# ---- block 1 ----
### config.mk
export PLATFORM = sky130hd
export DESIGN_NAME = multicycle_ctrl
export DESIGN_NICKNAME = d
export VERILOG_FILES = /design/src/rtl/multicycle_ctrl.sv
export SDC_FILE = /design/constraint.sdc
export NUM_CORES = 1
export LEC_CHECK = 0
export CAP_MARGIN = 0
export CELL_PAD_IN_SITES_DETAIL_PLACEMENT = 0
export CELL_PAD_IN_SITES_GLOBAL_PLACEMENT = 1
export CORE_MARGIN = 2
export CORE_UTILIZATION = 25
export DETAILED_ROUTE_END_ITERATION = 10
export PLACE_DENSITY_LB_ADDON = 0.1
export SLEW_MARGIN = 10
export SYNTH_ARGS = -nofsm -noshare
export SYNTH_HDL_FRONTEND = slang
export SYNTH_SLANG_ARGS = --single-unit
### constraint.sdc
create_clock -name clk -period 3.85 [get_ports clk]
set_clock_uncertainty 0.2 [all_clocks]
set_input_delay 1.155 -clock clk [delete_from_list [all_inputs] [get_ports clk]]
set_output_delay 1.155 -clock clk [all_outputs]
set_load 0.05 [all_outputs]
### src/rtl/multicycle_ctrl.sv
// Control FSM for the shared multi-cycle RV32I datapath: sequences fetch, decode,
// execute, memory and writeback, driving mux selects, ALU op and write enables.
module multicycle_ctrl #(
  parameter int STATE_W = 4
) (
  input  logic               clk,
  input  logic               rst,
  input  logic [31:0]        instr,
  input  logic               zero,
  input  logic               mem_ready,
  output logic               PCWrite,
  output logic               AdrSrc,
  output logic               IRWrite,
  output logic               MemWrite,
  output logic               RegWrite,
  output logic [1:0]         ResultSrc,
  output logic [1:0]         ALUSrcA,
  output logic [1:0]         ALUSrcB,
  output logic [3:0]         ALUControl,
  output logic               shift_right_type,
  output logic               instr_done,
  output logic               fault,
  output logic [STATE_W-1:0] state_o
);

  typedef enum logic [3:0] {
    S_FETCH    = 4'd0,
    S_DECODE   = 4'd1,
    S_MEMADR   = 4'd2,
    S_MEMREAD  = 4'd3,
    S_MEMWB    = 4'd4,
    S_MEMWRITE = 4'd5,
    S_EXECR    = 4'd6,
    S_EXECI    = 4'd7,
    S_ALUWB    = 4'd8,
    S_BRANCH   = 4'd9,
    S_JAL      = 4'd10,
    S_JALRA    = 4'd11,
    S_JALRB    = 4'd12,
    S_LUI      = 4'd13,
    S_FAULT    = 4'd14
  } state_t;

  localparam logic [6:0] OP_LOAD   = 7'b0000011;
  localparam logic [6:0] OP_STORE  = 7'b0100011;
  localparam logic [6:0] OP_RTYPE  = 7'b0110011;
  localparam logic [6:0] OP_ITYPE  = 7'b0010011;
  localparam logic [6:0] OP_BRANCH = 7'b1100011;
  localparam logic [6:0] OP_JAL    = 7'b1101111;
  localparam logic [6:0] OP_JALR   = 7'b1100111;
  localparam logic [6:0] OP_LUI    = 7'b0110111;

  localparam logic [3:0] ALU_ADD  = 4'b0000;
  localparam logic [3:0] ALU_SUB  = 4'b0001;
  localparam logic [3:0] ALU_AND  = 4'b0010;
  localparam logic [3:0] ALU_OR   = 4'b0011;
  localparam logic [3:0] ALU_XOR  = 4'b0100;
  localparam logic [3:0] ALU_SLT  = 4'b0101;
  localparam logic [3:0] ALU_SLL  = 4'b0110;
  localparam logic [3:0] ALU_SR   = 4'b0111;
  localparam logic [3:0] ALU_SLTU = 4'b1000;

  state_t     r_state;
  state_t     w_next;
  logic       r_fault;
  logic [6:0] w_opcode;
  logic [2:0] w_funct3;
  logic       w_bit30;
  logic       w_unused;
  logic       w_pc_write;
  logic       w_ir_write;
  logic       w_mem_write;
  logic       w_reg_write;
  logic       w_done;

  assign w_opcode = instr[6:0];
  assign w_funct3 = instr[14:12];
  assign w_bit30  = instr[30];
  assign w_unused = ^{instr[31], instr[29:15], instr[11:7]};

  // funct3 -> ALU op; SUB only when the caller says bit 30 selects it (R-type)
  function automatic logic [3:0] alu_decode(input logic [2:0] f3, input logic sub_sel);
    logic [3:0] op;
    case (f3)
      3'b000:  op = sub_sel ? ALU_SUB : ALU_ADD;
      3'b001:  op = ALU_SLL;
      3'b010:  op = ALU_SLT;
      3'b011:  op = ALU_SLTU;
      3'b100:  op = ALU_XOR;
      3'b101:  op = ALU_SR;
      3'b110:  op = ALU_OR;
      3'b111:  op = ALU_AND;
      default: op = ALU_ADD;
    endcase
    return op;
  endfunction

  // Next-state decode
  always_comb begin
    w_next = r_state;
    case (r_state)
      S_FETCH: begin
        if (mem_ready) w_next = S_DECODE;
        else           w_next = S_FETCH;
      end
      S_DECODE: begin
        case (w_opcode)
          OP_LOAD, OP_STORE: w_next = S_MEMADR;
          OP_RTYPE:          w_next = S_EXECR;
          OP_ITYPE:          w_next = S_EXECI;
          OP_BRANCH:         w_next = S_BRANCH;
          OP_JAL:            w_next = S_JAL;
          OP_JALR:           w_next = S_JALRA;
          OP_LUI:            w_next = S_LUI;
          default:           w_next = S_FAULT;
        endcase
      end
      S_MEMADR: begin
        if (w_opcode == OP_LOAD) w_next = S_MEMREAD;
        else                     w_next = S_MEMWRITE;
      end
      S_MEMREAD: begin
        if (mem_ready) w_next = S_MEMWB;
        else           w_next = S_MEMREAD;
      end
      S_MEMWB:    w_next = S_FETCH;
      S_MEMWRITE: begin
        if (mem_ready) w_next = S_FETCH;
        else           w_next = S_MEMWRITE;
      end
      S_EXECR, S_EXECI: w_next = S_ALUWB;
      S_ALUWB:    w_next = S_FETCH;
      S_BRANCH: begin
        if (w_funct3[2:1] == 2'b00) w_next = S_FETCH;
        else                        w_next = S_FAULT;
      end
      S_JAL:      w_next = S_ALUWB;
      S_JALRA:    w_next = S_JALRB;
      S_JALRB:    w_next = S_ALUWB;
      S_LUI:      w_next = S_ALUWB;
      S_FAULT:    w_next = S_FAULT;
      default:    w_next = S_FAULT;
    endcase
  end

  // State register and sticky fault flag
  always_ff @(posedge clk) begin
    if (rst) begin
      r_state <= S_FETCH;
      r_fault <= 1'b0;
    end else begin
      r_state <= w_next;
      r_fault <= r_fault | (w_next == S_FAULT);
    end
  end

  // Per-state control; enables depend on mem_ready/zero within the same cycle
  always_comb begin
    w_pc_write       = 1'b0;
    AdrSrc           = 1'b0;
    w_ir_write       = 1'b0;
    w_mem_write      = 1'b0;
    w_reg_write      = 1'b0;
    ResultSrc        = 2'b00;
    ALUSrcA          = 2'b00;
    ALUSrcB          = 2'b00;
    ALUControl       = ALU_ADD;
    shift_right_type = 1'b0;
    w_done           = 1'b0;
    case (r_state)
      S_FETCH: begin
        ALUSrcB    = 2'b10;
        ResultSrc  = 2'b10;
        w_pc_write = mem_ready;
        w_ir_write = mem_ready;
      end
      S_DECODE: begin
        ALUSrcA = 2'b01;
        ALUSrcB = 2'b01;
      end
      S_MEMADR: begin
        ALUSrcA = 2'b10;
        ALUSrcB = 2'b01;
      end
      S_MEMREAD: AdrSrc = 1'b1;
      S_MEMWB: begin
        ResultSrc   = 2'b01;
        w_reg_write = 1'b1;
        w_done      = 1'b1;
      end
      S_MEMWRITE: begin
        AdrSrc      = 1'b1;
        w_mem_write = 1'b1;
        w_done      = mem_ready;
      end
      S_EXECR: begin
        ALUSrcA          = 2'b10;
        ALUSrcB          = 2'b00;
        ALUControl       = alu_decode(w_funct3, w_bit30);
        shift_right_type = (w_funct3 == 3'b101) & w_bit30;
      end
      S_EXECI: begin
        ALUSrcA          = 2'b10;
        ALUSrcB          = 2'b01;
        ALUControl       = alu_decode(w_funct3, 1'b0);
        shift_right_type = (w_funct3 == 3'b101) & w_bit30;
      end
      S_ALUWB: begin
        w_reg_write = 1'b1;
        w_done      = 1'b1;
      end
      S_BRANCH: begin
        ALUSrcA    = 2'b10;
        ALUSrcB    = 2'b00;
        ALUControl = ALU_SUB;
        // only beq/bne are legal here; anything else heads to FAULT without a PC update
        if (w_funct3[2:1] == 2'b00) begin
          w_pc_write = zero ^ w_funct3[0];
          w_done     = 1'b1;
        end else begin
          w_pc_write = 1'b0;
          w_done     = 1'b0;
        end
      end
      S_JAL: begin
        ALUSrcA    = 2'b01;
        ALUSrcB    = 2'b10;
        w_pc_write = 1'b1;
      end
      S_JALRA: begin
        ALUSrcA = 2'b10;
        ALUSrcB = 2'b01;
      end
      S_JALRB: begin
        ALUSrcA    = 2'b01;
        ALUSrcB    = 2'b10;
        w_pc_write = 1'b1;
      end
      S_LUI: begin
        ALUSrcA = 2'b11;
        ALUSrcB = 2'b01;
      end
      S_FAULT: w_done = 1'b0;
      default: w_done = 1'b0;
    endcase
  end

  // Reset kills every write in the same cycle so an aborted instruction leaves no trace
  assign PCWrite    = w_pc_write  & ~rst;
  assign IRWrite    = w_ir_write  & ~rst;
  assign MemWrite   = w_mem_write & ~rst;
  assign RegWrite   = w_reg_write & ~rst;
  assign instr_done = w_done      & ~rst;
  assign fault      = r_fault;
  assign state_o    = STATE_W'(r_state);

endmodule

# ---- block 2 ----
File: src/rtl/if_id_buffer_pkg.sv
// Shared IF/ID pipeline types: buffer state, fetch bundle layout and the
// instruction reset value.
package if_id_buffer_pkg;

   typedef enum logic [1:0] {
      ST_EMPTY = 2'd0,
      ST_ONE   = 2'd1,
      ST_TWO   = 2'd2
   } state_e;

   // Reference layout at default widths; the top re-declares it per IW/AW.
   typedef struct packed {
      logic [31:0] instruction;
      logic [31:0] pc;
      logic        intr;
   } if_id_bundle_t;

   localparam logic [31:0] NOP_INSTR = 32'h0000_0000;

endpackage

File: src/rtl/if_id_entry.sv
// One bundle register with a valid bit: load writes data and sets valid,
// clear drops valid (clear wins over load for the valid bit).
module if_id_entry
   import if_id_buffer_pkg::*;
#(
   parameter int           W       = $bits(if_id_bundle_t),
   parameter logic [W-1:0] RST_VAL = '0
) (
   input  logic         clk,
   input  logic         rst_n,
   input  logic         load,
   input  logic         clear,
   input  logic [W-1:0] d,
   output logic [W-1:0] q,
   output logic         valid
);

   always_ff @(posedge clk) begin
      if (!rst_n) begin
         q     <= RST_VAL;
         valid <= 1'b0;
      end else begin
         if (load) q <= d;
         if (clear)     valid <= 1'b0;
         else if (load) valid <= 1'b1;
      end
   end

endmodule

File: src/rtl/if_id_buffer.sv
// IF->ID pipeline buffer with flush and saturating drop counter.
// IF_ID_SKID_EN: 2-entry skid buffer with registered in_ready; otherwise depth 1.
module if_id_buffer
   import if_id_buffer_pkg::*;
#(
   parameter int IW    = 32,
   parameter int AW    = 32,
   parameter int CNT_W = 8
) (
   input  logic             clk,
   input  logic             rst_n,
   input  logic             in_valid,
   output logic             in_ready,
   input  logic [IW-1:0]    in_instruction,
   input  logic [AW-1:0]    in_pc,
   input  logic             in_int,
   input  logic             flush,
   output logic             out_valid,
   input  logic             out_ready,
   output logic [IW-1:0]    out_instruction,
   output logic [AW-1:0]    out_pc,
   output logic             out_int,
   output logic [CNT_W-1:0] drop_count
);

   typedef struct packed {
      logic [IW-1:0] instruction;
      logic [AW-1:0] pc;
      logic          intr;
   } bundle_t;

   localparam bundle_t RST_BUNDLE = '{instruction: IW'(NOP_INSTR), pc: '0, intr: 1'b0};

   state_e         state;
   bundle_t        in_b, m_d, m_q;
   logic           m_vld, m_load, m_clr;
   logic           in_xfer, out_xfer;
   logic [1:0]     n_drop;
   logic [CNT_W:0] drop_sum;

   assign in_b      = '{instruction: in_instruction, pc: in_pc, intr: in_int};
   assign in_xfer   = in_valid & in_ready;
   assign out_xfer  = m_vld & out_ready;
   assign out_valid = m_vld;
   assign out_instruction = m_q.instruction;
   assign out_pc    = m_q.pc;
   assign out_int   = m_q.intr;
   assign drop_sum  = {1'b0, drop_count} + (CNT_W+1)'(n_drop);

   if_id_entry #(.W($bits(bundle_t)), .RST_VAL(RST_BUNDLE)) u_m (
      .clk(clk), .rst_n(rst_n), .load(m_load), .clear(m_clr),
      .d(m_d), .q(m_q), .valid(m_vld)
   );

`ifdef IF_ID_SKID_EN
   bundle_t s_q;
   logic    s_vld, s_load, s_clr;

   if_id_entry #(.W($bits(bundle_t)), .RST_VAL(RST_BUNDLE)) u_s (
      .clk(clk), .rst_n(rst_n), .load(s_load), .clear(s_clr),
      .d(in_b), .q(s_q), .valid(s_vld)
   );

   assign in_ready = (state != ST_TWO);
   assign m_d      = (state == ST_TWO) ? s_q : in_b;

   always_comb begin
      m_load = 1'b0;
      m_clr  = flush;
      s_load = 1'b0;
      s_clr  = flush;
      n_drop = 2'd0;
      case (state)
         ST_EMPTY: m_load = ~flush & in_xfer;
         ST_ONE: begin
            m_load = ~flush & in_xfer & out_xfer;
            m_clr  = flush | (out_xfer & ~in_xfer);
            s_load = ~flush & in_xfer & ~out_xfer;
            n_drop = out_xfer ? 2'd0 : 2'd1;
         end
         ST_TWO: begin
            m_load = ~flush & out_xfer;
            s_clr  = flush | out_xfer;
            n_drop = out_xfer ? 2'd1 : 2'd2;
         end
         default: ;
      endcase
   end
`else
   assign in_ready = out_ready | ~m_vld;
   assign m_d      = in_b;
   assign m_load   = ~flush & in_xfer;
   assign m_clr    = flush | (out_xfer & ~in_xfer);
   assign n_drop   = {1'b0, m_vld & ~out_ready};
`endif

   always_ff @(posedge clk) begin
      if (!rst_n) begin
         state      <= ST_EMPTY;
         drop_count <= '0;
      end else if (flush) begin
         state      <= ST_EMPTY;
         drop_count <= drop_sum[CNT_W] ? '1 : drop_sum[CNT_W-1:0];
      end else begin
         case (state)
            ST_EMPTY: if (in_xfer) state <= ST_ONE;
`ifdef IF_ID_SKID_EN
            ST_ONE: begin
               if (in_xfer && !out_xfer)      state <= ST_TWO;
               else if (!in_xfer && out_xfer) state <= ST_EMPTY;
            end
            ST_TWO: if (out_xfer) state <= ST_ONE;
`else
            ST_ONE: if (!in_xfer && out_xfer) state <= ST_EMPTY;
`endif
            default: state <= ST_EMPTY;
         endcase
      end
   end

endmodule
File: config.mk
export PLATFORM = sky130hd
export DESIGN_NAME = if_id_buffer
export DESIGN_NICKNAME = d
export VERILOG_FILES = /design/src/rtl/if_id_buffer_pkg.sv /design/src/rtl/if_id_entry.sv /design/src/rtl/if_id_buffer.sv
export SDC_FILE = /design/constraint.sdc
export NUM_CORES = 1
export LEC_CHECK = 0
export ABC_CLOCK_PERIOD_IN_PS = 2500
export CAP_MARGIN = 40
export CORE_MARGIN = 5
export CORE_UTILIZATION = 40
export DETAILED_ROUTE_END_ITERATION = 12
export PLACE_DENSITY_LB_ADDON = 0.05
export SETUP_SLACK_MARGIN = 0.4
export SLEW_MARGIN = 30
export SYNTH_ARGS = -nofsm -noshare
export SYNTH_HDL_FRONTEND = slang
export SYNTH_SLANG_ARGS = --single-unit
File: constraint.sdc
create_clock -name clk -period 2.5 [get_ports clk]
set_input_delay 0.375 -clock clk [delete_from_list [all_inputs] [get_ports clk]]
set_output_delay 0.375 -clock clk [all_outputs]
set_load 0.05 [all_outputs]
# ---- block 3 ----
<file path="src/rtl/syscall_pkg.sv">
// Shared definitions for the syscall unit: syscall codes, FSM state encoding
// and the ASCII constants used by the console path.
package syscall_pkg;

    localparam logic [31:0] SYS_PRINT_INT  = 32'd1;
    localparam logic [31:0] SYS_PRINT_STR  = 32'd4;
    localparam logic [31:0] SYS_EXIT       = 32'd10;
    localparam logic [31:0] SYS_PRINT_CHAR = 32'd11;
    localparam logic [31:0] SYS_PRINT_HEX  = 32'd34;

    localparam logic [7:0] ASCII_0 = 8'h30;
    localparam logic [7:0] ASCII_A = 8'h41;
    localparam logic [7:0] ASCII_X = 8'h78;

    typedef enum logic [2:0] {
        IDLE,
        STR_REQ,
        STR_WAIT,
        STR_EMIT,
        INT_EMIT,
        CHAR_EMIT,
        HALTED,
        HEX_EMIT
    } state_t;

endpackage

</file>
<file path="src/rtl/syscall_unit_hex_to_ascii.sv">
// Converts one 4-bit nibble to its uppercase ASCII hex digit.
module hex_to_ascii
    import syscall_pkg::*;
(
    input  logic [3:0] nibble,
    output logic [7:0] ascii
);

    always_comb begin
        if (nibble < 4'd10)
            ascii = ASCII_0 + {4'h0, nibble};
        else
            ascii = ASCII_A + {4'h0, nibble} - 8'd10;
    end

endmodule

</file>
<file path="src/rtl/syscall_unit.sv">
// Multi-cycle console syscall executor (print int/string/char, exit) that stalls the CPU while busy.
// Optional print-hex syscall (v0=34) is enabled by defining SYSCALL_PRINT_HEX_EN.
module syscall_unit
    import syscall_pkg::*;
#(
    parameter int unsigned ADDR_W      = 32,
    parameter int unsigned MAX_STR_LEN = 256
) (
    input  logic              clk,
    input  logic              rst_n,
    input  logic              syscall,
    input  logic [31:0]       v0,
    input  logic [ADDR_W-1:0] a0,
    output logic              stall,
    output logic              mem_req,
    output logic [ADDR_W-1:0] mem_addr,
    input  logic [7:0]        mem_rdata,
    input  logic              mem_valid,
    output logic [7:0]        char_data,
    output logic              char_valid,
    input  logic              char_ready,
    output logic [31:0]       int_data,
    output logic              int_valid,
    input  logic              int_ready,
    output logic              halt,
    output logic              bad_code
);

    localparam int unsigned CNT_W = $clog2(MAX_STR_LEN + 1);

    state_t            state, state_next;
    logic              done;
    logic [ADDR_W-1:0] ptr;
    logic [CNT_W-1:0]  count;
    logic              start;
    logic              is_int, is_char, is_str, is_exit, is_hex, is_bad;
    logic              str_end;

    assign start   = (state == IDLE) && syscall && !done;
    assign is_int  = (v0 == SYS_PRINT_INT);
    assign is_char = (v0 == SYS_PRINT_CHAR);
    assign is_str  = (v0 == SYS_PRINT_STR);
    assign is_exit = (v0 == SYS_EXIT);
`ifdef SYSCALL_PRINT_HEX_EN
    assign is_hex  = (v0 == SYS_PRINT_HEX);
`else
    assign is_hex  = 1'b0;
`endif
    assign is_bad  = start && !(is_int || is_char || is_str || is_exit || is_hex);
    assign str_end = (mem_rdata == 8'h00) || (count == CNT_W'(MAX_STR_LEN));

`ifdef SYSCALL_PRINT_HEX_EN
    logic [31:0] hex_val;
    logic [3:0]  digit;
    logic [31:0] hex_shift;
    logic [7:0]  hex_ascii;
    logic [7:0]  hex_next;

    // Digit k (2..9) shows nibble 9-k; the next char is prepared while the current one is offered.
    assign hex_shift = hex_val >> {4'd8 - digit, 2'b00};
    assign hex_next  = (digit == 4'd0) ? ASCII_X : hex_ascii;

    hex_to_ascii u_hex_to_ascii (
        .nibble (hex_shift[3:0]),
        .ascii  (hex_ascii)
    );
`endif

    always_ff @(posedge clk or negedge rst_n) begin
        if (!rst_n)
            state <= IDLE;
        else
            state <= state_next;
    end

    always_comb begin
        state_next = state;
        case (state)
            IDLE: begin
                if (start) begin
                    if (is_int)       state_next = INT_EMIT;
                    else if (is_char) state_next = CHAR_EMIT;
                    else if (is_str)  state_next = STR_REQ;
                    else if (is_exit) state_next = HALTED;
                    else if (is_hex)  state_next = HEX_EMIT;
                end
            end
            STR_REQ:   state_next = STR_WAIT;
            STR_WAIT:  if (mem_valid) state_next = str_end ? IDLE : STR_EMIT;
            STR_EMIT:  if (char_ready) state_next = STR_REQ;
            INT_EMIT:  if (int_ready) state_next = IDLE;
            CHAR_EMIT: if (char_ready) state_next = IDLE;
            HALTED:    state_next = HALTED;
`ifdef SYSCALL_PRINT_HEX_EN
            HEX_EMIT:  if (char_ready && digit == 4'd9) state_next = IDLE;
`endif
            default:   state_next = IDLE;
        endcase
    end

    always_comb begin
        stall      = (state != IDLE) || start;
        mem_req    = (state == STR_REQ);
        char_valid = (state == CHAR_EMIT) || (state == STR_EMIT) || (state == HEX_EMIT);
        int_valid  = (state == INT_EMIT);
        halt       = (state == HALTED);
    end

    assign mem_addr = ptr;

    always_ff @(posedge clk or negedge rst_n) begin
        if (!rst_n) begin
            int_data  <= '0;
            char_data <= '0;
            ptr       <= '0;
            count     <= '0;
            bad_code  <= 1'b0;
            done      <= 1'b0;
`ifdef SYSCALL_PRINT_HEX_EN
            hex_val   <= '0;
            digit     <= '0;
`endif
        end else begin
            bad_code <= is_bad;
            // Done blocks re-execution of a still-held syscall once the FSM is back in IDLE.
            if ((state != IDLE && state_next == IDLE) || is_bad)
                done <= 1'b1;
            else if (!syscall)
                done <= 1'b0;

            case (state)
                IDLE: begin
                    if (start) begin
                        if (is_int)  int_data  <= 32'(a0);
                        if (is_char) char_data <= a0[7:0];
                        if (is_str) begin
                            ptr   <= a0;
                            count <= '0;
                        end
`ifdef SYSCALL_PRINT_HEX_EN
                        if (is_hex) begin
                            hex_val   <= 32'(a0);
                            digit     <= '0;
                            char_data <= ASCII_0;
                        end
`endif
                    end
                end
                STR_WAIT: if (mem_valid && !str_end) char_data <= mem_rdata;
                STR_EMIT: begin
                    if (char_ready) begin
                        ptr   <= ptr + 1'b1;
                        count <= count + 1'b1;
                    end
                end
`ifdef SYSCALL_PRINT_HEX_EN
                HEX_EMIT: begin
                    if (char_ready && digit != 4'd9) begin
                        digit     <= digit + 4'd1;
                        char_data <= hex_next;
                    end
                end
`endif
                default: ;
            endcase
        end
    end

endmodule
</file>
<file path="config.mk">
export PLATFORM = sky130hd
export DESIGN_NAME = syscall_unit
export DESIGN_NICKNAME = d
export VERILOG_FILES = /design/src/rtl/syscall_pkg.sv /design/src/rtl/syscall_unit_hex_to_ascii.sv /design/src/rtl/syscall_unit.sv
export SDC_FILE = /design/constraint.sdc
export NUM_CORES = 1
export LEC_CHECK = 0
export CORE_ASPECT_RATIO = 1.5
export CORE_MARGIN = 3
export CORE_UTILIZATION = 42
export DETAILED_ROUTE_END_ITERATION = 16
export GPL_TIMING_DRIVEN = 0
export PLACE_DENSITY = 0.8
export SETUP_SLACK_MARGIN = 0.2
export SLEW_MARGIN = 5
export SYNTH_ARGS = -nofsm -noshare
export SYNTH_HDL_FRONTEND = slang
export SYNTH_SLANG_ARGS = --single-unit
</file>
<file path="constraint.sdc">
create_clock -name clk -period 2.5 [get_ports clk]
set_input_delay 0.5 -clock clk [delete_from_list [all_inputs] [get_ports clk]]
set_output_delay 0.5 -clock clk [all_outputs]
set_load 0.005 [all_outputs]
</file>
# ---- block 4 ----
--- src/rtl/otter_pkg.sv ---
// Shared fetch-unit types: fetch FSM encoding, {IR, PC} FIFO entry and the
// default boot address.
package otter_pkg;

  // Default first fetch address after reset.
  localparam logic [31:0] OTTER_RESET_VEC = 32'h0000_0000;

  // Fixed encodings kept as plain constants so older code can keep using them.
  localparam logic [1:0] ST_BOOT  = 2'd0;
  localparam logic [1:0] ST_RUN   = 2'd1;
  localparam logic [1:0] ST_FAULT = 2'd2;

  typedef enum logic [1:0] {
    FS_BOOT  = ST_BOOT,
    FS_RUN   = ST_RUN,
    FS_FAULT = ST_FAULT
  } fetch_state_e;

  typedef struct packed {
    logic [31:0] ir;
    logic [31:0] pc;
  } fetch_entry_t;

endpackage

--- src/rtl/otter_fetch_fifo.sv ---
// Two-entry {IR, PC} buffer between instruction memory and decode.
// Clear has priority over push/pop; a push into a full buffer is accepted
// only when the head is popped in the same cycle.
module otter_fetch_fifo
  import otter_pkg::*;
(
  input  logic         clk,
  input  logic         rst_n,
  input  logic         clr,
  input  logic         push,
  input  fetch_entry_t push_data,
  input  logic         pop,
  output fetch_entry_t head,
  output logic [1:0]   occupancy,
  output logic         empty
);

  fetch_entry_t mem_q [2];
  fetch_entry_t mem_d [2];
  logic         rd_ptr_q, rd_ptr_d;
  logic         wr_ptr_q, wr_ptr_d;
  logic [1:0]   count_q, count_d;
  logic         full;
  logic         do_push, do_pop;

  assign empty     = (count_q == 2'd0);
  assign full      = (count_q == 2'd2);
  assign occupancy = count_q;
  assign head      = mem_q[rd_ptr_q];

  // Next pointers, count and storage from push/pop/clear requests.
  always_comb begin
    mem_d    = mem_q;
    rd_ptr_d = rd_ptr_q;
    wr_ptr_d = wr_ptr_q;
    count_d  = count_q;
    do_push  = push && (!full || pop);
    do_pop   = pop && !empty;
    if (clr) begin
      rd_ptr_d = 1'b0;
      wr_ptr_d = 1'b0;
      count_d  = 2'd0;
    end else begin
      if (do_push) begin
        mem_d[wr_ptr_q] = push_data;
        wr_ptr_d        = ~wr_ptr_q;
      end
      if (do_pop) begin
        rd_ptr_d = ~rd_ptr_q;
      end
      count_d = count_q + {1'b0, do_push} - {1'b0, do_pop};
    end
  end

  // Control state: pointers and occupancy, cleared by reset.
  always_ff @(posedge clk) begin
    if (!rst_n) begin
      rd_ptr_q <= 1'b0;
      wr_ptr_q <= 1'b0;
      count_q  <= 2'd0;
    end else begin
      rd_ptr_q <= rd_ptr_d;
      wr_ptr_q <= wr_ptr_d;
      count_q  <= count_d;
    end
  end

  // Entry storage; contents are only meaningful while counted as occupied.
  always_ff @(posedge clk) begin
    mem_q <= mem_d;
  end

endmodule

--- src/rtl/otter_fetch_unit.sv ---
// OTTER instruction fetch unit: BOOT/RUN/FAULT sequencer, one-cycle
// instruction memory interface and a 2-entry output buffer toward decode.
// Optional performance counters are built when OTTER_FETCH_PERF_EN is
// defined; otherwise the counter ports read as zero.
module otter_fetch_unit #(
  parameter logic [31:0] RESET_VEC = otter_pkg::OTTER_RESET_VEC
) (
  input  logic        CLK,
  input  logic        RST_N,
  input  logic        STALL,
  input  logic        REDIRECT,
  input  logic [31:0] REDIRECT_PC,
  output logic        IMEM_REQ,
  output logic [31:0] IMEM_ADDR,
  input  logic [31:0] IMEM_RDATA,
  output logic        IF_VALID,
  output logic [31:0] IF_IR,
  output logic [31:0] IF_PC,
  output logic [31:0] IF_NEXT_PC,
  output logic        IF_FAULT,
  output logic [31:0] PERF_FETCH_CNT,
  output logic [31:0] PERF_STALL_CNT
);
  import otter_pkg::*;

  fetch_state_e state_q, state_d;
  logic [31:0]  fetch_pc_q, fetch_pc_d;
  logic         inflight_q, inflight_d;
  logic [31:0]  inflight_pc_q, inflight_pc_d;

  logic         redir, redir_ok, redir_bad;
  logic         if_valid, pop, push, req;
  logic [31:0]  req_addr, if_pc;
  logic [2:0]   credit_need;
  logic [1:0]   fifo_occ;
  logic         fifo_empty;
  fetch_entry_t fifo_head, push_entry;

  otter_fetch_fifo u_fifo (
    .clk       (CLK),
    .rst_n     (RST_N),
    .clr       (redir),
    .push      (push),
    .push_data (push_entry),
    .pop       (pop),
    .head      (fifo_head),
    .occupancy (fifo_occ),
    .empty     (fifo_empty)
  );

  // Redirect decode, pop/push, request issue with buffer credit, next state.
  always_comb begin
    // Redirects are ignored during the single BOOT cycle.
    redir     = REDIRECT && (state_q != FS_BOOT);
    redir_ok  = redir && (REDIRECT_PC[1:0] == 2'b00);
    redir_bad = redir && !redir_ok;
    if_valid  = RST_N && !fifo_empty && (state_q != FS_FAULT);
    pop       = if_valid && !STALL && !redir;
    // A response returning while a redirect is taken belongs to the old path.
    push      = inflight_q && !redir;
    // Slots that will be spoken for after this cycle's pop.
    credit_need = {1'b0, fifo_occ} + {2'b00, inflight_q} - {2'b00, pop};
    req      = 1'b0;
    req_addr = fetch_pc_q;
    if (RST_N) begin
      if (redir_ok) begin
        req      = 1'b1;
        req_addr = REDIRECT_PC;
      end else if (!redir && (state_q == FS_RUN) && (credit_need < 3'd2)) begin
        req = 1'b1;
      end
    end
    fetch_pc_d    = req ? (req_addr + 32'd4) : fetch_pc_q;
    inflight_d    = req;
    inflight_pc_d = req_addr;
    push_entry    = '{ir: IMEM_RDATA, pc: inflight_pc_q};
    state_d = state_q;
    if (state_q == FS_BOOT) begin
      state_d = FS_RUN;
    end
    if (redir_ok) begin
      state_d = FS_RUN;
    end else if (redir_bad) begin
      state_d = FS_FAULT;
    end
  end

  // Output view: head of the buffer, zeroed whenever nothing valid is shown.
  always_comb begin
    IMEM_REQ   = req;
    IMEM_ADDR  = req_addr;
    IF_VALID   = if_valid;
    IF_FAULT   = RST_N && (state_q == FS_FAULT);
    if_pc      = if_valid ? fifo_head.pc : 32'd0;
    IF_PC      = if_pc;
    IF_IR      = if_valid ? fifo_head.ir : 32'd0;
    IF_NEXT_PC = if_pc + 32'd4;
  end

  // Control registers: FSM, fetch PC and outstanding-request flag.
  always_ff @(posedge CLK) begin
    if (!RST_N) begin
      state_q    <= FS_BOOT;
      fetch_pc_q <= RESET_VEC;
      inflight_q <= 1'b0;
    end else begin
      state_q    <= state_d;
      fetch_pc_q <= fetch_pc_d;
      inflight_q <= inflight_d;
    end
  end

  // Address of the outstanding request, paired with its returning word.
  always_ff @(posedge CLK) begin
    inflight_pc_q <= inflight_pc_d;
  end

`ifdef OTTER_FETCH_PERF_EN
  logic [31:0] perf_fetch_q, perf_fetch_d;
  logic [31:0] perf_stall_q, perf_stall_d;

  // Count delivered instructions and cycles where decode holds a valid word.
  always_comb begin
    perf_fetch_d = perf_fetch_q + {31'd0, pop};
    perf_stall_d = perf_stall_q + {31'd0, (if_valid && STALL)};
  end

  // Counter registers, wrapping naturally at 2^32.
  always_ff @(posedge CLK) begin
    if (!RST_N) begin
      perf_fetch_q <= 32'd0;
      perf_stall_q <= 32'd0;
    end else begin
      perf_fetch_q <= perf_fetch_d;
      perf_stall_q <= perf_stall_d;
    end
  end

  assign PERF_FETCH_CNT = perf_fetch_q;
  assign PERF_STALL_CNT = perf_stall_q;
`else
  assign PERF_FETCH_CNT = 32'd0;
  assign PERF_STALL_CNT = 32'd0;
`endif

endmodule

--- config.mk ---
export PLATFORM = sky130hd
export DESIGN_NAME = otter_fetch_unit
export DESIGN_NICKNAME = d
export VERILOG_FILES = /design/src/rtl/otter_pkg.sv /design/src/rtl/otter_fetch_fifo.sv /design/src/rtl/otter_fetch_unit.sv
export SDC_FILE = /design/constraint.sdc
export NUM_CORES = 1
export LEC_CHECK = 0
export ABC_CLOCK_PERIOD_IN_PS = 7570
export CORE_MARGIN = 2
export CORE_UTILIZATION = 33
export CTS_CLUSTER_SIZE = 24
export DETAILED_ROUTE_END_ITERATION = 6
export HOLD_SLACK_MARGIN = 0.02
export PLACE_DENSITY_LB_ADDON = 0.1
export SYNTH_ARGS = -nofsm -noshare
export SYNTH_HDL_FRONTEND = slang
export SYNTH_HIERARCHICAL = 1
export SYNTH_SLANG_ARGS = --single-unit
--- constraint.sdc ---
create_clock -name CLK -period 7.57 [get_ports CLK]
set_input_delay 0.757 -clock CLK [delete_from_list [all_inputs] [get_ports CLK]]
set_output_delay 0.757 -clock CLK [all_outputs]
set_load 0.05 [all_outputs]
### M4 wires, block 3

The bar under the picture is 20 um long.
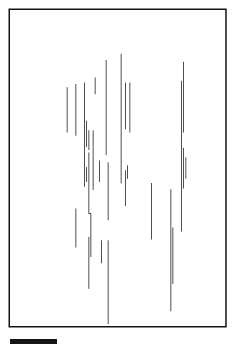
wire length on this layer	679 um
longest straight run	63.9 um
wire length reported by the detailed router: 17,800 um
number of vias after detailed routing: 5,144

==> run notes, block 3 <==
Physical implementation.

- The flow ran to the end, and the final reports show no timing, DRC or antenna violations.
- Leaving out buffers and inverters, the combinational logic in the layout accounts for 2550 um2.
- The sequential fraction of total cell area is 0.292.
- The power of the combinational group is approximately 0.26 mW.
- Of the total standard cell area in the layout, the multi-input combinational portion is 0.345.
- Per the gpl log, the routability congestion estimate is 0.929.
- The final power report lists total power as between 3 and 4 mW.
- A synthesized cell averages between 9 and 10 um2.
- The arrival time at the worst endpoint is around 2.6 ns.
- The number of warnings reported in the stage logs is 30.
- In the layout the commonest cells are 144 x clkdlybuf4s50_1, 82 x dfrtp_1, 33 x nor2_1, 32 x mux2_2, 31 x buf_4.
- The global routing report lists met2 layer usage as 0.502.
- On the critical path, the stage with the largest delay is an instance of or4_4.
- Clock tree synthesis selected as its root buffer the cell clkbuf_16.
- The clock network power is ~1.4 mW.
- The number of placed instances, taps included, is 780.
- Detailed routing placed a total of 1660 um of wire on met3.
- After layout, the worst setup slack is approximately 0.18 ns.
- In this run the deepest clock path goes through 2 buffers.
- The share of final layout cell area taken by non-clock buffers is 0.288.
- For this run, the detailed router's first-pass iteration total came to 5.
- The number of buffers inserted to repair setup after CTS is 25.
-- block 3: sequential cells by signal, summed over array words and instances, names as in the netlist --
signal,count
int_data,32
mem_addr,32
count,9
char_data,8
state,3
bad_code,1
done,1
-- block 3: logic make-up (layout without fill, tap and decap cells) --
kind of cell / count (synthesis) / after routing / share of synthesized area
muxes: 33 / 33 / 0.0798
AOI/OAI and AO/OA: 144 / 144 / 0.217
DFF: 86 / 86 / 0.464
adders and majority gates: 3 / 3 / 0.00809
xor gates and xnor gates: 6 / 6 / 0.0113
and+or+nand+nor: 154 / 154 / 0.174
buffers and inverters: 54 / 259 / 0.0456
-- block 3: synth_stat cells, drive strengths merged (4+ instances only) --
library cell  instances
o311ai                4
nand4                11
a41oi                 4
nor2                 33
o22ai                13
o22a                 14
a31oi                20
o21ai                14
mux2                 32
o211ai                9
a21oi                28
buf                   4
clkbuf               29
xor2                  6
nor3                 14
a311oi                5
a211oi                4
a22oi                 6
inv                  21
nor4                 16
and3                 11
a2bb2oi               4
dfrtp                86
nand3                20
or3                   4
nand2                26
### Cell placement, block 4

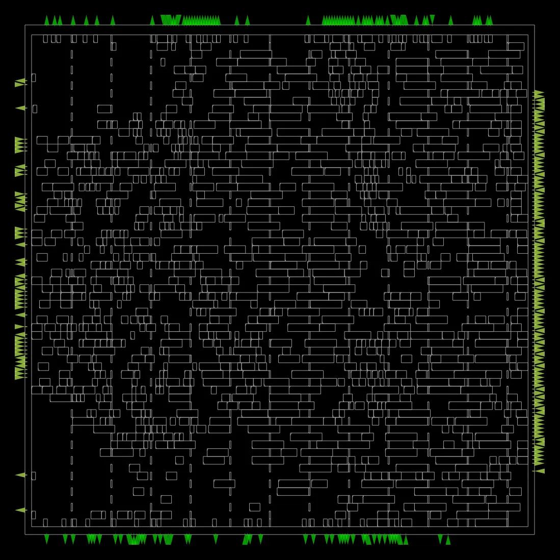
core area: 29,600 um2
num tapcells: 390
utilization after layout: 0.423
fillcell total: 2,872

==> run notes, block 4 <==
Physical implementation.

- In this run the worst setup path begins at RST_N.
- Clock tree synthesis found a total of around 200 sinks.
- The data required time at the worst endpoint is 6.81 ns.
- The cell-mix breakdown from Yosys lists the simple-gate area share as 0.169.
- The half-perimeter wire length of the detailed placement result is approximately 19,000 um.
- Buffers added to address setup during post-CTS repair amount to 0.
- The number of buffers created by CTS is 17.
- The top register by number of flip-flops is u_fifo/mem_q.
- The max-slew headroom at the worst pin is 0.248.
- The origin of the worst min-delay path is inflight_pc_q[31].
- The final standard cell count with taps included and fillers excluded is roughly 1,500.
- The tally of clock buffers in the finished layout is 19.
- The flow ran to the end, and the final reports show no timing, DRC or antenna violations.
- The TritonCTS clock tree is built.
- The die area is between 30,000 and 40,000 um2.
- The path type of the worst setup path is primary input to output pin.
- STA classifies the critical path startpoint as a primary input.
- The maximum vdd ir drop is approximately 0.00014 V.
- The fraction of area in multi-input gates is 0.328.
- The number of logic gates is around 600.
## block 4: cells in the mapped netlist (all sizes together) (2+ instances only)
cell	number	area (um2)
ha	5	62.6
nor3b	5	42.5
a21oi	21	109
nand4	19	119
xnor2	30	263
o21a	2	15.0
clkbuf	20	75.1
nor3	21	110
and4	3	26.3
nand3	46	235
a31oi	4	25.0
mux2	78	1070
inv	24	90.1
nand2b	2	12.5
nor2b	2	12.5
buf	84	637
nand2	92	345
nor4	9	83.8
o21ai	27	143
a211oi	4	30.0
mux2i	10	100
a21o	2	15.0
dfxtp	71	1420
xor2	19	166
o31ai	3	36.3
edfxtp	128	3840
and2b	2	15.0
and2	8	50.1
or4	3	26.3
nor2	32	136
a32oi	4	35.0
or3	4	25.0
and3	63	394
or3b	2	17.5
## block 4: final timing paths
check,cells after the start,slack (ns),endpoint
max,14,1.67,IF_NEXT_PC[26]
min,0,0.43,u_fifo/mem_q[31]
max reg2reg,13,2.58,fetch_pc_q[30]
min reg2reg,0,0.43,u_fifo/mem_q[31]
## block 4: power breakdown
part / switching, mW / internal [mW]
Combinational: 0.199 / 0.0834
Sequential: 0.00956 / 1.17
Clock: 0.416 / 0.426
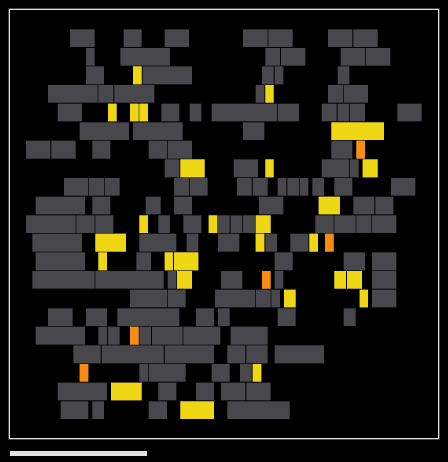
*Gate families picked out, block 1*
The bar under the picture is 20 um long.
colour	family	cells	most used
yellow	NOR gates	27	nor2_1
orange	inverters	5	inv_2

### Met1 routing, block 1

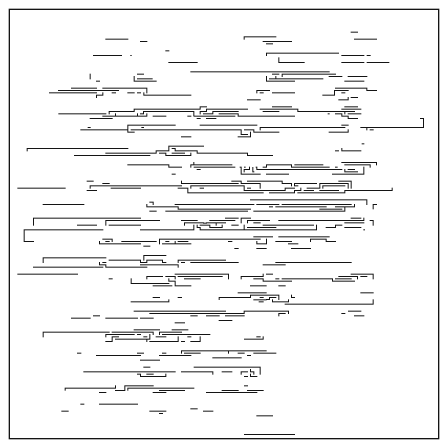
main direction	horizontal
nets with wire on the layer	151

==> run notes, block 1 <==
Physical implementation.

- According to the report, the first pass of detailed routing completed in 4 iterations.
- Static timing analysis puts the maximum clock frequency at 263 MHz.
- The number of nets in the synthesized netlist is between 150 and 200.
- Overall routing resource usage recorded by global route was 0.140.
- For the worst reg-to-reg path, the startpoint reported by OpenROAD is state_o[0].
- The slack of the worst reg-to-reg path is 1.66 ns.
- The met3 usage in global routing is 0.0270.
- Clock tree synthesis inserted a total of 3 buffers.
- Per the layout report, the design carries roughly 350 filler cells.
- The run finished with clean final reports.
- Measured in cells, the most critical reg-to-reg path has a length of 5.
- The final tally of hold violations is 0.
- The final clock period utilization by the worst path is 0.988.
- The share of total power dissipated in sequential elements is 0.158.
- The transition time recorded at the tightest slew-check pin is 0.552 ns.
- The placeable core region is 3310 um2.
- The routed length on met3 is roughly 120 um.
- Once detailed placement completed, the half-perimeter wirelength came to 2140 um.
- The post-detailed-route DRC marker count is 0.
- The chip occupies 3920 um2.
- Per the CTS log, the buffer count on the longest clock path is 2.
- In this run the tool buffered the top-level ports with 36 buffer cells.
- Looking at the reg2reg group, the worst path ends at fault.
- The row count is 21.
- The total power after layout is 0.508 mW.
-- block 1: cell type report --
| type | count | area share |
|---|---|---|
| multi-input cells | 99 | 0.502 |
| repair buffers | 53 | 0.370 |
| flip-flops and latches | 5 | 0.0636 |
| well taps | 46 | 0.0366 |
| clock buffers | 4 | 0.0167 |
| inverters | 5 | 0.0119 |
-- block 1: cells by family (layout without fill, tap and decap cells) --
| family | after synthesis | after routing | share of synthesized area |
|---|---|---|---|
| compound gates | 37 | 37 | 0.337 |
| mux | 2 | 2 | 0.0233 |
| fa+ha+maj | 4 | 4 | 0.0583 |
| simple gates | 52 | 52 | 0.329 |
| buf+inv | 14 | 62 | 0.0948 |
| flops | 5 | 5 | 0.117 |
| xor+xnor | 4 | 4 | 0.0408 |
-- block 1: worst max-delay path: cells and delay by family --
| kind | cells | cell delay [ns] |
|---|---|---|
| buffers and inverters | 4 | 0.61 |
| adders and majority gates | 1 | 0.17 |
| and+or+nand+nor | 1 | 0.15 |
| AOI/OAI and AO/OA | 3 | 0.36 |
-- block 1: state kept, by name, indices dropped and copies added (netlist names) --
name / count
fault: 1
state_o: 4
### Cell placement, block 2

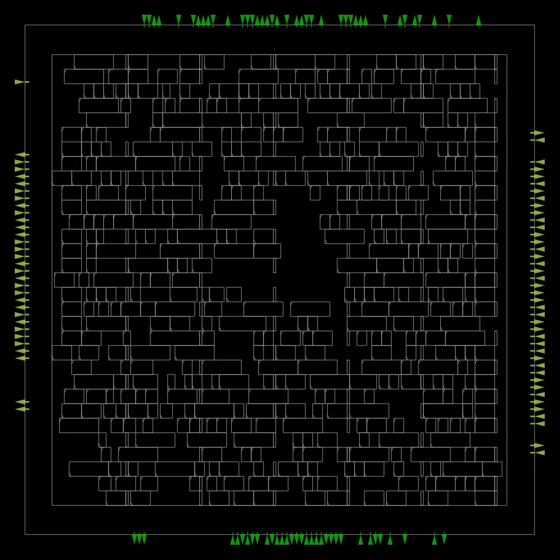
number of sequential cells in the layout: 74
core area: 7180 um2

==> run notes, block 2 <==
Physical implementation.

- The cell depth of the worst flop-to-flop path is 6.
- The run finished with clean final reports.
- The predominant post-synthesis flop cell is dfxtp_1.
- The summed instance area of the synthesized netlist is between 2000 and 3000 um2.
- In the final layout, the fill cell count is between 600 and 700.
- Entering global routing, the biggest net connects a little under 70 pins.
- The number of nets in the synthesized netlist is 417.
- For the worst reg-to-reg path, the startpoint reported by OpenROAD is u_m.valid.
- Per the Yosys statistics, synthesis produced between 300 and 400 cells.
- Routing resource usage on met2 recorded by global route was 0.303.
- The biggest cell delay along the critical path is 0.45 ns.
- The CTS log lists the clock sinks for this run as 74.
- The number of pins exceeding their max-slew limit in the final report is 0.
- Signal routing reaches up to met4.
- Setup repair after global routing left no endpoint under its margin.
- The detailed router reported a total wirelength of roughly 8800 um.
- The clock period could shrink to roughly 2.0 ns.
- The classification of the worst-slack hold path is flip-flop to flip-flop.
- The via count of the first global-routing pass came to ~2,900.
- The cell type of the slowest stage on the worst timing path is clkdlybuf4s50_1.
- The data required time at the worst endpoint is 2.12 ns.
- The height of the die is approximately 95 um.
==> block 2: state kept, by name (all words and copies together), names as in the netlist <==
name	count
drop_count	8
u_m.q	65
u_m.valid	1
==> block 2: placed cells by master (no fill, tap or decap), drive strengths merged <==
master	count
inv	4
and3	2
nor2	2
dfxtp	74
o21ai	69
nand3	66
or3	1
nand2	1
clkbuf	13
clkdlybuf4s50	143
xor2	1
nand4	4
and4	1
and4b	1
or4b	1
ha	2
buf	9
nand2b	1
o211a	1
a211oi	1
a31oi	4
and2	1
nor2b	2
a21oi	68
nor3	2
clkinv	2
==> block 2: power by group <==
group	internal, mW	switching (mW)
Sequential	1.23	0.0236
Combinational	0.233	0.324
Clock	0.441	0.407
Total	1.90	0.755
==> block 2: final cells by class <==
cell class | count | area (um2) | share of cell area
clock buffers | 13 | 170 | 0.0369
well taps | 99 | 124 | 0.0269
flip-flops and latches | 74 | 1490 | 0.322
clock inverters | 2 | 10.0 | 0.00217
inverters | 4 | 15.0 | 0.00326
repair buffers | 152 | 1560 | 0.339
multi-input cells | 231 | 1240 | 0.270

==> notes/layouts.md <==
Pictures saved along the way, in no particular order.

Signal wires by layer.
Plate I
The bar under the picture is 20 um long.
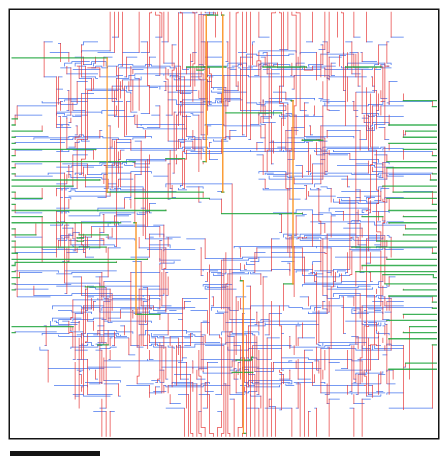
Plate II
The bar under the picture is 20 um long.
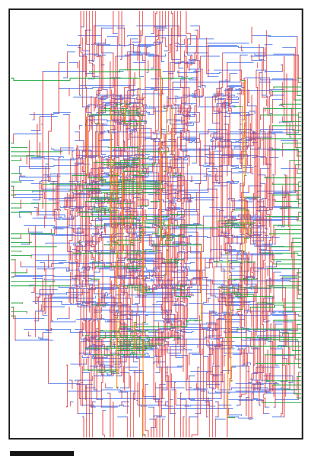
Plate III
The bar under the picture is 20 um long.
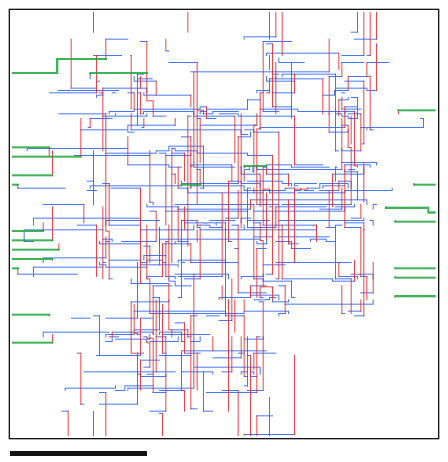
Plate IV
The bar under the picture is 50 um long.
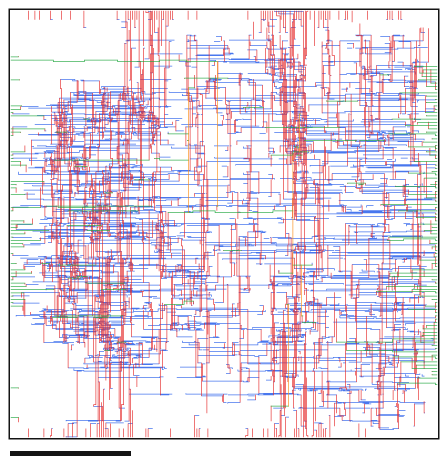
For block 2, see Plate I.
For block 1, see Plate III.
For block 3, see Plate II.
For block 4, see Plate IV.
The one with the most wire is Plate IV.
The one with the largest die is Plate IV.

Key to Plate IV:
colour	layer	wire length
orange	met4	239 um
green	met3	1,570 um
red	met2	11,600 um
blue	met1	13,100 um


# ---- block 5 ----
--- src/rtl/serial_full_adder.sv ---
// Bit-serial WIDTH-bit adder: one full-adder cell plus a registered carry,
// one bit per clock LSB first, start/ready handshake in, single-cycle done out.
module serial_full_adder #(
  parameter int WIDTH = 8
) (
  input  logic             clk,
  input  logic             rst_n,
  input  logic             start,
  input  logic [WIDTH-1:0] a,
  input  logic [WIDTH-1:0] b,
  input  logic             cin,
  output logic             ready,
  output logic             busy,
  output logic             done,
  output logic [WIDTH-1:0] sum,
  output logic             cout
);

  localparam int CNT_W = $clog2(WIDTH);
  localparam logic [CNT_W-1:0] CNT_LAST = CNT_W'(WIDTH - 1);

  typedef enum logic [1:0] {
    ST_IDLE,
    ST_SHIFT,
    ST_DONE
  } state_e;

  state_e           state_q, state_d;
  logic [WIDTH-1:0] a_q, a_d;
  logic [WIDTH-1:0] b_q, b_d;
  logic [WIDTH-1:0] ps_q, ps_d;
  logic [WIDTH-1:0] sum_q, sum_d;
  logic [CNT_W-1:0] cnt_q, cnt_d;
  logic             c_q, c_d;
  logic             cout_q, cout_d;
  logic             done_q, done_d;

  logic bit_s;
  logic c_next;

  // The single full-adder cell, fed by the LSBs of the operand shift registers.
  assign bit_s  = a_q[0] ^ b_q[0] ^ c_q;
  assign c_next = (a_q[0] & b_q[0]) | (c_q & (a_q[0] ^ b_q[0]));

  always_comb begin
    // NOTE: every signal gets a default first so no path leaves it unassigned,
    // which would otherwise infer a latch.
    state_d = state_q;
    a_d     = a_q;
    b_d     = b_q;
    ps_d    = ps_q;
    sum_d   = sum_q;
    cnt_d   = cnt_q;
    c_d     = c_q;
    cout_d  = cout_q;
    done_d  = 1'b0;

    unique case (state_q)
      ST_IDLE, ST_DONE: begin
        if (start) begin
          a_d     = a;
          b_d     = b;
          c_d     = cin;
          cnt_d   = '0;
          state_d = ST_SHIFT;
        end else begin
          state_d = ST_IDLE;
        end
      end
      ST_SHIFT: begin
        ps_d  = {bit_s, ps_q[WIDTH-1:1]};
        a_d   = a_q >> 1;
        b_d   = b_q >> 1;
        c_d   = c_next;
        if (cnt_q == CNT_LAST) begin
          // Counter holds at its last value; the next start reloads it.
          sum_d   = {bit_s, ps_q[WIDTH-1:1]};
          cout_d  = c_next;
          done_d  = 1'b1;
          state_d = ST_DONE;
        end else begin
          cnt_d = cnt_q + CNT_W'(1);
        end
      end
      default: state_d = ST_IDLE;
    endcase
  end

  // NOTE: sequential state uses non-blocking assignments so every flop samples
  // the pre-edge values regardless of statement order.
  always_ff @(posedge clk or negedge rst_n) begin
    if (!rst_n) begin
      state_q <= ST_IDLE;
      a_q     <= '0;
      b_q     <= '0;
      ps_q    <= '0;
      sum_q   <= '0;
      cnt_q   <= '0;
      c_q     <= 1'b0;
      cout_q  <= 1'b0;
      done_q  <= 1'b0;
    end else begin
      state_q <= state_d;
      a_q     <= a_d;
      b_q     <= b_d;
      ps_q    <= ps_d;
      sum_q   <= sum_d;
      cnt_q   <= cnt_d;
      c_q     <= c_d;
      cout_q  <= cout_d;
      done_q  <= done_d;
    end
  end

  assign ready = (state_q == ST_IDLE) || (state_q == ST_DONE);
  assign busy  = (state_q == ST_SHIFT);
  assign done  = done_q;
  assign sum   = sum_q;
  assign cout  = cout_q;

endmodule

--- config.mk ---
export PLATFORM = sky130hd
export DESIGN_NAME = serial_full_adder
export DESIGN_NICKNAME = d
export VERILOG_FILES = /design/src/rtl/serial_full_adder.sv
export SDC_FILE = /design/constraint.sdc
export NUM_CORES = 1
export LEC_CHECK = 0
export CAP_MARGIN = 20
export CORE_MARGIN = 2
export CORE_UTILIZATION = 45
export DETAILED_ROUTE_END_ITERATION = 8
export DONT_BUFFER_PORTS = 1
export PLACE_DENSITY = 0.71
export REMOVE_ABC_BUFFERS = 1
export SYNTH_ARGS = -nofsm -noshare
export SYNTH_HDL_FRONTEND = slang
export SYNTH_SLANG_ARGS = --single-unit
--- constraint.sdc ---
create_clock -name clk -period 2 [get_ports clk]
set_clock_uncertainty 0.1 [all_clocks]
set_input_delay 0.4 -clock clk [delete_from_list [all_inputs] [get_ports clk]]
set_output_delay 0.4 -clock clk [all_outputs]
set_load 0.1 [all_outputs]
# ---- block 6 ----
### src/rtl/uart_bus_pkg.sv
// Shared constants for the bus-mapped UART: register map, STATUS bit positions
// and the state encoding used by both the TX and RX machines.
package uart_bus_pkg;

  localparam logic [1:0] REG_DATA    = 2'd0;
  localparam logic [1:0] REG_STATUS  = 2'd1;
  localparam logic [1:0] REG_CLEAR   = 2'd2;
  localparam logic [1:0] REG_BAUDDIV = 2'd3;

  localparam int STAT_RX_AVAIL  = 0;
  localparam int STAT_TX_BUSY   = 1;
  localparam int STAT_RX_FULL   = 2;
  localparam int STAT_OVERRUN   = 3;
  localparam int STAT_FRAME_ERR = 4;

  localparam logic [15:0] DIV_MIN = 16'd4;

  typedef enum logic [1:0] {
    S_IDLE  = 2'd0,
    S_START = 2'd1,
    S_DATA  = 2'd2,
    S_STOP  = 2'd3
  } uart_state_e;

endpackage

### src/rtl/uart_rx_fifo.sv
// Small synchronous byte FIFO for received UART data. A push while full is
// accepted only when a pop frees the head slot in the same cycle.
module uart_rx_fifo #(
  parameter int DEPTH = 4
) (
  input  logic       i_clk,
  input  logic       i_reset,
  input  logic       i_push,
  input  logic       i_pop,
  input  logic [7:0] i_data,
  output logic [7:0] o_head,
  output logic       o_full,
  output logic       o_empty
);

  localparam int AW = $clog2(DEPTH);
  localparam int CW = AW + 1;

  logic [7:0]    mem [DEPTH];
  logic [AW-1:0] wr_ptr;
  logic [AW-1:0] rd_ptr;
  logic [CW-1:0] count;
  logic          do_push;
  logic          do_pop;

  assign o_full  = (count == CW'(DEPTH));
  assign o_empty = (count == '0);
  assign o_head  = mem[rd_ptr];
  assign do_pop  = i_pop && !o_empty;
  assign do_push = i_push && (!o_full || do_pop);

  always_ff @(posedge i_clk) begin
    if (do_push) mem[wr_ptr] <= i_data;
  end

  always_ff @(posedge i_clk or posedge i_reset) begin
    if (i_reset) begin
      wr_ptr <= '0;
      rd_ptr <= '0;
      count  <= '0;
    end else begin
      if (do_push) wr_ptr <= wr_ptr + 1'b1;
      if (do_pop)  rd_ptr <= rd_ptr + 1'b1;
      case ({do_push, do_pop})
        2'b10:   count <= count + 1'b1;
        2'b01:   count <= count - 1'b1;
        default: count <= count;
      endcase
    end
  end

endmodule

### src/rtl/uart_bus_responder.sv
// Memory-mapped 8N1 UART on the MasterShell bus: TX byte register, RX FIFO,
// sticky error flags and a runtime baud divisor latched at each frame start.
//
// state   | TX meaning                    | RX meaning
// S_IDLE  | line high, waiting for a load | waiting for falling edge
// S_START | driving start bit             | mid-start check (glitch reject)
// S_DATA  | driving bits 0..7, LSB first  | sampling bits 0..7, LSB first
// S_STOP  | driving stop bit              | stop check / wait for line high
module uart_bus_responder
  import uart_bus_pkg::*;
#(
  parameter int CLK_HZ     = 25000000,
  parameter int BAUD       = 115200,
  parameter int FIFO_DEPTH = 4
) (
  input  logic        i_clk,
  input  logic        i_reset,
  input  logic [1:0]  i_addr,
  input  logic [15:0] i_dat,
  output logic [15:0] o_dat,
  input  logic        i_cs,
  input  logic        i_we,
  output logic        o_ack,
  input  logic        i_uart_rx,
  output logic        o_uart_tx,
  output logic        o_rx_avail
);

  localparam logic [15:0] DIV_RESET = 16'(CLK_HZ / BAUD);

  logic [15:0] div_reg;
  logic        ack_armed;
  logic        access;
  logic        overrun;
  logic        frame_err;
  logic [15:0] status;

  logic [7:0]  fifo_head;
  logic        fifo_full;
  logic        fifo_empty;
  logic        fifo_pop;
  logic        rx_push;
  logic        rx_ferr_set;

  uart_state_e tx_state;
  logic [15:0] tx_cnt;
  logic [15:0] tx_div;
  logic [7:0]  tx_shift;
  logic [2:0]  tx_idx;
  logic        tx_busy;
  logic        tx_load;

  uart_state_e rx_state;
  logic [15:0] rx_cnt;
  logic [15:0] rx_div;
  logic [7:0]  rx_shift;
  logic [2:0]  rx_idx;
  logic        rx_brk;
  logic        rx_s1, rx_s2, rx_s3;

  // An access fires once; i_cs must be seen low again before the next one.
  assign access      = i_cs && !o_ack && ack_armed;
  assign tx_busy     = (tx_state != S_IDLE);
  assign tx_load     = access && i_we && (i_addr == REG_DATA) && !tx_busy;
  assign fifo_pop    = access && !i_we && (i_addr == REG_DATA) && !fifo_empty;
  assign rx_push     = (rx_state == S_STOP) && (rx_cnt == '0) && !rx_brk && rx_s2;
  assign rx_ferr_set = (rx_state == S_STOP) && (rx_cnt == '0) && !rx_brk && !rx_s2;
  assign o_rx_avail  = !fifo_empty;

  always_comb begin
    status                 = '0;
    status[STAT_RX_AVAIL]  = !fifo_empty;
    status[STAT_TX_BUSY]   = tx_busy;
    status[STAT_RX_FULL]   = fifo_full;
    status[STAT_OVERRUN]   = overrun;
    status[STAT_FRAME_ERR] = frame_err;
  end

  uart_rx_fifo #(.DEPTH(FIFO_DEPTH)) u_rx_fifo (
    .i_clk   (i_clk),
    .i_reset (i_reset),
    .i_push  (rx_push),
    .i_pop   (fifo_pop),
    .i_data  (rx_shift),
    .o_head  (fifo_head),
    .o_full  (fifo_full),
    .o_empty (fifo_empty)
  );

  always_ff @(posedge i_clk or posedge i_reset) begin
    if (i_reset) begin
      o_ack     <= 1'b0;
      o_dat     <= '0;
      ack_armed <= 1'b1;
      div_reg   <= DIV_RESET;
      overrun   <= 1'b0;
      frame_err <= 1'b0;
    end else begin
      o_ack <= access;
      if (access)     ack_armed <= 1'b0;
      else if (!i_cs) ack_armed <= 1'b1;

      if (access && !i_we) begin
        case (i_addr)
          REG_DATA:   o_dat <= fifo_empty ? 16'h0000 : {8'h00, fifo_head};
          REG_STATUS: o_dat <= status;
          REG_CLEAR:  o_dat <= 16'h0000;
          default:    o_dat <= div_reg;
        endcase
      end

      if (access && i_we && (i_addr == REG_BAUDDIV))
        div_reg <= (i_dat < DIV_MIN) ? DIV_MIN : i_dat;

      // A new error event wins over a clear issued in the same cycle.
      if (rx_push && fifo_full && !fifo_pop)
        overrun <= 1'b1;
      else if (access && i_we && (i_addr == REG_CLEAR) && i_dat[STAT_OVERRUN])
        overrun <= 1'b0;

      if (rx_ferr_set)
        frame_err <= 1'b1;
      else if (access && i_we && (i_addr == REG_CLEAR) && i_dat[STAT_FRAME_ERR])
        frame_err <= 1'b0;
    end
  end

  always_ff @(posedge i_clk or posedge i_reset) begin
    if (i_reset) begin
      tx_state  <= S_IDLE;
      o_uart_tx <= 1'b1;
      tx_cnt    <= '0;
      tx_div    <= '0;
      tx_shift  <= '0;
      tx_idx    <= '0;
    end else begin
      case (tx_state)
        S_IDLE: begin
          o_uart_tx <= 1'b1;
          if (tx_load) begin
            tx_shift  <= i_dat[7:0];
            tx_div    <= div_reg;
            tx_cnt    <= div_reg - 16'd1;
            tx_state  <= S_START;
            o_uart_tx <= 1'b0;
          end
        end
        S_START: begin
          if (tx_cnt == '0) begin
            tx_state  <= S_DATA;
            tx_cnt    <= tx_div - 16'd1;
            tx_idx    <= '0;
            o_uart_tx <= tx_shift[0];
          end else begin
            tx_cnt <= tx_cnt - 16'd1;
          end
        end
        S_DATA: begin
          if (tx_cnt == '0) begin
            tx_cnt <= tx_div - 16'd1;
            if (tx_idx == 3'd7) begin
              tx_state  <= S_STOP;
              o_uart_tx <= 1'b1;
            end else begin
              tx_idx    <= tx_idx + 3'd1;
              o_uart_tx <= tx_shift[1];
              tx_shift  <= {1'b0, tx_shift[7:1]};
            end
          end else begin
            tx_cnt <= tx_cnt - 16'd1;
          end
        end
        S_STOP: begin
          if (tx_cnt == '0) tx_state <= S_IDLE;
          else              tx_cnt   <= tx_cnt - 16'd1;
        end
        default: tx_state <= S_IDLE;
      endcase
    end
  end

  always_ff @(posedge i_clk or posedge i_reset) begin
    if (i_reset) begin
      rx_s1    <= 1'b1;
      rx_s2    <= 1'b1;
      rx_s3    <= 1'b1;
      rx_state <= S_IDLE;
      rx_cnt   <= '0;
      rx_div   <= '0;
      rx_shift <= '0;
      rx_idx   <= '0;
      rx_brk   <= 1'b0;
    end else begin
      rx_s1 <= i_uart_rx;
      rx_s2 <= rx_s1;
      rx_s3 <= rx_s2;
      case (rx_state)
        S_IDLE: begin
          rx_brk <= 1'b0;
          if (rx_s3 && !rx_s2) begin
            rx_state <= S_START;
            rx_div   <= div_reg;
            rx_cnt   <= {1'b0, div_reg[15:1]} - 16'd1;
          end
        end
        S_START: begin
          if (rx_cnt == '0) begin
            if (rx_s2) begin
              rx_state <= S_IDLE;
            end else begin
              rx_state <= S_DATA;
              rx_cnt   <= rx_div - 16'd1;
              rx_idx   <= '0;
            end
          end else begin
            rx_cnt <= rx_cnt - 16'd1;
          end
        end
        S_DATA: begin
          if (rx_cnt == '0) begin
            rx_shift <= {rx_s2, rx_shift[7:1]};
            rx_cnt   <= rx_div - 16'd1;
            if (rx_idx == 3'd7) rx_state <= S_STOP;
            else                rx_idx   <= rx_idx + 3'd1;
          end else begin
            rx_cnt <= rx_cnt - 16'd1;
          end
        end
        S_STOP: begin
          // After a bad stop bit, hold here until the line returns high.
          if (rx_brk) begin
            if (rx_s2) rx_state <= S_IDLE;
          end else if (rx_cnt == '0) begin
            if (rx_s2) rx_state <= S_IDLE;
            else       rx_brk   <= 1'b1;
          end else begin
            rx_cnt <= rx_cnt - 16'd1;
          end
        end
        default: rx_state <= S_IDLE;
      endcase
    end
  end

endmodule

### config.mk
export PLATFORM = sky130hd
export DESIGN_NAME = uart_bus_responder
export DESIGN_NICKNAME = d
export VERILOG_FILES = /design/src/rtl/uart_bus_pkg.sv /design/src/rtl/uart_rx_fifo.sv /design/src/rtl/uart_bus_responder.sv
export SDC_FILE = /design/constraint.sdc
export NUM_CORES = 1
export LEC_CHECK = 0
export ABC_AREA = 1
export ABC_CLOCK_PERIOD_IN_PS = 5800
export CORE_ASPECT_RATIO = 1.25
export CORE_MARGIN = 8
export CORE_UTILIZATION = 45
export CTS_CLUSTER_SIZE = 20
export DETAILED_ROUTE_END_ITERATION = 7
export PLACE_DENSITY = 0.62
export SETUP_SLACK_MARGIN = 0.4
export SKIP_LAST_GASP = 1
export SYNTH_ARGS = -nofsm -noshare
export SYNTH_HDL_FRONTEND = slang
export SYNTH_SLANG_ARGS = --single-unit
### constraint.sdc
create_clock -name i_clk -period 5.8 [get_ports i_clk]
set_input_delay 1.16 -clock i_clk [delete_from_list [all_inputs] [get_ports i_clk]]
set_output_delay 1.16 -clock i_clk [all_outputs]
set_load 0.1 [all_outputs]
# ---- block 7 ----
`config.mk`:
```
export PLATFORM = sky130hd
export DESIGN_NAME = mseq_sync_decoder
export DESIGN_NICKNAME = d
export VERILOG_FILES = /design/src/rtl/mseq_pkg.sv /design/src/rtl/mseq_pos_lut.sv /design/src/rtl/mseq_sync_decoder.sv
export SDC_FILE = /design/constraint.sdc
export NUM_CORES = 1
export LEC_CHECK = 0
export ABC_AREA = 0
export CORE_MARGIN = 2
export CORE_UTILIZATION = 45
export CTS_CLUSTER_DIAMETER = 80
export DETAILED_ROUTE_END_ITERATION = 7
export PLACE_DENSITY = 0.67
export REMOVE_ABC_BUFFERS = 1
export SETUP_SLACK_MARGIN = 0.02
export SYNTH_ARGS = -nofsm -noshare
export SYNTH_HDL_FRONTEND = slang
export SYNTH_SLANG_ARGS = --single-unit
export TNS_END_PERCENT = 20
```
`constraint.sdc`:
```
create_clock -name CLK_50MHZ -period 2.6 [get_ports CLK_50MHZ]
set_input_delay 0.52 -clock CLK_50MHZ [delete_from_list [all_inputs] [get_ports CLK_50MHZ]]
set_output_delay 0.52 -clock CLK_50MHZ [all_outputs]
set_load 0.01 [all_outputs]
```
`src/rtl/mseq_pkg.sv`:
```
`default_nettype none
// ============================================================================
//  Module      : mseq_pkg
//  Description : Shared definitions for the m-sequence decoder slice.
//                Holds the sequence degree/length, the seed window, the
//                feedback taps, the decoder state encoding and the
//                next-bit prediction function.
//  Revision    : 1.0 - initial release
// ============================================================================
package mseq_pkg;

  // Degree of the generating polynomial and resulting sequence length.
  localparam int DEG = 5;
  localparam int LEN = 31;

  // Window holding a_0..a_4 (a_0 in the MSB).
  localparam logic [DEG-1:0] SEED = 5'b00001;

  // a_(k+5) = a_(k+3) ^ a_k. With W[4]=a_k, a_(k+3) sits in W[1].
  localparam int TAP_HI = 4;
  localparam int TAP_LO = 1;

  typedef enum logic [1:0] {
    ACQ    = 2'd0,
    VERIFY = 2'd1,
    LOCKED = 2'd2
  } mseq_state_e;

  // Predicted next sequence bit for a given window.
  function automatic logic mseq_next(input logic [DEG-1:0] win);
    return win[TAP_HI] ^ win[TAP_LO];
  endfunction

endpackage : mseq_pkg
`default_nettype wire

```
`src/rtl/mseq_pos_lut.sv`:
```
`default_nettype none
// ============================================================================
//  Module      : mseq_pos_lut
//  Description : Combinational window-to-position ROM. Entries are built at
//                elaboration by stepping the recurrence from the seed; the
//                position returned is that of the newest (LSB) window bit.
//                The all-zero window never occurs in the sequence: it maps
//                to position 0 and is flagged invalid.
//  Revision    : 1.0 - initial release
//
//  Ports:
//    window_i  in  DEG  received window, newest bit in LSB
//    pos_o     out 8    index 0..LEN-1 of the newest bit
//    valid_o   out 1    window is a legal (nonzero) sequence window
// ============================================================================
module mseq_pos_lut #(
  parameter int DEG = 5,
  parameter int LEN = 31
) (
  input  logic [DEG-1:0] window_i,
  output logic [7:0]     pos_o,
  output logic           valid_o
);
  import mseq_pkg::*;

  // Window that starts at sequence index k (a_k in the MSB).
  function automatic logic [DEG-1:0] win_at(input int k);
    logic [DEG-1:0] w;
    w = SEED;
    for (int i = 0; i < k; i++) begin
      w = {w[DEG-2:0], mseq_next(w)};
    end
    return w;
  endfunction

  logic [LEN-1:0] hit;

  for (genvar k = 0; k < LEN; k++) begin : g_rom
    localparam logic [DEG-1:0] c_WIN = win_at(k);
    assign hit[k] = (window_i == c_WIN);
  end

  // Every nonzero window appears exactly once, so at most one hit is set.
  always_comb begin
    pos_o = '0;
    for (int k = 0; k < LEN; k++) begin
      if (hit[k]) pos_o = 8'((k + DEG - 1) % LEN);
    end
  end

  assign valid_o = |window_i;

endmodule : mseq_pos_lut
`default_nettype wire

```
`src/rtl/mseq_sync_decoder.sv`:
```
`default_nettype none
// ============================================================================
//  Module      : mseq_sync_decoder
//  Description : Receives the serial m-sequence, acquires its absolute phase
//                by window lookup, verifies the phase over LOCK_CNT correct
//                predictions, then tracks it while tolerating up to MISS_MAX
//                consecutive mispredictions. All outputs are registered and
//                move only in the cycle after a bit_valid strobe (or reacq).
//  Revision    : 1.0 - initial release
//
//  Ports:
//    CLK_50MHZ  in  1    system clock
//    RST_N      in  1    asynchronous active-low reset
//    bit_in     in  1    serial bit, sampled when bit_valid=1
//    bit_valid  in  1    one-cycle bit strobe
//    reacq      in  1    drop lock and restart acquisition (wins over bit)
//    window     out DEG  last DEG received bits, newest in LSB
//    pos        out 8    sequence index of the newest received bit
//    pos_valid  out 1    pos meaningful (VERIFY or LOCKED)
//    locked     out 1    high in LOCKED only
//    err_cnt    out 8    saturating misprediction / illegal-window count
// ============================================================================
module mseq_sync_decoder #(
  parameter int DEG      = 5,
  parameter int LEN      = 31,
  parameter int LOCK_CNT = 8,
  parameter int MISS_MAX = 2
) (
  input  logic           CLK_50MHZ,
  input  logic           RST_N,
  input  logic           bit_in,
  input  logic           bit_valid,
  input  logic           reacq,
  output logic [DEG-1:0] window,
  output logic [7:0]     pos,
  output logic           pos_valid,
  output logic           locked,
  output logic [7:0]     err_cnt
);
  import mseq_pkg::*;

  localparam int FILL_W  = $clog2(DEG + 1);
  localparam int MATCH_W = $clog2(LOCK_CNT + 1);
  localparam int MISS_W  = $clog2(MISS_MAX + 1);

  localparam logic [FILL_W-1:0]  c_FILL_LAST = FILL_W'(DEG - 1);
  localparam logic [FILL_W-1:0]  c_FILL_FULL = FILL_W'(DEG);
  localparam logic [MATCH_W-1:0] c_MATCH_END = MATCH_W'(LOCK_CNT - 1);
  localparam logic [MISS_W-1:0]  c_MISS_END  = MISS_W'(MISS_MAX);
  localparam logic [7:0]         c_POS_LAST  = 8'(LEN - 1);

  mseq_state_e        state_q,     state_d;
  logic [DEG-1:0]     window_q,    window_d;
  logic [7:0]         pos_q,       pos_d;
  logic               pos_valid_q, pos_valid_d;
  logic               locked_q,    locked_d;
  logic [7:0]         err_cnt_q,   err_cnt_d;
  logic [FILL_W-1:0]  fill_q,      fill_d;
  logic [MATCH_W-1:0] match_q,     match_d;
  logic [MISS_W-1:0]  miss_q,      miss_d;

  logic [DEG-1:0] win_shift;
  logic [7:0]     lut_pos;
  logic           lut_valid;
  logic           bit_ok;
  logic [7:0]     pos_inc;
  logic [7:0]     err_inc;

  assign win_shift = {window_q[DEG-2:0], bit_in};

  // The lookup always sees the post-shift window; the prediction uses the
  // pre-shift window.
  mseq_pos_lut #(
    .DEG (DEG),
    .LEN (LEN)
  ) u_pos_lut (
    .window_i (win_shift),
    .pos_o    (lut_pos),
    .valid_o  (lut_valid)
  );

  assign bit_ok  = (bit_in == mseq_next(window_q));
  assign pos_inc = (pos_q == c_POS_LAST) ? 8'd0 : pos_q + 8'd1;
  assign err_inc = (err_cnt_q == 8'hFF) ? 8'hFF : err_cnt_q + 8'd1;

  always_comb begin
    state_d     = state_q;
    window_d    = window_q;
    pos_d       = pos_q;
    pos_valid_d = pos_valid_q;
    locked_d    = locked_q;
    err_cnt_d   = err_cnt_q;
    fill_d      = fill_q;
    match_d     = match_q;
    miss_d      = miss_q;

    if (bit_valid) window_d = win_shift;

    if (reacq) begin
      state_d     = ACQ;
      pos_valid_d = 1'b0;
      locked_d    = 1'b0;
      err_cnt_d   = 8'd0;
      fill_d      = '0;
      match_d     = '0;
      miss_d      = '0;
    end else if (bit_valid) begin
      unique case (state_q)
        ACQ: begin
          if (fill_q < c_FILL_LAST) begin
            fill_d = fill_q + FILL_W'(1);
          end else begin
            // Window is full: keep the fill counter saturated so every
            // further bit retries the lookup until a legal window shows up.
            fill_d = c_FILL_FULL;
            if (lut_valid) begin
              pos_d       = lut_pos;
              pos_valid_d = 1'b1;
              match_d     = '0;
              state_d     = VERIFY;
            end else begin
              err_cnt_d = err_inc;
            end
          end
        end

        VERIFY: begin
          if (bit_ok) begin
            pos_d   = pos_inc;
            match_d = match_q + MATCH_W'(1);
            if (match_q == c_MATCH_END) begin
              state_d  = LOCKED;
              locked_d = 1'b1;
              miss_d   = '0;
            end
          end else begin
            err_cnt_d = err_inc;
            match_d   = '0;
            if (lut_valid) begin
              pos_d = lut_pos;
            end else begin
              state_d     = ACQ;
              pos_valid_d = 1'b0;
              fill_d      = c_FILL_FULL;
            end
          end
        end

        LOCKED: begin
          pos_d = pos_inc;
          if (bit_ok) begin
            miss_d = '0;
          end else begin
            err_cnt_d = err_inc;
            if (miss_q == c_MISS_END) begin
              // One miss beyond the tolerance: drop lock and arrange for the
              // very next bit to trigger a fresh lookup.
              state_d     = ACQ;
              locked_d    = 1'b0;
              pos_valid_d = 1'b0;
              fill_d      = c_FILL_LAST;
              miss_d      = '0;
              match_d     = '0;
            end else begin
              miss_d = miss_q + MISS_W'(1);
            end
          end
        end

        default: begin
          state_d     = ACQ;
          pos_valid_d = 1'b0;
          locked_d    = 1'b0;
          fill_d      = '0;
        end
      endcase
    end
  end

  always_ff @(posedge CLK_50MHZ or negedge RST_N) begin
    if (!RST_N) begin
      state_q     <= ACQ;
      window_q    <= '0;
      pos_q       <= 8'd0;
      pos_valid_q <= 1'b0;
      locked_q    <= 1'b0;
      err_cnt_q   <= 8'd0;
      fill_q      <= '0;
      match_q     <= '0;
      miss_q      <= '0;
    end else begin
      state_q     <= state_d;
      window_q    <= window_d;
      pos_q       <= pos_d;
      pos_valid_q <= pos_valid_d;
      locked_q    <= locked_d;
      err_cnt_q   <= err_cnt_d;
      fill_q      <= fill_d;
      match_q     <= match_d;
      miss_q      <= miss_d;
    end
  end

  assign window    = window_q;
  assign pos       = pos_q;
  assign pos_valid = pos_valid_q;
  assign locked    = locked_q;
  assign err_cnt   = err_cnt_q;

endmodule : mseq_sync_decoder
`default_nettype wire
```
# ---- block 8 ----
`src/rtl/alu_accumulator.sv`:
```
// Accumulator/operand-register stage around an external combinational add/subtract unit.
// Optional overflow flag output FLAG_V is built only when ALU_OVERFLOW_FLAG_EN is defined.
module alu_accumulator #(
    parameter int WIDTH         = 8,
    parameter int SETTLE_CYCLES = 1   // legal 1..15
) (
    input  logic             CLK,
    input  logic             RST_n,
    // Handshake: a command transfers on a rising edge where CMD_VALID && CMD_READY;
    // CMD_OP/DATA_IN are sampled only on that edge, and CMD_VALID while not ready is ignored.
    input  logic             CMD_VALID,
    output logic             CMD_READY,
    input  logic [2:0]       CMD_OP,
    input  logic [WIDTH-1:0] DATA_IN,
    output logic [WIDTH-1:0] ACC,
    output logic [WIDTH-1:0] B_REG,
    output logic [WIDTH-1:0] ALU_A,
    output logic [WIDTH-1:0] ALU_B,
    output logic             ALU_SUB,
    output logic             ALU_OE,
    input  logic [WIDTH-1:0] ALU_RESULT,
    input  logic             ALU_CARRY,
    output logic             FLAG_C,
    output logic             FLAG_Z,
    output logic             FLAG_N,
`ifdef ALU_OVERFLOW_FLAG_EN
    output logic             FLAG_V,
`endif
    output logic             OUT_VALID,
    output logic [WIDTH-1:0] OUT_DATA,
    output logic             DONE,
    output logic             o_dbg_state
);

    typedef enum logic {S_IDLE = 1'b0, S_EXEC = 1'b1} state_t;

    localparam logic [2:0] OP_LDA  = 3'b001;
    localparam logic [2:0] OP_LDB  = 3'b010;
    localparam logic [2:0] OP_ADD  = 3'b011;
    localparam logic [2:0] OP_SUB  = 3'b100;
    localparam logic [2:0] OP_CLRA = 3'b101;
    localparam logic [2:0] OP_OUTA = 3'b110;
    localparam logic [3:0] SETTLE  = 4'(SETTLE_CYCLES);

    state_t           r_state;
    logic [3:0]       r_cnt;
    logic             r_ready;
    logic             r_done;
    logic             r_out_valid;
    logic             r_oe;
    logic             r_sub;
    logic [WIDTH-1:0] r_acc;
    logic [WIDTH-1:0] r_b;
    logic [WIDTH-1:0] r_out;
    logic             r_c;
    logic             r_z;
    logic             r_n;
    logic             w_accept;
    logic             w_is_arith;

    assign w_accept   = CMD_VALID && r_ready;
    assign w_is_arith = (CMD_OP == OP_ADD) || (CMD_OP == OP_SUB);

`ifdef ALU_OVERFLOW_FLAG_EN
    logic r_v;
    logic w_v_next;
    // Signed overflow from operand MSBs held during EXEC and the adder result MSB.
    assign w_v_next = r_sub
        ? ((r_acc[WIDTH-1] != r_b[WIDTH-1]) && (ALU_RESULT[WIDTH-1] != r_acc[WIDTH-1]))
        : ((r_acc[WIDTH-1] == r_b[WIDTH-1]) && (ALU_RESULT[WIDTH-1] != r_acc[WIDTH-1]));
    assign FLAG_V = r_v;
`endif

    always_ff @(posedge CLK or negedge RST_n) begin
        if (!RST_n) begin
            r_state     <= S_IDLE;
            r_cnt       <= '0;
            r_ready     <= 1'b0;
            r_done      <= 1'b0;
            r_out_valid <= 1'b0;
            r_oe        <= 1'b0;
            r_sub       <= 1'b0;
            r_acc       <= '0;
            r_b         <= '0;
            r_out       <= '0;
            r_c         <= 1'b0;
            r_z         <= 1'b0;
            r_n         <= 1'b0;
`ifdef ALU_OVERFLOW_FLAG_EN
            r_v         <= 1'b0;
`endif
        end else begin
            r_done      <= 1'b0;
            r_out_valid <= 1'b0;
            case (r_state)
                S_IDLE: begin
                    r_ready <= 1'b1;
                    if (w_accept) begin
                        r_done <= !w_is_arith;
                        case (CMD_OP)
                            OP_LDA: begin
                                r_acc <= DATA_IN;
                                r_z   <= (DATA_IN == '0);
                                r_n   <= DATA_IN[WIDTH-1];
                            end
                            OP_LDB: r_b <= DATA_IN;
                            OP_CLRA: begin
                                r_acc <= '0;
                                r_z   <= 1'b1;
                                r_n   <= 1'b0;
                                r_c   <= 1'b0;
`ifdef ALU_OVERFLOW_FLAG_EN
                                r_v   <= 1'b0;
`endif
                            end
                            OP_OUTA: begin
                                r_out       <= r_acc;
                                r_out_valid <= 1'b1;
                            end
                            OP_ADD, OP_SUB: begin
                                r_state <= S_EXEC;
                                r_ready <= 1'b0;
                                r_cnt   <= SETTLE;
                                r_oe    <= 1'b1;
                                r_sub   <= (CMD_OP == OP_SUB);
                            end
                            default: ;
                        endcase
                    end
                end
                S_EXEC: begin
                    r_cnt <= r_cnt - 4'd1;
                    // A zero count can only come from an illegal SETTLE_CYCLES; capture rather than hang.
                    if (r_cnt <= 4'd1) begin
                        r_acc   <= ALU_RESULT;
                        r_z     <= (ALU_RESULT == '0);
                        r_n     <= ALU_RESULT[WIDTH-1];
                        r_c     <= ALU_CARRY;
`ifdef ALU_OVERFLOW_FLAG_EN
                        r_v     <= w_v_next;
`endif
                        r_state <= S_IDLE;
                        r_ready <= 1'b1;
                        r_oe    <= 1'b0;
                        r_sub   <= 1'b0;
                        r_done  <= 1'b1;
                    end
                end
                default: r_state <= S_IDLE;
            endcase
        end
    end

    assign CMD_READY   = r_ready;
    assign ACC         = r_acc;
    assign B_REG       = r_b;
    assign ALU_A       = r_acc;
    assign ALU_B       = r_b;
    assign ALU_SUB     = r_sub;
    assign ALU_OE      = r_oe;
    assign FLAG_C      = r_c;
    assign FLAG_Z      = r_z;
    assign FLAG_N      = r_n;
    assign OUT_VALID   = r_out_valid;
    assign OUT_DATA    = r_out;
    assign DONE        = r_done;
    assign o_dbg_state = r_state;

endmodule
```
`config.mk`:
```
export PLATFORM = sky130hd
export DESIGN_NAME = alu_accumulator
export DESIGN_NICKNAME = d
export VERILOG_FILES = /design/src/rtl/alu_accumulator.sv
export SDC_FILE = /design/constraint.sdc
export NUM_CORES = 1
export LEC_CHECK = 0
export CAP_MARGIN = 20
export CELL_PAD_IN_SITES_DETAIL_PLACEMENT = 1
export CELL_PAD_IN_SITES_GLOBAL_PLACEMENT = 2
export CORE_UTILIZATION = 28
export DETAILED_ROUTE_END_ITERATION = 16
export GPL_TIMING_DRIVEN = 0
export PLACE_DENSITY = 0.87
export SYNTH_ARGS = -nofsm -noshare
export SYNTH_HDL_FRONTEND = slang
export SYNTH_SLANG_ARGS = --single-unit
```
`constraint.sdc`:
```
create_clock -name CLK -period 2.95 [get_ports CLK]
set_clock_uncertainty 0.05 [all_clocks]
set_input_delay 0.4425 -clock CLK [delete_from_list [all_inputs] [get_ports CLK]]
set_output_delay 0.4425 -clock CLK [all_outputs]
set_load 0.01 [all_outputs]
```
### Signal wires by layer, block 8

The bar under the picture is 20 um long.
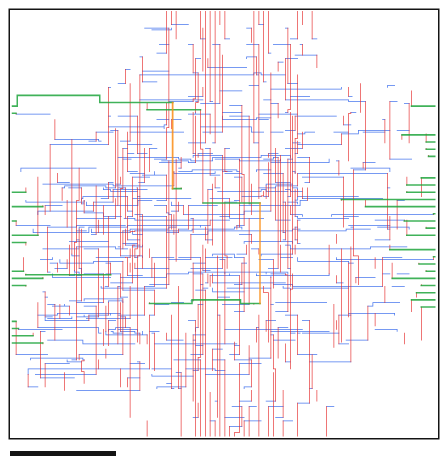
colour	layer	wire length
orange	met4	35.4 um
blue	met1	1,940 um
green	met3	240 um
red	met2	2,280 um

==> run notes, block 8 <==
Physical implementation.

- The fraction of area in multi-input gates is 0.262.
- The post-synth count of flops with an enable pin is 0.
- In this run, post-CTS hold repair placed 0 buffers.
- The TritonCTS clock tree is built.
- The cell-mix breakdown from Yosys lists the XOR/XNOR area share as 0.
- The library cell used most frequently in the layout, excluding fill and tap cells, is clkdlybuf4s50_1.
- In the final layout, the share of cells above drive strength 1 is 0.248.
- The routed design shows a wire length per standard cell of between 10 and 15 um.
- The flow ran to the end, and the final reports show no timing, DRC or antenna violations.
- In this run the post-CTS setup repair buffer count came out at 0.
- Checking max transition, the worst relative margin is 0.459.
- The end-of-flow timing check tallies setup violations at 0.
- The sequential fraction of total cell area is 0.343.
- For this run, the leading register cell type out of synthesis is dfrtp_1.
- The die area is ~6600 um2.
- The antenna diode count is 0.
- The number of port buffers is about 69.
[block 8: path summary, 6_finish.rpt]
kind	end	cells after the start	slack, ns
max	ACC[0]	7	0.97
min	r_cnt[0]	1	0.19
max reg2reg	ACC[0]	7	0.97
min reg2reg	ALU_OE	2	0.44
max in group asynchronous	ALU_B[1]	1	2.15
min in group CLK	ALU_SUB	2	0.42
[block 8: critical path: stages, from the launching register on]
cell	delay [ns]
dfrtp_1	0.42
inv_1	0.10
ha_1	0.17
nor2_1	0.07
or3_1	0.33
buf_2	0.17
o21ai_4	0.16
mux2_2	0.39
[block 8: sequential cells by signal, indices dropped and copies added, names as in the netlist]
name         cells
DONE             1
ALU_SUB          1
o_dbg_state      1
r_cnt            4
CMD_READY        1
OUT_DATA         8
ALU_OE           1
FLAG_Z           1
FLAG_C           1
OUT_VALID        1
ALU_B            8
ACC              8
### M4 wires, block 6

The bar under the picture is 50 um long.
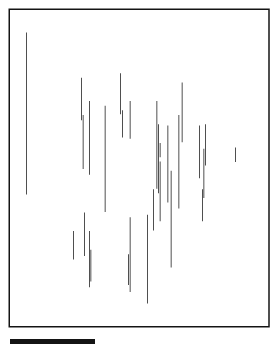
longest straight run	94.5 um
share of all routed wire	3.5%
wire length on this layer	979 um
number of vias after detailed routing: 8,992
wire length reported by the detailed router: 28,300 um

### Cell classes on the final placement, block 6

The bar under the picture is 50 um long. Fill, decap, tap and diode cells in grey.
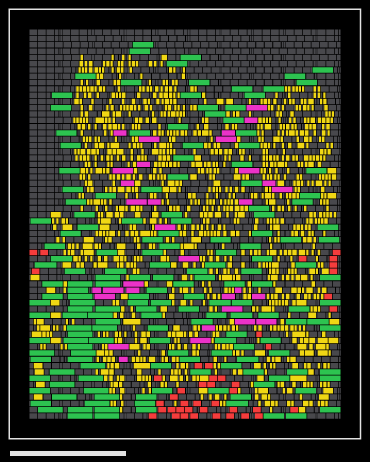
colour	class	cells
yellow	all other logic	1,166
red	other buffers and delay cells	43
green	flip-flops	170
magenta	clock drivers and dummy loads	32
utilization after layout: 0.508
cell area after layout: 11,500 um2
core area: 22,700 um2

==> run notes, block 6 <==
Physical implementation.

- Hold-check failures listed in the final report amount to 0.
- The number of nets handed over by synthesis was 1,420.
- The final clock period utilization by the worst path is 0.599.
- The register with the most flip-flops in the layout has 32 of them.
- The instance count of the mapped netlist is roughly 1,400.
- The synthesis report lists the Yosys warning total as 0.
- The share of final layout cell area taken by non-clock buffers is 0.0368.
- The number of tap instances is roughly 290.
- The die area is 28,000 um2.
- Prior to clock tree synthesis, the placed netlist has a worst setup slack of 2.27 ns.
- The number of buffers created by CTS is 17.
- The startpoint of the lowest-slack register-to-register path is rx_state[0].
- The top-level I/O count is around 42.
- In this run, post-CTS repair resized a total of 0 instances.
- Per the synth log, the flip-flop and latch total comes to about 170.
- The final net count is 1,448.
- The summed instance area of the synthesized netlist is roughly 10,000 um2.
- The flow ran to the end, and the final reports show no timing, DRC or antenna violations.
- During placement, the flow inserted port buffers numbering roughly 41.
- The height of the die is 185 um.
- The pin closest to its max-slew limit shows a slew of 1.00 ns.
block 6: worst max-delay path by stage:
| stage | from | to | slack, ns | depth (start not counted) |
|---|---|---|---|---|
| after CTS | u_rx_fifo.count[1] | o_rx_avail | 2.30 | 3 |
| final | u_rx_fifo.count[1] | o_rx_avail | 2.33 | 3 |
| after floorplan | i_reset | asynchronous set/reset pin | 0.96 | 1 |
| after global placement | i_addr[1] | u_rx_fifo.count[2] | 2.33 | 10 |
| after detailed placement | i_addr[1] | u_rx_fifo.count[1] | 2.27 | 9 |
| after global routing | u_rx_fifo.count[1] | o_rx_avail | 2.23 | 3 |
block 6: critical path, cell delays in order (launching register included):
cell and delay, ns:
dfrtp_1 0.42, nor3_1 0.40, inv_1 0.07, clkdlybuf4s50_1 0.98
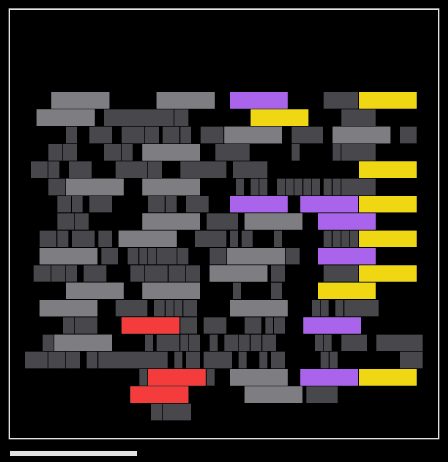
*Register map, names as in the netlist, block 5*
The bar under the picture is 20 um long.
colour	signal	placed flops
purple	`ps_q`	7
red	`cnt_q`	3
yellow	`sum`	8
not coloured	21
register area: 976 um2
utilization after layout: 0.536
register share of the cell area: 0.486

==> run notes, block 5 <==
Physical implementation.

- The flow ran to the end, and the final reports show no timing, DRC or antenna violations.
- The number of antenna violations at the first check in global routing came to 0.
- The fraction of registers with async set or reset after synthesis is 1.00.
- The transition time at the pin with the least slew margin is ~0.9 ns.
- Of the total synthesized cell area, the portion taken by AND-OR and OR-AND cells is 0.0981.
- In the detailed route, the total length drawn on met3 is approximately 260 um.
- The detailed router's first-iteration violation count is slightly below 90.
- The count of antenna-violating nets left after detailed routing is 0.
- Setup slack closes at between 0.1 and 0.15 ns.
- Counting the warning lines in the Yosys log gives 0.
- In the post-synthesis netlist, the biggest area contributors are dfrtp_1 54%, mux2i_1 7.2%, mux2_4 6.7%.
- The portion of the layout cell area used by clock cells is 0.0661.
- OpenSTA lists the critical path endpoint as busy.
- The first global-routing pass estimated 5300 um of wire.
- The post-cts sizing count is 0.
- The horizontal die size is approximately 67 um.
- Leaving out fill and tap cells, the most frequent cells in the layout are 39 x dfrtp_1, 28 x nand2_1, 13 x mux2i_1, 11 x nor2b_1.
- The chip area line of the yosys report is roughly 1800 um2.
- The clock H-tree reported by CTS has 2 levels.
- The global routing report lists combined usage of all routing layers as 0.160.
- The classification of the worst-slack hold path is primary input to flip-flop.
- In the setup report, the worst path falls into the class flip-flop to output pin.
- Yosys reported a register bit count of 39.
- The fraction of cell area in multi-input combinational cells is reported as 0.375.
- The number of logic gates is between 100 and 150.
==> block 5: how the worst min path moves through the flow <==
stage / from / to / slack [ns] / cells past startpoint
detailed placement: rst_n / sum[1] / 0.005 / 0
CTS: b[7] / b_q[7] / 0.11 / 2
global placement: rst_n / sum[1] / 0.006 / 0
global route: b[7] / b_q[7] / 0.12 / 2
finish: b[7] / b_q[7] / 0.12 / 2
floorplan: rst_n / a_q[0] / 0.004 / 0
==> block 5: state kept, by name, indices dropped and copies added, names as in the netlist <==
register  cells
cnt_q         3
a_q           8
b_q           8
sum           8
ps_q          7
state_q       2
done          1
c_q           1
cout          1
==> block 5: metal layers <==
layer  vias to the layer above  GRT usage
met5                         -          0
met4                         0     0.0536
met3                         5     0.0817
met2                        39      0.256
met1                       567      0.185
li1                        568          -
==> block 5: worst max-delay path: stages, from the launching register on <==
cell and delay [ns]:
dfrtp_1 0.48, nand2b_4 0.17, inv_4 0.09, buf_4 0.36
### Cell classes on the final placement, block 7

The bar under the picture is 20 um long. Fill, decap, tap and diode cells in grey.
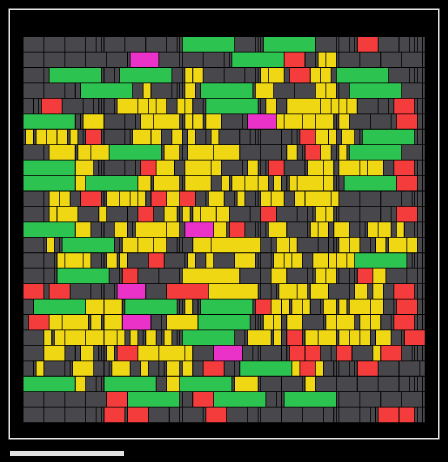
colour	class	cells
magenta	clock drivers and dummy loads	6
yellow	all other logic	214
red	other buffers and delay cells	48
green	flip-flops	34

==> run notes, block 7 <==
Physical implementation.

- The number of buffers created by CTS is 5.
- The first-pass detailed-route iteration total is 4.
- The sequential fraction of total cell area is 0.300.
- The routed layout reports a DRC error count of 0.
- In the finished layout, the clock tree contains a buffer count of 6.
- In the finished design the tool counted flip-flops and latches totalling 34.
- Per the final report, max-transition violations number 0.
- The via count of the first global-routing pass is ~1,900.
- The cell depth of the worst flop-to-flop path is 7.
- The number of warnings issued by yosys is 0.
- The worst hold path belongs to the class flip-flop to flip-flop.
- The run finished with clean final reports.
- For reference, the top cells by area after synthesis are dfrtp_1 37%, ha_1 4.9%, o21ai_0 4.6%.
- After clock tree synthesis, the setup repair step added 0 buffers.
- The proportion of synthesized chip area in sequential cells is 0.371.
- The placeable core region is between 4000 and 5000 um2.
## block 7: worst min-delay path by stage
stage / from / depth (start not counted) / end
2_1_floorplan: RST_N / 0 / err_cnt[0]
4_1_cts: miss_q[0] / 1 / miss_q[0]
5_1_grt: pos_valid / 1 / pos_valid
6_report: pos_valid / 1 / pos_valid
3_3_place_gp: miss_q[0] / 1 / miss_q[0]
3_5_place_dp: pos_valid / 1 / pos_valid
## block 7: metrics by stage
| step | setup slack, ns | cell area, um2 | std cells | utilization |
|---|---|---|---|---|
| 2_1_floorplan | 0.232 | 2230 | 248 | - |
| 3_3_place_gp | 0.109 | 2760 | 363 | 0.572 |
| 3_5_place_dp | -0.0112 | 2760 | 363 | 0.572 |
| 4_1_cts | 0.305 | 2840 | 369 | 0.590 |
| 5_1_grt | 0.238 | 2840 | 369 | 0.590 |
| 6_report | 0.293 | 2840 | 369 | 0.590 |
## block 7: layer usage
metal  up-vias  track usage  wire [um]
li1       1052            -          -
met1       995        0.276       2580
met2        39        0.316       2400
met3        11       0.0489        200
met4         0       0.0838        102
met5         -            0          0

==> screenshots <==
Gate families picked out.
(a)
The bar under the picture is 20 um long.
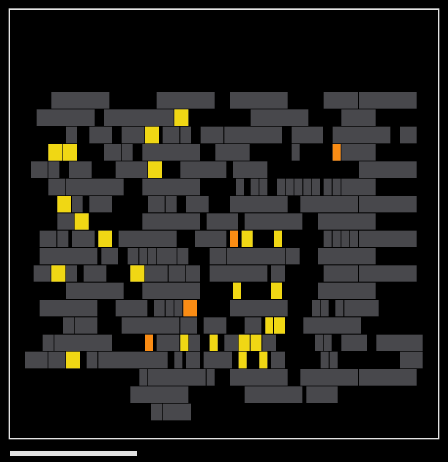
(b)
The bar under the picture is 20 um long.
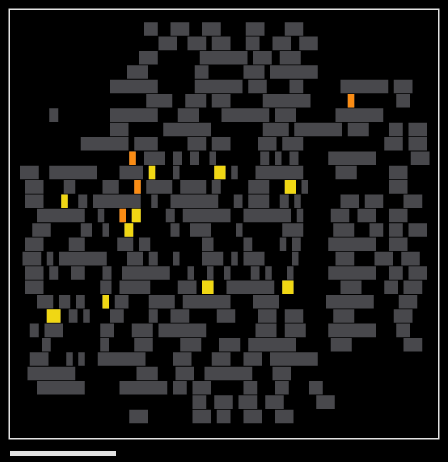
(c)
The bar under the picture is 20 um long.
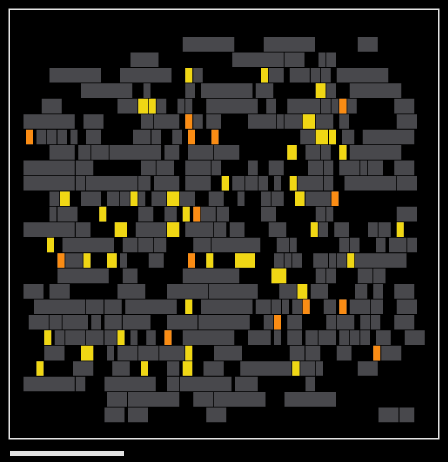
(d)
The bar under the picture is 50 um long.
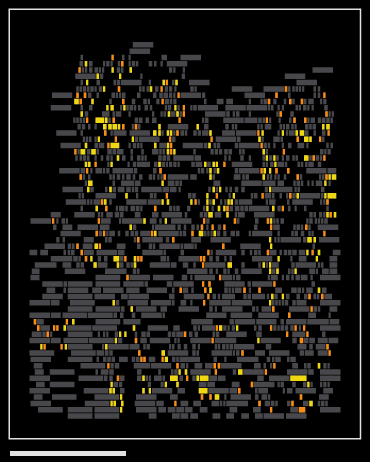
Of these, most cells: (d)
block 6 -> (d)
block 5 -> (a)
block 7 -> (c)
block 8 -> (b)


# ---- block 9 ----
--- config.mk ---
export PLATFORM = sky130hd
export DESIGN_NAME = uart7n_frame_tx_flat
export DESIGN_NICKNAME = d
export VERILOG_FILES = /design/src/rtl/uart7n_frame_tx_if.sv /design/src/rtl/uart7n_frame_tx.sv /design/src/flat_wrapper.sv
export SDC_FILE = /design/constraint.sdc
export NUM_CORES = 1
export LEC_CHECK = 0
export ABC_AREA = 1
export CAP_MARGIN = 20
export CORE_MARGIN = 4
export CORE_UTILIZATION = 50
export DETAILED_ROUTE_END_ITERATION = 6
export HOLD_SLACK_MARGIN = 0.05
export PLACE_DENSITY_LB_ADDON = 0.2
export SYNTH_ARGS = -nofsm -noshare
export SYNTH_HDL_FRONTEND = slang
export SYNTH_SLANG_ARGS = --single-unit
--- constraint.sdc ---
create_clock -name clk_i -period 2.04 [get_ports clk_i]
set_input_delay 0.612 -clock clk_i [delete_from_list [all_inputs] [get_ports clk_i]]
set_output_delay 0.612 -clock clk_i [all_outputs]
set_load 0.05 [all_outputs]
--- src/rtl/uart7n_frame_tx_if.sv ---
// Word-side handshake bundle for uart7n_frame_tx: 7-bit word with valid/ready.
interface uart7n_frame_tx_if;
  logic [6:0] data;
  logic       valid;
  logic       ready;

  modport master (output data, output valid, input ready);
  modport slave  (input data, input valid, output ready);
endinterface

--- src/rtl/uart7n_frame_tx.sv ---
// 7-bit UART frame serialiser: start, 7 data LSB first, optional parity, 1/2 stop bits.
// Optional 4-entry input FIFO when UART7N_TX_FIFO_EN is defined.
module uart7n_frame_tx #(
  parameter int unsigned p_clk_speed_hz = 50_000_000,
  parameter int unsigned p_baud_rate    = 9_600
) (
  input  logic               clk_i,
  input  logic               rst_i,
  input  logic               enable_i,
  input  logic               parity_en_i,
  input  logic               parity_sel_i,
  input  logic               stop_sel_i,
  uart7n_frame_tx_if.slave   word_if,
  output logic               data_o,
  output logic               busy_o,
  output logic               sent_o
);

  localparam int unsigned DIV = p_clk_speed_hz / p_baud_rate;
  localparam int unsigned CW  = $clog2(DIV);

  typedef struct packed {
    logic [6:0] data;
    logic       par_en;
    logic       par_sel;
    logic       stop_sel;
  } frame_cfg_t;

  typedef enum logic [2:0] {
    S_IDLE, S_START, S_DATA, S_PARITY, S_STOP1, S_STOP2
  } state_t;

  state_t          state_q, state_d;
  logic [CW-1:0]   baud_q, baud_d;
  logic [2:0]      bit_q, bit_d;
  frame_cfg_t      cfg_q, cfg_d;
  logic            line_q, line_d;
  logic            busy_q, busy_d;
  logic            sent_q, sent_d;

  frame_cfg_t      in_word;
  frame_cfg_t      src_word;
  logic            can_start;
  logic            start_c;
  logic            last_bit;

  assign in_word   = '{word_if.data, parity_en_i, parity_sel_i, stop_sel_i};
  // sent_q marks the final clock of the last stop bit, where a new frame may chain on
  assign can_start = (state_q == S_IDLE) | sent_q;

`ifdef UART7N_TX_FIFO_EN
  frame_cfg_t  mem_q [4];
  frame_cfg_t  mem_d [4];
  logic [1:0]  wr_ptr_q, wr_ptr_d;
  logic [1:0]  rd_ptr_q, rd_ptr_d;
  logic [2:0]  count_q, count_d;
  logic        push, pop;

  assign word_if.ready = (count_q != 3'd4);
  assign push          = word_if.valid & word_if.ready;
  assign pop           = enable_i & can_start & (count_q != 3'd0);
  assign start_c       = pop;
  assign src_word      = mem_q[rd_ptr_q];

  always_comb begin
    mem_d    = mem_q;
    wr_ptr_d = wr_ptr_q;
    rd_ptr_d = rd_ptr_q;
    if (push) begin
      mem_d[wr_ptr_q] = in_word;
      wr_ptr_d        = wr_ptr_q + 2'd1;
    end
    if (pop) rd_ptr_d = rd_ptr_q + 2'd1;
    count_d = count_q + 3'(push) - 3'(pop);
  end

  always_ff @(posedge clk_i) begin
    if (rst_i) begin
      wr_ptr_q <= '0;
      rd_ptr_q <= '0;
      count_q  <= '0;
    end else begin
      wr_ptr_q <= wr_ptr_d;
      rd_ptr_q <= rd_ptr_d;
      count_q  <= count_d;
    end
  end

  // Storage needs no reset: occupancy is tracked by count_q
  always_ff @(posedge clk_i) begin
    mem_q <= mem_d;
  end
`else
  logic ready_c;

  assign ready_c       = enable_i & can_start;
  assign word_if.ready = ready_c;
  assign start_c       = word_if.valid & ready_c;
  assign src_word      = in_word;
`endif

  // Next-state and registered line outputs
  always_comb begin
    state_d  = state_q;
    baud_d   = baud_q;
    bit_d    = bit_q;
    cfg_d    = cfg_q;
    last_bit = (baud_q == CW'(DIV - 1));

    if (state_q == S_IDLE) begin
      if (start_c) begin
        state_d = S_START;
        cfg_d   = src_word;
        baud_d  = '0;
      end
    end else if (!last_bit) begin
      baud_d = baud_q + CW'(1);
    end else begin
      baud_d = '0;
      case (state_q)
        S_START: begin
          state_d = S_DATA;
          bit_d   = '0;
        end
        S_DATA: begin
          if (bit_q == 3'd6) state_d = cfg_q.par_en ? S_PARITY : S_STOP1;
          else               bit_d   = bit_q + 3'd1;
        end
        S_PARITY: state_d = S_STOP1;
        S_STOP1, S_STOP2: begin
          if (state_q == S_STOP1 && cfg_q.stop_sel) begin
            state_d = S_STOP2;
          end else if (start_c) begin
            state_d = S_START;
            cfg_d   = src_word;
          end else begin
            state_d = S_IDLE;
          end
        end
        default: state_d = S_IDLE;
      endcase
    end

    case (state_d)
      S_START:  line_d = 1'b0;
      S_DATA:   line_d = cfg_d.data[bit_d];
      S_PARITY: line_d = (^cfg_d.data) ^ cfg_d.par_sel;
      default:  line_d = 1'b1;
    endcase

    busy_d = (state_d != S_IDLE);
    sent_d = ((state_d == S_STOP1 && !cfg_d.stop_sel) || state_d == S_STOP2) &&
             (baud_d == CW'(DIV - 1));
  end

  always_ff @(posedge clk_i) begin
    if (rst_i) begin
      state_q <= S_IDLE;
      baud_q  <= '0;
      bit_q   <= '0;
      cfg_q   <= '0;
      line_q  <= 1'b1;
      busy_q  <= 1'b0;
      sent_q  <= 1'b0;
    end else begin
      state_q <= state_d;
      baud_q  <= baud_d;
      bit_q   <= bit_d;
      cfg_q   <= cfg_d;
      line_q  <= line_d;
      busy_q  <= busy_d;
      sent_q  <= sent_d;
    end
  end

  assign data_o = line_q;
  assign busy_o = busy_q;
  assign sent_o = sent_q;

endmodule
--- src/flat_wrapper.sv ---
// flat-port wrapper written by rule: the top's interface ports become plain ports
module uart7n_frame_tx_flat 
#(
  parameter int unsigned p_clk_speed_hz = 50_000_000,
  parameter int unsigned p_baud_rate    = 9_600
)
  (clk_i, rst_i, enable_i, parity_en_i, parity_sel_i, stop_sel_i, data_o, busy_o, sent_o, word_if_data, word_if_valid, word_if_ready);
  uart7n_frame_tx_if word_if_i ();
  input  logic clk_i;
  input  logic rst_i;
  input  logic enable_i;
  input  logic parity_en_i;
  input  logic parity_sel_i;
  input  logic stop_sel_i;
  output logic data_o;
  output logic busy_o;
  output logic sent_o;
  input wire logic [$bits(word_if_i.data)-1:0] word_if_data;
  input wire logic [$bits(word_if_i.valid)-1:0] word_if_valid;
  output wire logic [$bits(word_if_i.ready)-1:0] word_if_ready;
  assign word_if_i.data = word_if_data;
  assign word_if_i.valid = word_if_valid;
  assign word_if_ready = word_if_i.ready;
  uart7n_frame_tx #(.p_clk_speed_hz(p_clk_speed_hz), .p_baud_rate(p_baud_rate)) u_core (.clk_i(clk_i), .rst_i(rst_i), .enable_i(enable_i), .parity_en_i(parity_en_i), .parity_sel_i(parity_sel_i), .stop_sel_i(stop_sel_i), .word_if(word_if_i), .data_o(data_o), .busy_o(busy_o), .sent_o(sent_o));
endmodule
# ---- block 10 ----
$ cat src/rtl/reset_seq_monitor.sv
// reset_seq_monitor
// Receiving end of the staged reset-release sequencer. Watches the five
// per-stage release lines and tracks which release phase the controller is in.
// It flags releases that arrive out of order and phases that were held too
// briefly, and it reports how long each phase was held (dwell).
//
// Release vector V = {rst_mem, rst_pe, rst_3b3, rst_2b2, rst_disp}. A 0 on a
// line means that stage has been released. Phase Pn has the n most significant
// lines released, so the pattern for Pn is 5'b11111 >> n.
//
// The stage lines are sampled directly, with no synchronizer. The controller
// drives them on this same clock. All outputs come from registers, so each
// output follows its input edge by one cycle.
module reset_seq_monitor #(
    parameter int unsigned MIN_DWELL = 100_000_000,
    parameter int          CNT_W     = 32
) (
    input  logic             clk,
    input  logic             rst,
    input  logic             rst_mem,
    input  logic             rst_pe,
    input  logic             rst_3b3,
    input  logic             rst_2b2,
    input  logic             rst_disp,
    output logic [2:0]       phase,
    output logic             phase_valid,
    output logic             seq_done,
    output logic [CNT_W-1:0] dwell_cnt,
    output logic [CNT_W-1:0] last_dwell,
    output logic             last_dwell_vld,
    output logic             err_order,
    output logic             err_dwell
);

    // The state encoding doubles as the phase output: P0..P5 map to 0..5, and
    // ERR maps to 3'b111.
    typedef enum logic [2:0] {
        ST_P0  = 3'd0,
        ST_P1  = 3'd1,
        ST_P2  = 3'd2,
        ST_P3  = 3'd3,
        ST_P4  = 3'd4,
        ST_P5  = 3'd5,
        ST_ERR = 3'b111
    } state_t;

    localparam logic [4:0]       PAT_P0  = 5'b11111;
    localparam logic [CNT_W-1:0] CNT_ONE = CNT_W'(1);
    localparam logic [CNT_W-1:0] CNT_MAX = '1;

    // The dwell threshold is compared at a width that holds both the counter
    // and the 32-bit parameter. A small CNT_W therefore cannot truncate
    // MIN_DWELL.
    localparam int               CMP_W   = (CNT_W > 32) ? CNT_W : 32;
    localparam logic [CMP_W-1:0] MIN_EXT = CMP_W'(MIN_DWELL);

    state_t           state_q, state_d;
    logic [CNT_W-1:0] dwell_q, dwell_d;
    logic [CNT_W-1:0] last_q, last_d;
    logic             vld_q, vld_d;
    logic             eo_q, eo_d;
    logic             ed_q, ed_d;

    logic [4:0]       v;
    logic [2:0]       st_idx;
    logic [2:0]       nxt_idx;
    logic [4:0]       pat_cur;
    logic [4:0]       pat_nxt;
    logic [CMP_W-1:0] dwell_ext;

    assign v         = {rst_mem, rst_pe, rst_3b3, rst_2b2, rst_disp};
    assign st_idx    = state_q;
    assign nxt_idx   = st_idx + 3'd1;
    // In P5 the value of pat_nxt is never used. Advancing is blocked there.
    assign pat_cur   = PAT_P0 >> st_idx;
    assign pat_nxt   = PAT_P0 >> nxt_idx;
    assign dwell_ext = CMP_W'(dwell_q);

    // State register and tracked counters. rst clears them immediately and
    // does not wait for a clock edge.
    always_ff @(posedge clk or posedge rst) begin
        if (rst) begin
            state_q <= ST_P0;
            dwell_q <= '0;
            last_q  <= '0;
            vld_q   <= 1'b0;
            eo_q    <= 1'b0;
            ed_q    <= 1'b0;
        end else begin
            state_q <= state_d;
            dwell_q <= dwell_d;
            last_q  <= last_d;
            vld_q   <= vld_d;
            eo_q    <= eo_d;
            ed_q    <= ed_d;
        end
    end

    // Next-state logic. The checks run in priority order: hold the current
    // pattern, advance one phase, controller restart, and otherwise error.
    always_comb begin
        state_d = state_q;
        dwell_d = dwell_q;
        last_d  = last_q;
        vld_d   = 1'b0;
        eo_d    = eo_q;
        ed_d    = ed_q;
        if (state_q == ST_ERR) begin
            // Only a full restart pattern leaves ERR. The counter stays at 0
            // until then.
            if (v == PAT_P0) begin
                state_d = ST_P0;
                dwell_d = CNT_ONE;
            end else begin
                dwell_d = '0;
            end
        end else if (v == pat_cur) begin
            if (dwell_q != CNT_MAX) begin
                dwell_d = dwell_q + CNT_ONE;
            end
        end else if (state_q != ST_P5 && v == pat_nxt) begin
            // A legal advance still happens when the dwell was too short. The
            // short dwell is only flagged.
            state_d = state_t'(nxt_idx);
            last_d  = dwell_q;
            vld_d   = 1'b1;
            dwell_d = CNT_ONE;
            if (dwell_ext < MIN_EXT) begin
                ed_d = 1'b1;
            end
        end else if (v == PAT_P0) begin
            state_d = ST_P0;
            dwell_d = CNT_ONE;
        end else begin
            state_d = ST_ERR;
            eo_d    = 1'b1;
            dwell_d = '0;
        end
    end

    assign phase          = state_q;
    assign phase_valid    = (state_q != ST_ERR);
    assign seq_done       = (state_q == ST_P5);
    assign dwell_cnt      = dwell_q;
    assign last_dwell     = last_q;
    assign last_dwell_vld = vld_q;
    assign err_order      = eo_q;
    assign err_dwell      = ed_q;

endmodule
$ cat config.mk
export PLATFORM = sky130hd
export DESIGN_NAME = reset_seq_monitor
export DESIGN_NICKNAME = d
export VERILOG_FILES = /design/src/rtl/reset_seq_monitor.sv
export SDC_FILE = /design/constraint.sdc
export NUM_CORES = 1
export LEC_CHECK = 0
export CORE_UTILIZATION = 55
export CTS_CLUSTER_SIZE = 25
export DETAILED_ROUTE_END_ITERATION = 7
export MAX_ROUTING_LAYER = met4
export PLACE_DENSITY = 0.89
export SLEW_MARGIN = 20
export SYNTH_ARGS = -nofsm -noshare
export SYNTH_HDL_FRONTEND = slang
export SYNTH_SLANG_ARGS = --single-unit
$ cat constraint.sdc
create_clock -name clk -period 5.23 [get_ports clk]
set_clock_uncertainty 0.1 [all_clocks]
set_input_delay 1.569 -clock clk [delete_from_list [all_inputs] [get_ports clk]]
set_output_delay 1.569 -clock clk [all_outputs]
set_load 0.02 [all_outputs]
# ---- block 11 ----
File: config.mk
export PLATFORM = sky130hd
export DESIGN_NAME = serial_adder
export DESIGN_NICKNAME = d
export VERILOG_FILES = /design/src/rtl/serial_adder.sv
export SDC_FILE = /design/constraint.sdc
export NUM_CORES = 1
export LEC_CHECK = 0
export CORE_AREA = 4 4 46 88
export DETAILED_ROUTE_END_ITERATION = 16
export DIE_AREA = 0 0 50 92
export MAX_ROUTING_LAYER = met4
export PLACE_DENSITY = 0.75
export SETUP_SLACK_MARGIN = 0.05
export SLEW_MARGIN = 15
export SYNTH_ARGS = -nofsm -noshare
export SYNTH_HDL_FRONTEND = slang
export SYNTH_SLANG_ARGS = --single-unit
File: constraint.sdc
create_clock -name clk -period 1.7 [get_ports clk]
set_clock_uncertainty 0.15 [all_clocks]
set_input_delay 0.17 -clock clk [delete_from_list [all_inputs] [get_ports clk]]
set_output_delay 0.17 -clock clk [all_outputs]
set_load 0.02 [all_outputs]
File: src/rtl/serial_adder.sv
// Bit-serial adder/subtractor: one full-adder cell and a carry flip-flop
// process the operands LSB first, one bit per clock. The result is only
// transferred to the outputs once all WIDTH bits are done.
//
// state   | meaning
// --------+-----------------------------------------------------------
// IDLE    | waiting for start; outputs hold the last result
// RUN     | one operand bit per clock through the full adder
// DONE    | one-cycle result strobe; start here chains the next op
module serial_adder #(
  parameter int WIDTH = 8
) (
  input  logic             clk,
  input  logic             rst,
  input  logic             start,
  input  logic [WIDTH-1:0] a,
  input  logic [WIDTH-1:0] b,
  input  logic             cin,
  input  logic             sub,
  output logic [WIDTH-1:0] s,
  output logic             c,
  output logic             ov,
  output logic             busy,
  output logic             done
);

  localparam int CW = (WIDTH > 1) ? $clog2(WIDTH) : 1;
  localparam logic [CW-1:0] LAST_BIT = CW'(WIDTH - 1);

  typedef enum logic [1:0] {
    ST_IDLE = 2'd0,
    ST_RUN  = 2'd1,
    ST_DONE = 2'd2
  } state_t;

  state_t           state_q, state_d;
  logic [WIDTH-1:0] a_q, a_d;
  logic [WIDTH-1:0] b_q, b_d;
  logic [WIDTH-1:0] sr_q, sr_d;
  logic [CW-1:0]    cnt_q, cnt_d;
  logic             carry_q, carry_d;
  logic [WIDTH-1:0] s_q, s_d;
  logic             c_q, c_d;
  logic             ov_q, ov_d;

  logic sum_bit;
  logic carry_nxt;

  // Full-adder cell on the current LSBs of the shifting operand registers.
  always_comb begin
    sum_bit   = a_q[0] ^ b_q[0] ^ carry_q;
    carry_nxt = (a_q[0] & b_q[0]) | (a_q[0] & carry_q) | (b_q[0] & carry_q);
  end

  // Next-state and datapath control; subtraction is a + ~b + 1.
  always_comb begin
    state_d = state_q;
    a_d     = a_q;
    b_d     = b_q;
    sr_d    = sr_q;
    cnt_d   = cnt_q;
    carry_d = carry_q;
    s_d     = s_q;
    c_d     = c_q;
    ov_d    = ov_q;
    case (state_q)
      ST_IDLE, ST_DONE: begin
        if (start) begin
          a_d     = a;
          b_d     = sub ? ~b : b;
          carry_d = sub ? 1'b1 : cin;
          cnt_d   = '0;
          state_d = ST_RUN;
        end else if (state_q == ST_DONE) begin
          state_d = ST_IDLE;
        end
      end
      ST_RUN: begin
        a_d     = a_q >> 1;
        b_d     = b_q >> 1;
        carry_d = carry_nxt;
        sr_d    = {sum_bit, sr_q[WIDTH-1:1]};
        cnt_d   = cnt_q + CW'(1);
        if (cnt_q == LAST_BIT) begin
          // carry_q here is the carry into the MSB
          s_d     = {sum_bit, sr_q[WIDTH-1:1]};
          c_d     = carry_nxt;
          ov_d    = carry_q ^ carry_nxt;
          state_d = ST_DONE;
        end
      end
      default: state_d = ST_IDLE;
    endcase
  end

  // State and datapath registers with synchronous reset.
  always_ff @(posedge clk) begin
    if (rst) begin
      state_q <= ST_IDLE;
      a_q     <= '0;
      b_q     <= '0;
      sr_q    <= '0;
      cnt_q   <= '0;
      carry_q <= 1'b0;
      s_q     <= '0;
      c_q     <= 1'b0;
      ov_q    <= 1'b0;
    end else begin
      state_q <= state_d;
      a_q     <= a_d;
      b_q     <= b_d;
      sr_q    <= sr_d;
      cnt_q   <= cnt_d;
      carry_q <= carry_d;
      s_q     <= s_d;
      c_q     <= c_d;
      ov_q    <= ov_d;
    end
  end

  assign s    = s_q;
  assign c    = c_q;
  assign ov   = ov_q;
  assign busy = (state_q == ST_RUN);
  assign done = (state_q == ST_DONE);

endmodule

### Gate families picked out, block 11

The bar under the picture is 20 um long.
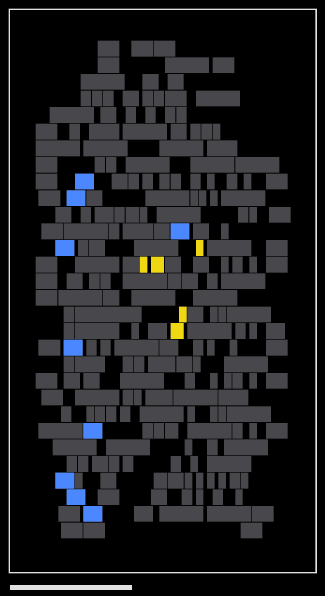
colour	family	cells	most used
blue	XOR/XNOR gates	9	xor2_1
yellow	NOR gates	5	nor2_1
share of cell area taken by multi-input logic gates: 0.350
post-route insts no fill: 269
most numerous logic cell after layout: dfxtp_1

==> run notes, block 11 <==
Physical implementation.

- The flow ran to the end, and the final reports show no timing, DRC or antenna violations.
- The first routing iteration left 21 violations.
- The total area inside the core boundary comes to 3420 um2.
- The max-slew headroom at the worst pin is 0.736.
- The register cell area after layout is around 780 um2.
- The kind of start point of the critical path is a flip-flop.
- The first global-routing pass estimated about 5600 um of wire.
- According to the timing report, the arrival time at the worst endpoint equals 1.24 ns.
- The layout report lists the non-clock buffer share of cell area as 0.191.
- The total placed cells including tap cells is about 260.
- Per the synthesis report, the simple-gate share of the synthesized area is 0.185.
- The post-detailed-route via-to-cell ratio is slightly above 5.
- A synthesized cell averages a little under 9 um2.
- After synthesis, the share of cell area in mux cells is 0.
- The via count of the first global-routing pass was approximately 1,300.
- Between the synthesized netlist and the finished layout, the area growth was recorded as 28.4%.
- The multi-input combinational cell area is ~730 um2.
- The height of the die is 92 um.
- The final timing report lists a max-slew violation count of 0.
- The antenna diode count is 0.
-- block 11: how the worst max path moves through the flow --
stage / from / endpoint / slack (ns) / cells after the start
2_1_floorplan: cnt_q[0] / ov / 0.28 / 5
3_3_place_gp: start / a_q[5] / 0.18 / 5
3_5_place_dp: start / a_q[5] / 0.17 / 5
4_1_cts: s[3] / s[3] / 0.12 / 1
5_1_grt: cnt_q[0] / s[1] / 0.06 / 5
6_report: s[3] / s[3] / 0.14 / 1
-- block 11: report_power, final --
group	switching, mW	leakage (nW)	internal (mW)	total [mW]
sequential	0.0238	0.317	0.951	0.975
clock	0.338	0.0581	0.437	0.774
combinational	0.120	0.379	0.112	0.232
-- block 11: stage by stage --
step | area (um2) | setup WS (ns) | hold slack (ns)
after floorplan | 1630 | 0.285 | 0.156
after global placement | 1980 | 0.179 | 0.291
after detailed placement | 1980 | 0.173 | 0.296
after CTS | 2090 | 0.123 | 0.299
after global routing | 2090 | 0.0627 | 0.319
final | 2090 | 0.135 | 0.303
-- block 11: metal layers --
metal / routed length, um / global-route usage / share of wire
met1: 1310 / 0.166 / 0.40
met2: 1760 / 0.274 / 0.54
met3: 139 / 0.0439 / 0.042
met4: 68 / 0.0624 / 0.021
met5: 0 / - / 0
### Signal wires by layer, block 9

The bar under the picture is 20 um long.
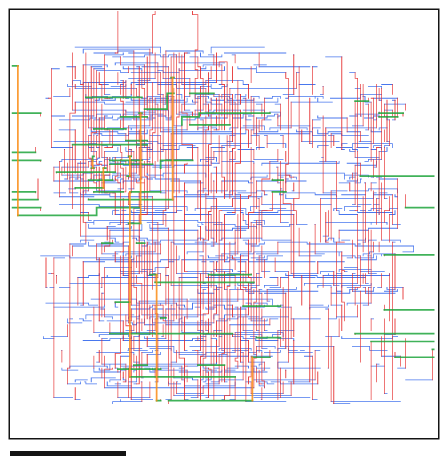
colour	layer	wire length
red	met2	3,050 um
green	met3	384 um
blue	met1	2,890 um
orange	met4	135 um
Global Route Usage Sum: 0.217
wire length reported by the detailed router: 6460 um
wire length per cell: 13.3 um
number of vias after detailed routing: 2,552

==> run notes, block 9 <==
Physical implementation.

- The flow ran to the end, but the final reports show violations.
- The final reports fail on setup timing.
- The routed length on met3 is between 300 and 400 um.
- Once detail routing completed, the nets flagged for antenna violations numbered 0.
- For the finished layout, the period the worst path requires is 2.07 ns.
- The synthesized netlist has a Yosys-reported chip area of 2170 um2.
- Summed over all combinational cells, the power is approximately 0.48 mW.
- The detailed router's first-iteration violation count is slightly below 200.
- The number of antenna violations at the first check in global routing is 0.
- For the clock group, total power comes out at between 0.4 and 0.5 mW.
- Per the OpenROAD floorplan log, the area of the core is just over 4000 um2.
- The worst clock skew is 0.00622 ns.
- The number of filler cells placed in the layout is just over 300.
- The post-detailed-route via-to-cell ratio is between 5 and 6.
- The end-of-flow timing check tallies setup violations at 1.
- The biggest slice of the total power is consumed by sequential cells.
- The post-synthesis average cell area is between 5 and 6 um2.
- Per the final report, the share of cell area in non-clock buffers is 0.205.
- The share of total power dissipated in the clock network is 0.302.
- The top fanout value on the critical path is 6.
- The script extracted a net switching power of 0.530 mW.
- The category of the worst setup path capture point is a flip-flop.
- The critical path in the final layout is reported with a setup slack of -0.0322 ns.
- The final weighted congestion in routability-driven placement is around 0.85.
block 9: cell usage after synthesis:
cell	count	area share
nand3_4	1	0.0081
nor3_2	2	0.0092
nor2_2	3	0.0086
nand2_2	4	0.012
o21ai_0	23	0.053
nand3_1	33	0.076
nand4_1	1	0.0029
ha_1	3	0.017
and2_1	1	0.0029
o211ai_1	2	0.0069
inv_2	9	0.016
o21ai_1	2	0.0046
nand2_1	117	0.20
clkbuf_1	3	0.0052
buf_6	3	0.016
nor3_1	5	0.012
inv_1	50	0.086
a21boi_0	3	0.010
dfxtp_1	32	0.30
nand3b_1	4	0.014
and3_1	1	0.0029
nand2_4	4	0.021
a21oi_1	4	0.0092
nor2_4	1	0.0052
nand3_2	1	0.0046
or2_2	2	0.0058
nor2_1	48	0.083
nor4_1	1	0.0029
o22ai_1	1	0.0029
a31oi_1	2	0.0058
block 9: critical path: stages (launching register included):
cell and delay (ns):
dfxtp_4 0.37, nor2_4 0.13, nand2_4 0.09, nand2_4 0.07, nand3_4 0.08, nor2_4 0.18
buf_12 0.15, buf_12 0.11, nand3_1 0.07, nand2_1 0.12, nand2_1 0.10, nand2_2 0.12
inv_2 0.03, nand2_1 0.08, nand3_1 0.10, nand3_1 0.09, nand3_1 0.06
### M4 wires, block 10

The bar under the picture is 20 um long.
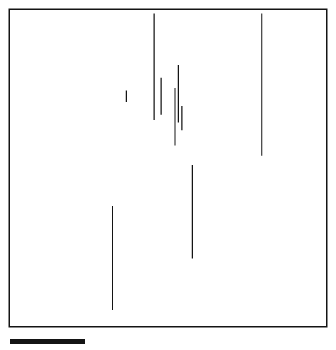
longest straight run	37.4 um
nets with wire on the layer	8
main direction	vertical
wire length on this layer	165 um
share of all routed wire	1.9%

==> run notes, block 10 <==
Physical implementation.

- The run finished with clean final reports.
- Setup repair after global routing left no endpoint under its margin.
- Signal routing reaches up to met4.
- Once layout is complete, the cells apart from fillers number roughly 500.
- Looking at the group totals, the largest power group turns out to be sequential cells.
- The minimum hold slack is between 0.3 and 0.4 ns.
- The data required time at the worst endpoint is ~5.4 ns.
- The maximum buffer depth of the clock tree is 2.
- The most used routing layer in global routing is met2.
- The proportion of synthesized chip area in sequential cells is 0.477.
- According to the floorplan report, the die width is 83.7 um.
- STA classifies the critical path endpoint as a flip-flop.
- The number of register bits inferred by synthesis is 70.
- The post-detailed-route DRC marker count is 0.
- Sequential power for this build is ~0.57 mW.
block 10: cells by family (layout without fill, tap and decap cells):
family | Yosys count | count (layout) | share of synthesized area
muxes | 40 | 40 | 0.150
DFF | 70 | 70 | 0.477
and+or+nand+nor | 115 | 115 | 0.175
buffers and inverters | 24 | 110 | 0.0313
AOI/OAI and AO/OA | 54 | 54 | 0.101
xor gates and xnor gates | 16 | 16 | 0.0382
adders and majority gates | 8 | 8 | 0.0273
block 10: state kept, by name, indices dropped and copies added, names as in the netlist:
| name | count |
|---|---|
| dwell_cnt | 32 |
| last_dwell | 32 |
| phase | 3 |
| err_dwell | 1 |
| err_order | 1 |
| last_dwell_vld | 1 |
block 10: final cells by class:
cell class / instances / area, um2 / share of cell area
multi-input cells: 233 / 1810 / 0.382
flip-flops and latches: 70 / 1750 / 0.370
repair buffers: 81 / 803 / 0.170
clock buffers: 10 / 138 / 0.0291
well taps: 77 / 96.3 / 0.0204
clock inverters: 6 / 85.1 / 0.0180
inverters: 13 / 48.8 / 0.0103


==> notes/layouts.md <==
Pictures saved along the way, in no particular order.

Gate families picked out.
picture 1
The bar under the picture is 20 um long.
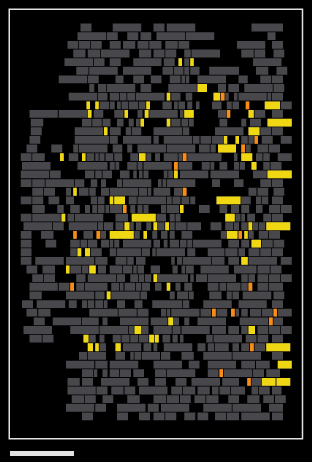
picture 2
The bar under the picture is 20 um long.
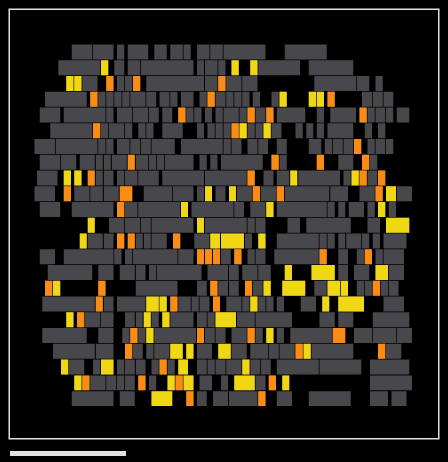
picture 3
The bar under the picture is 20 um long.
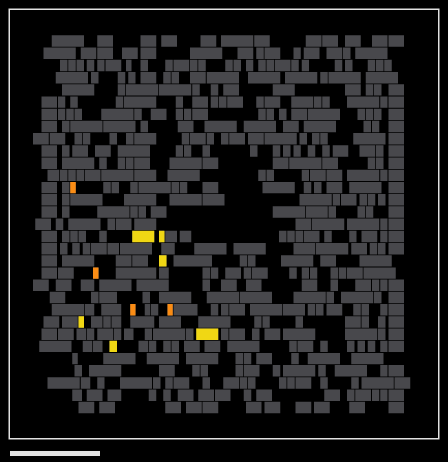
picture 4
The bar under the picture is 50 um long.
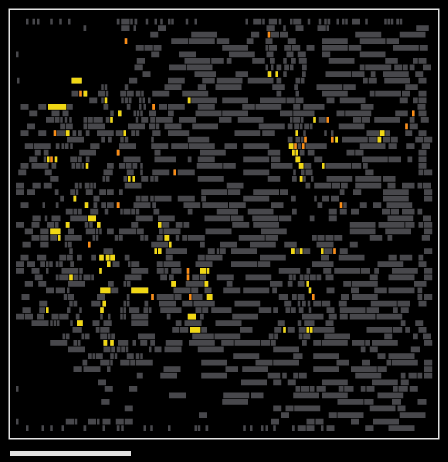
picture 5
The bar under the picture is 20 um long.
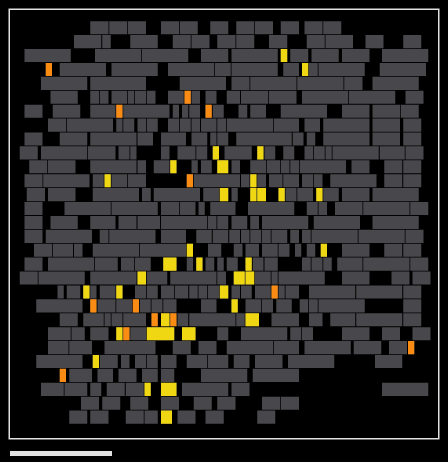
For block 3, see picture 1.
For block 10, see picture 5.
For block 4, see picture 4.
For block 9, see picture 2.
For block 2, see picture 3.

Key to picture 4:
colour	family	cells	most used
yellow	NOR gates	69	nor2_1
orange	inverters	24	inv_1


==> layout pictures side by side <==
Cell placement.
panel A
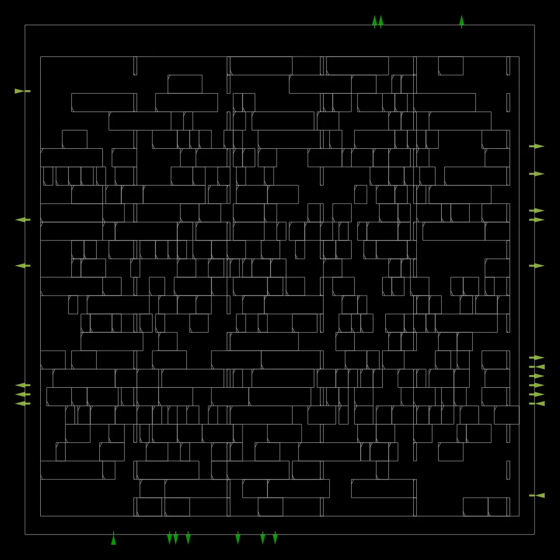
panel B
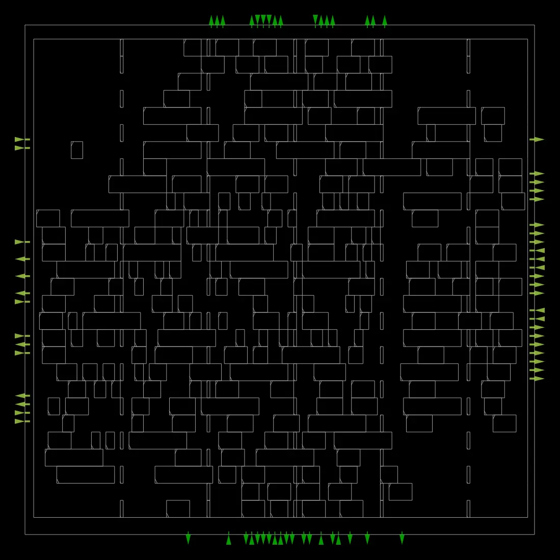
panel C
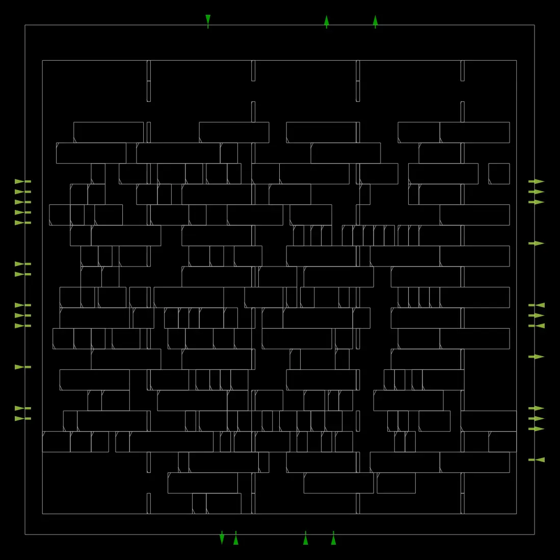
panel D
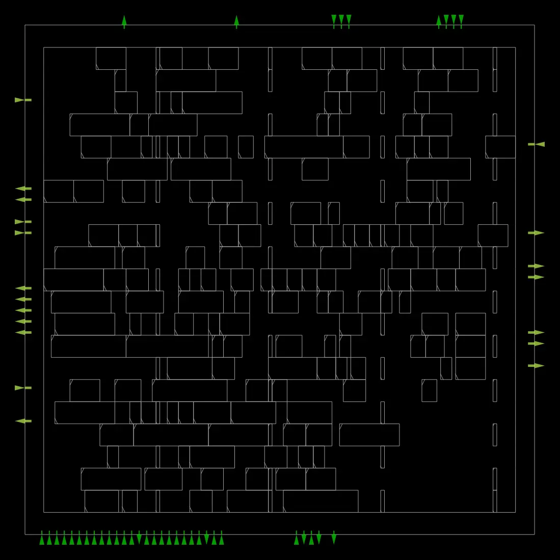
panel E
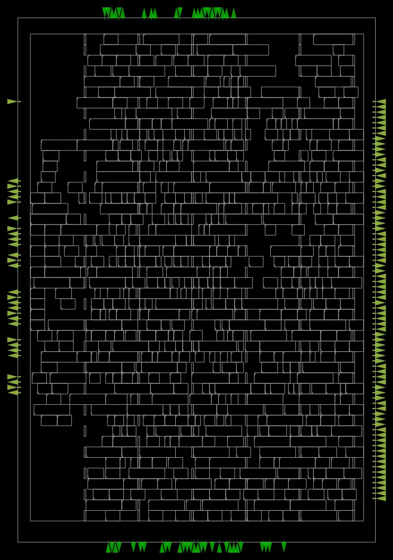
panel F
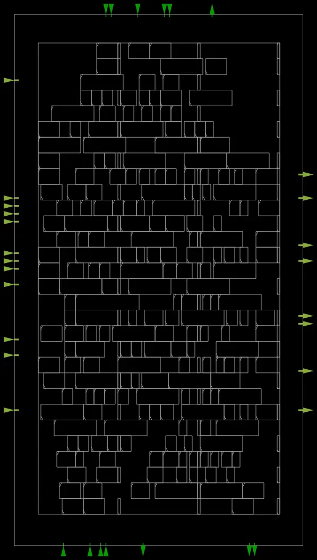
block 1: panel D
block 5: panel C
block 7: panel A
block 11: panel F
block 8: panel B
block 3: panel E
- most cells: panel E

Power and IR drop assume default switching activity.
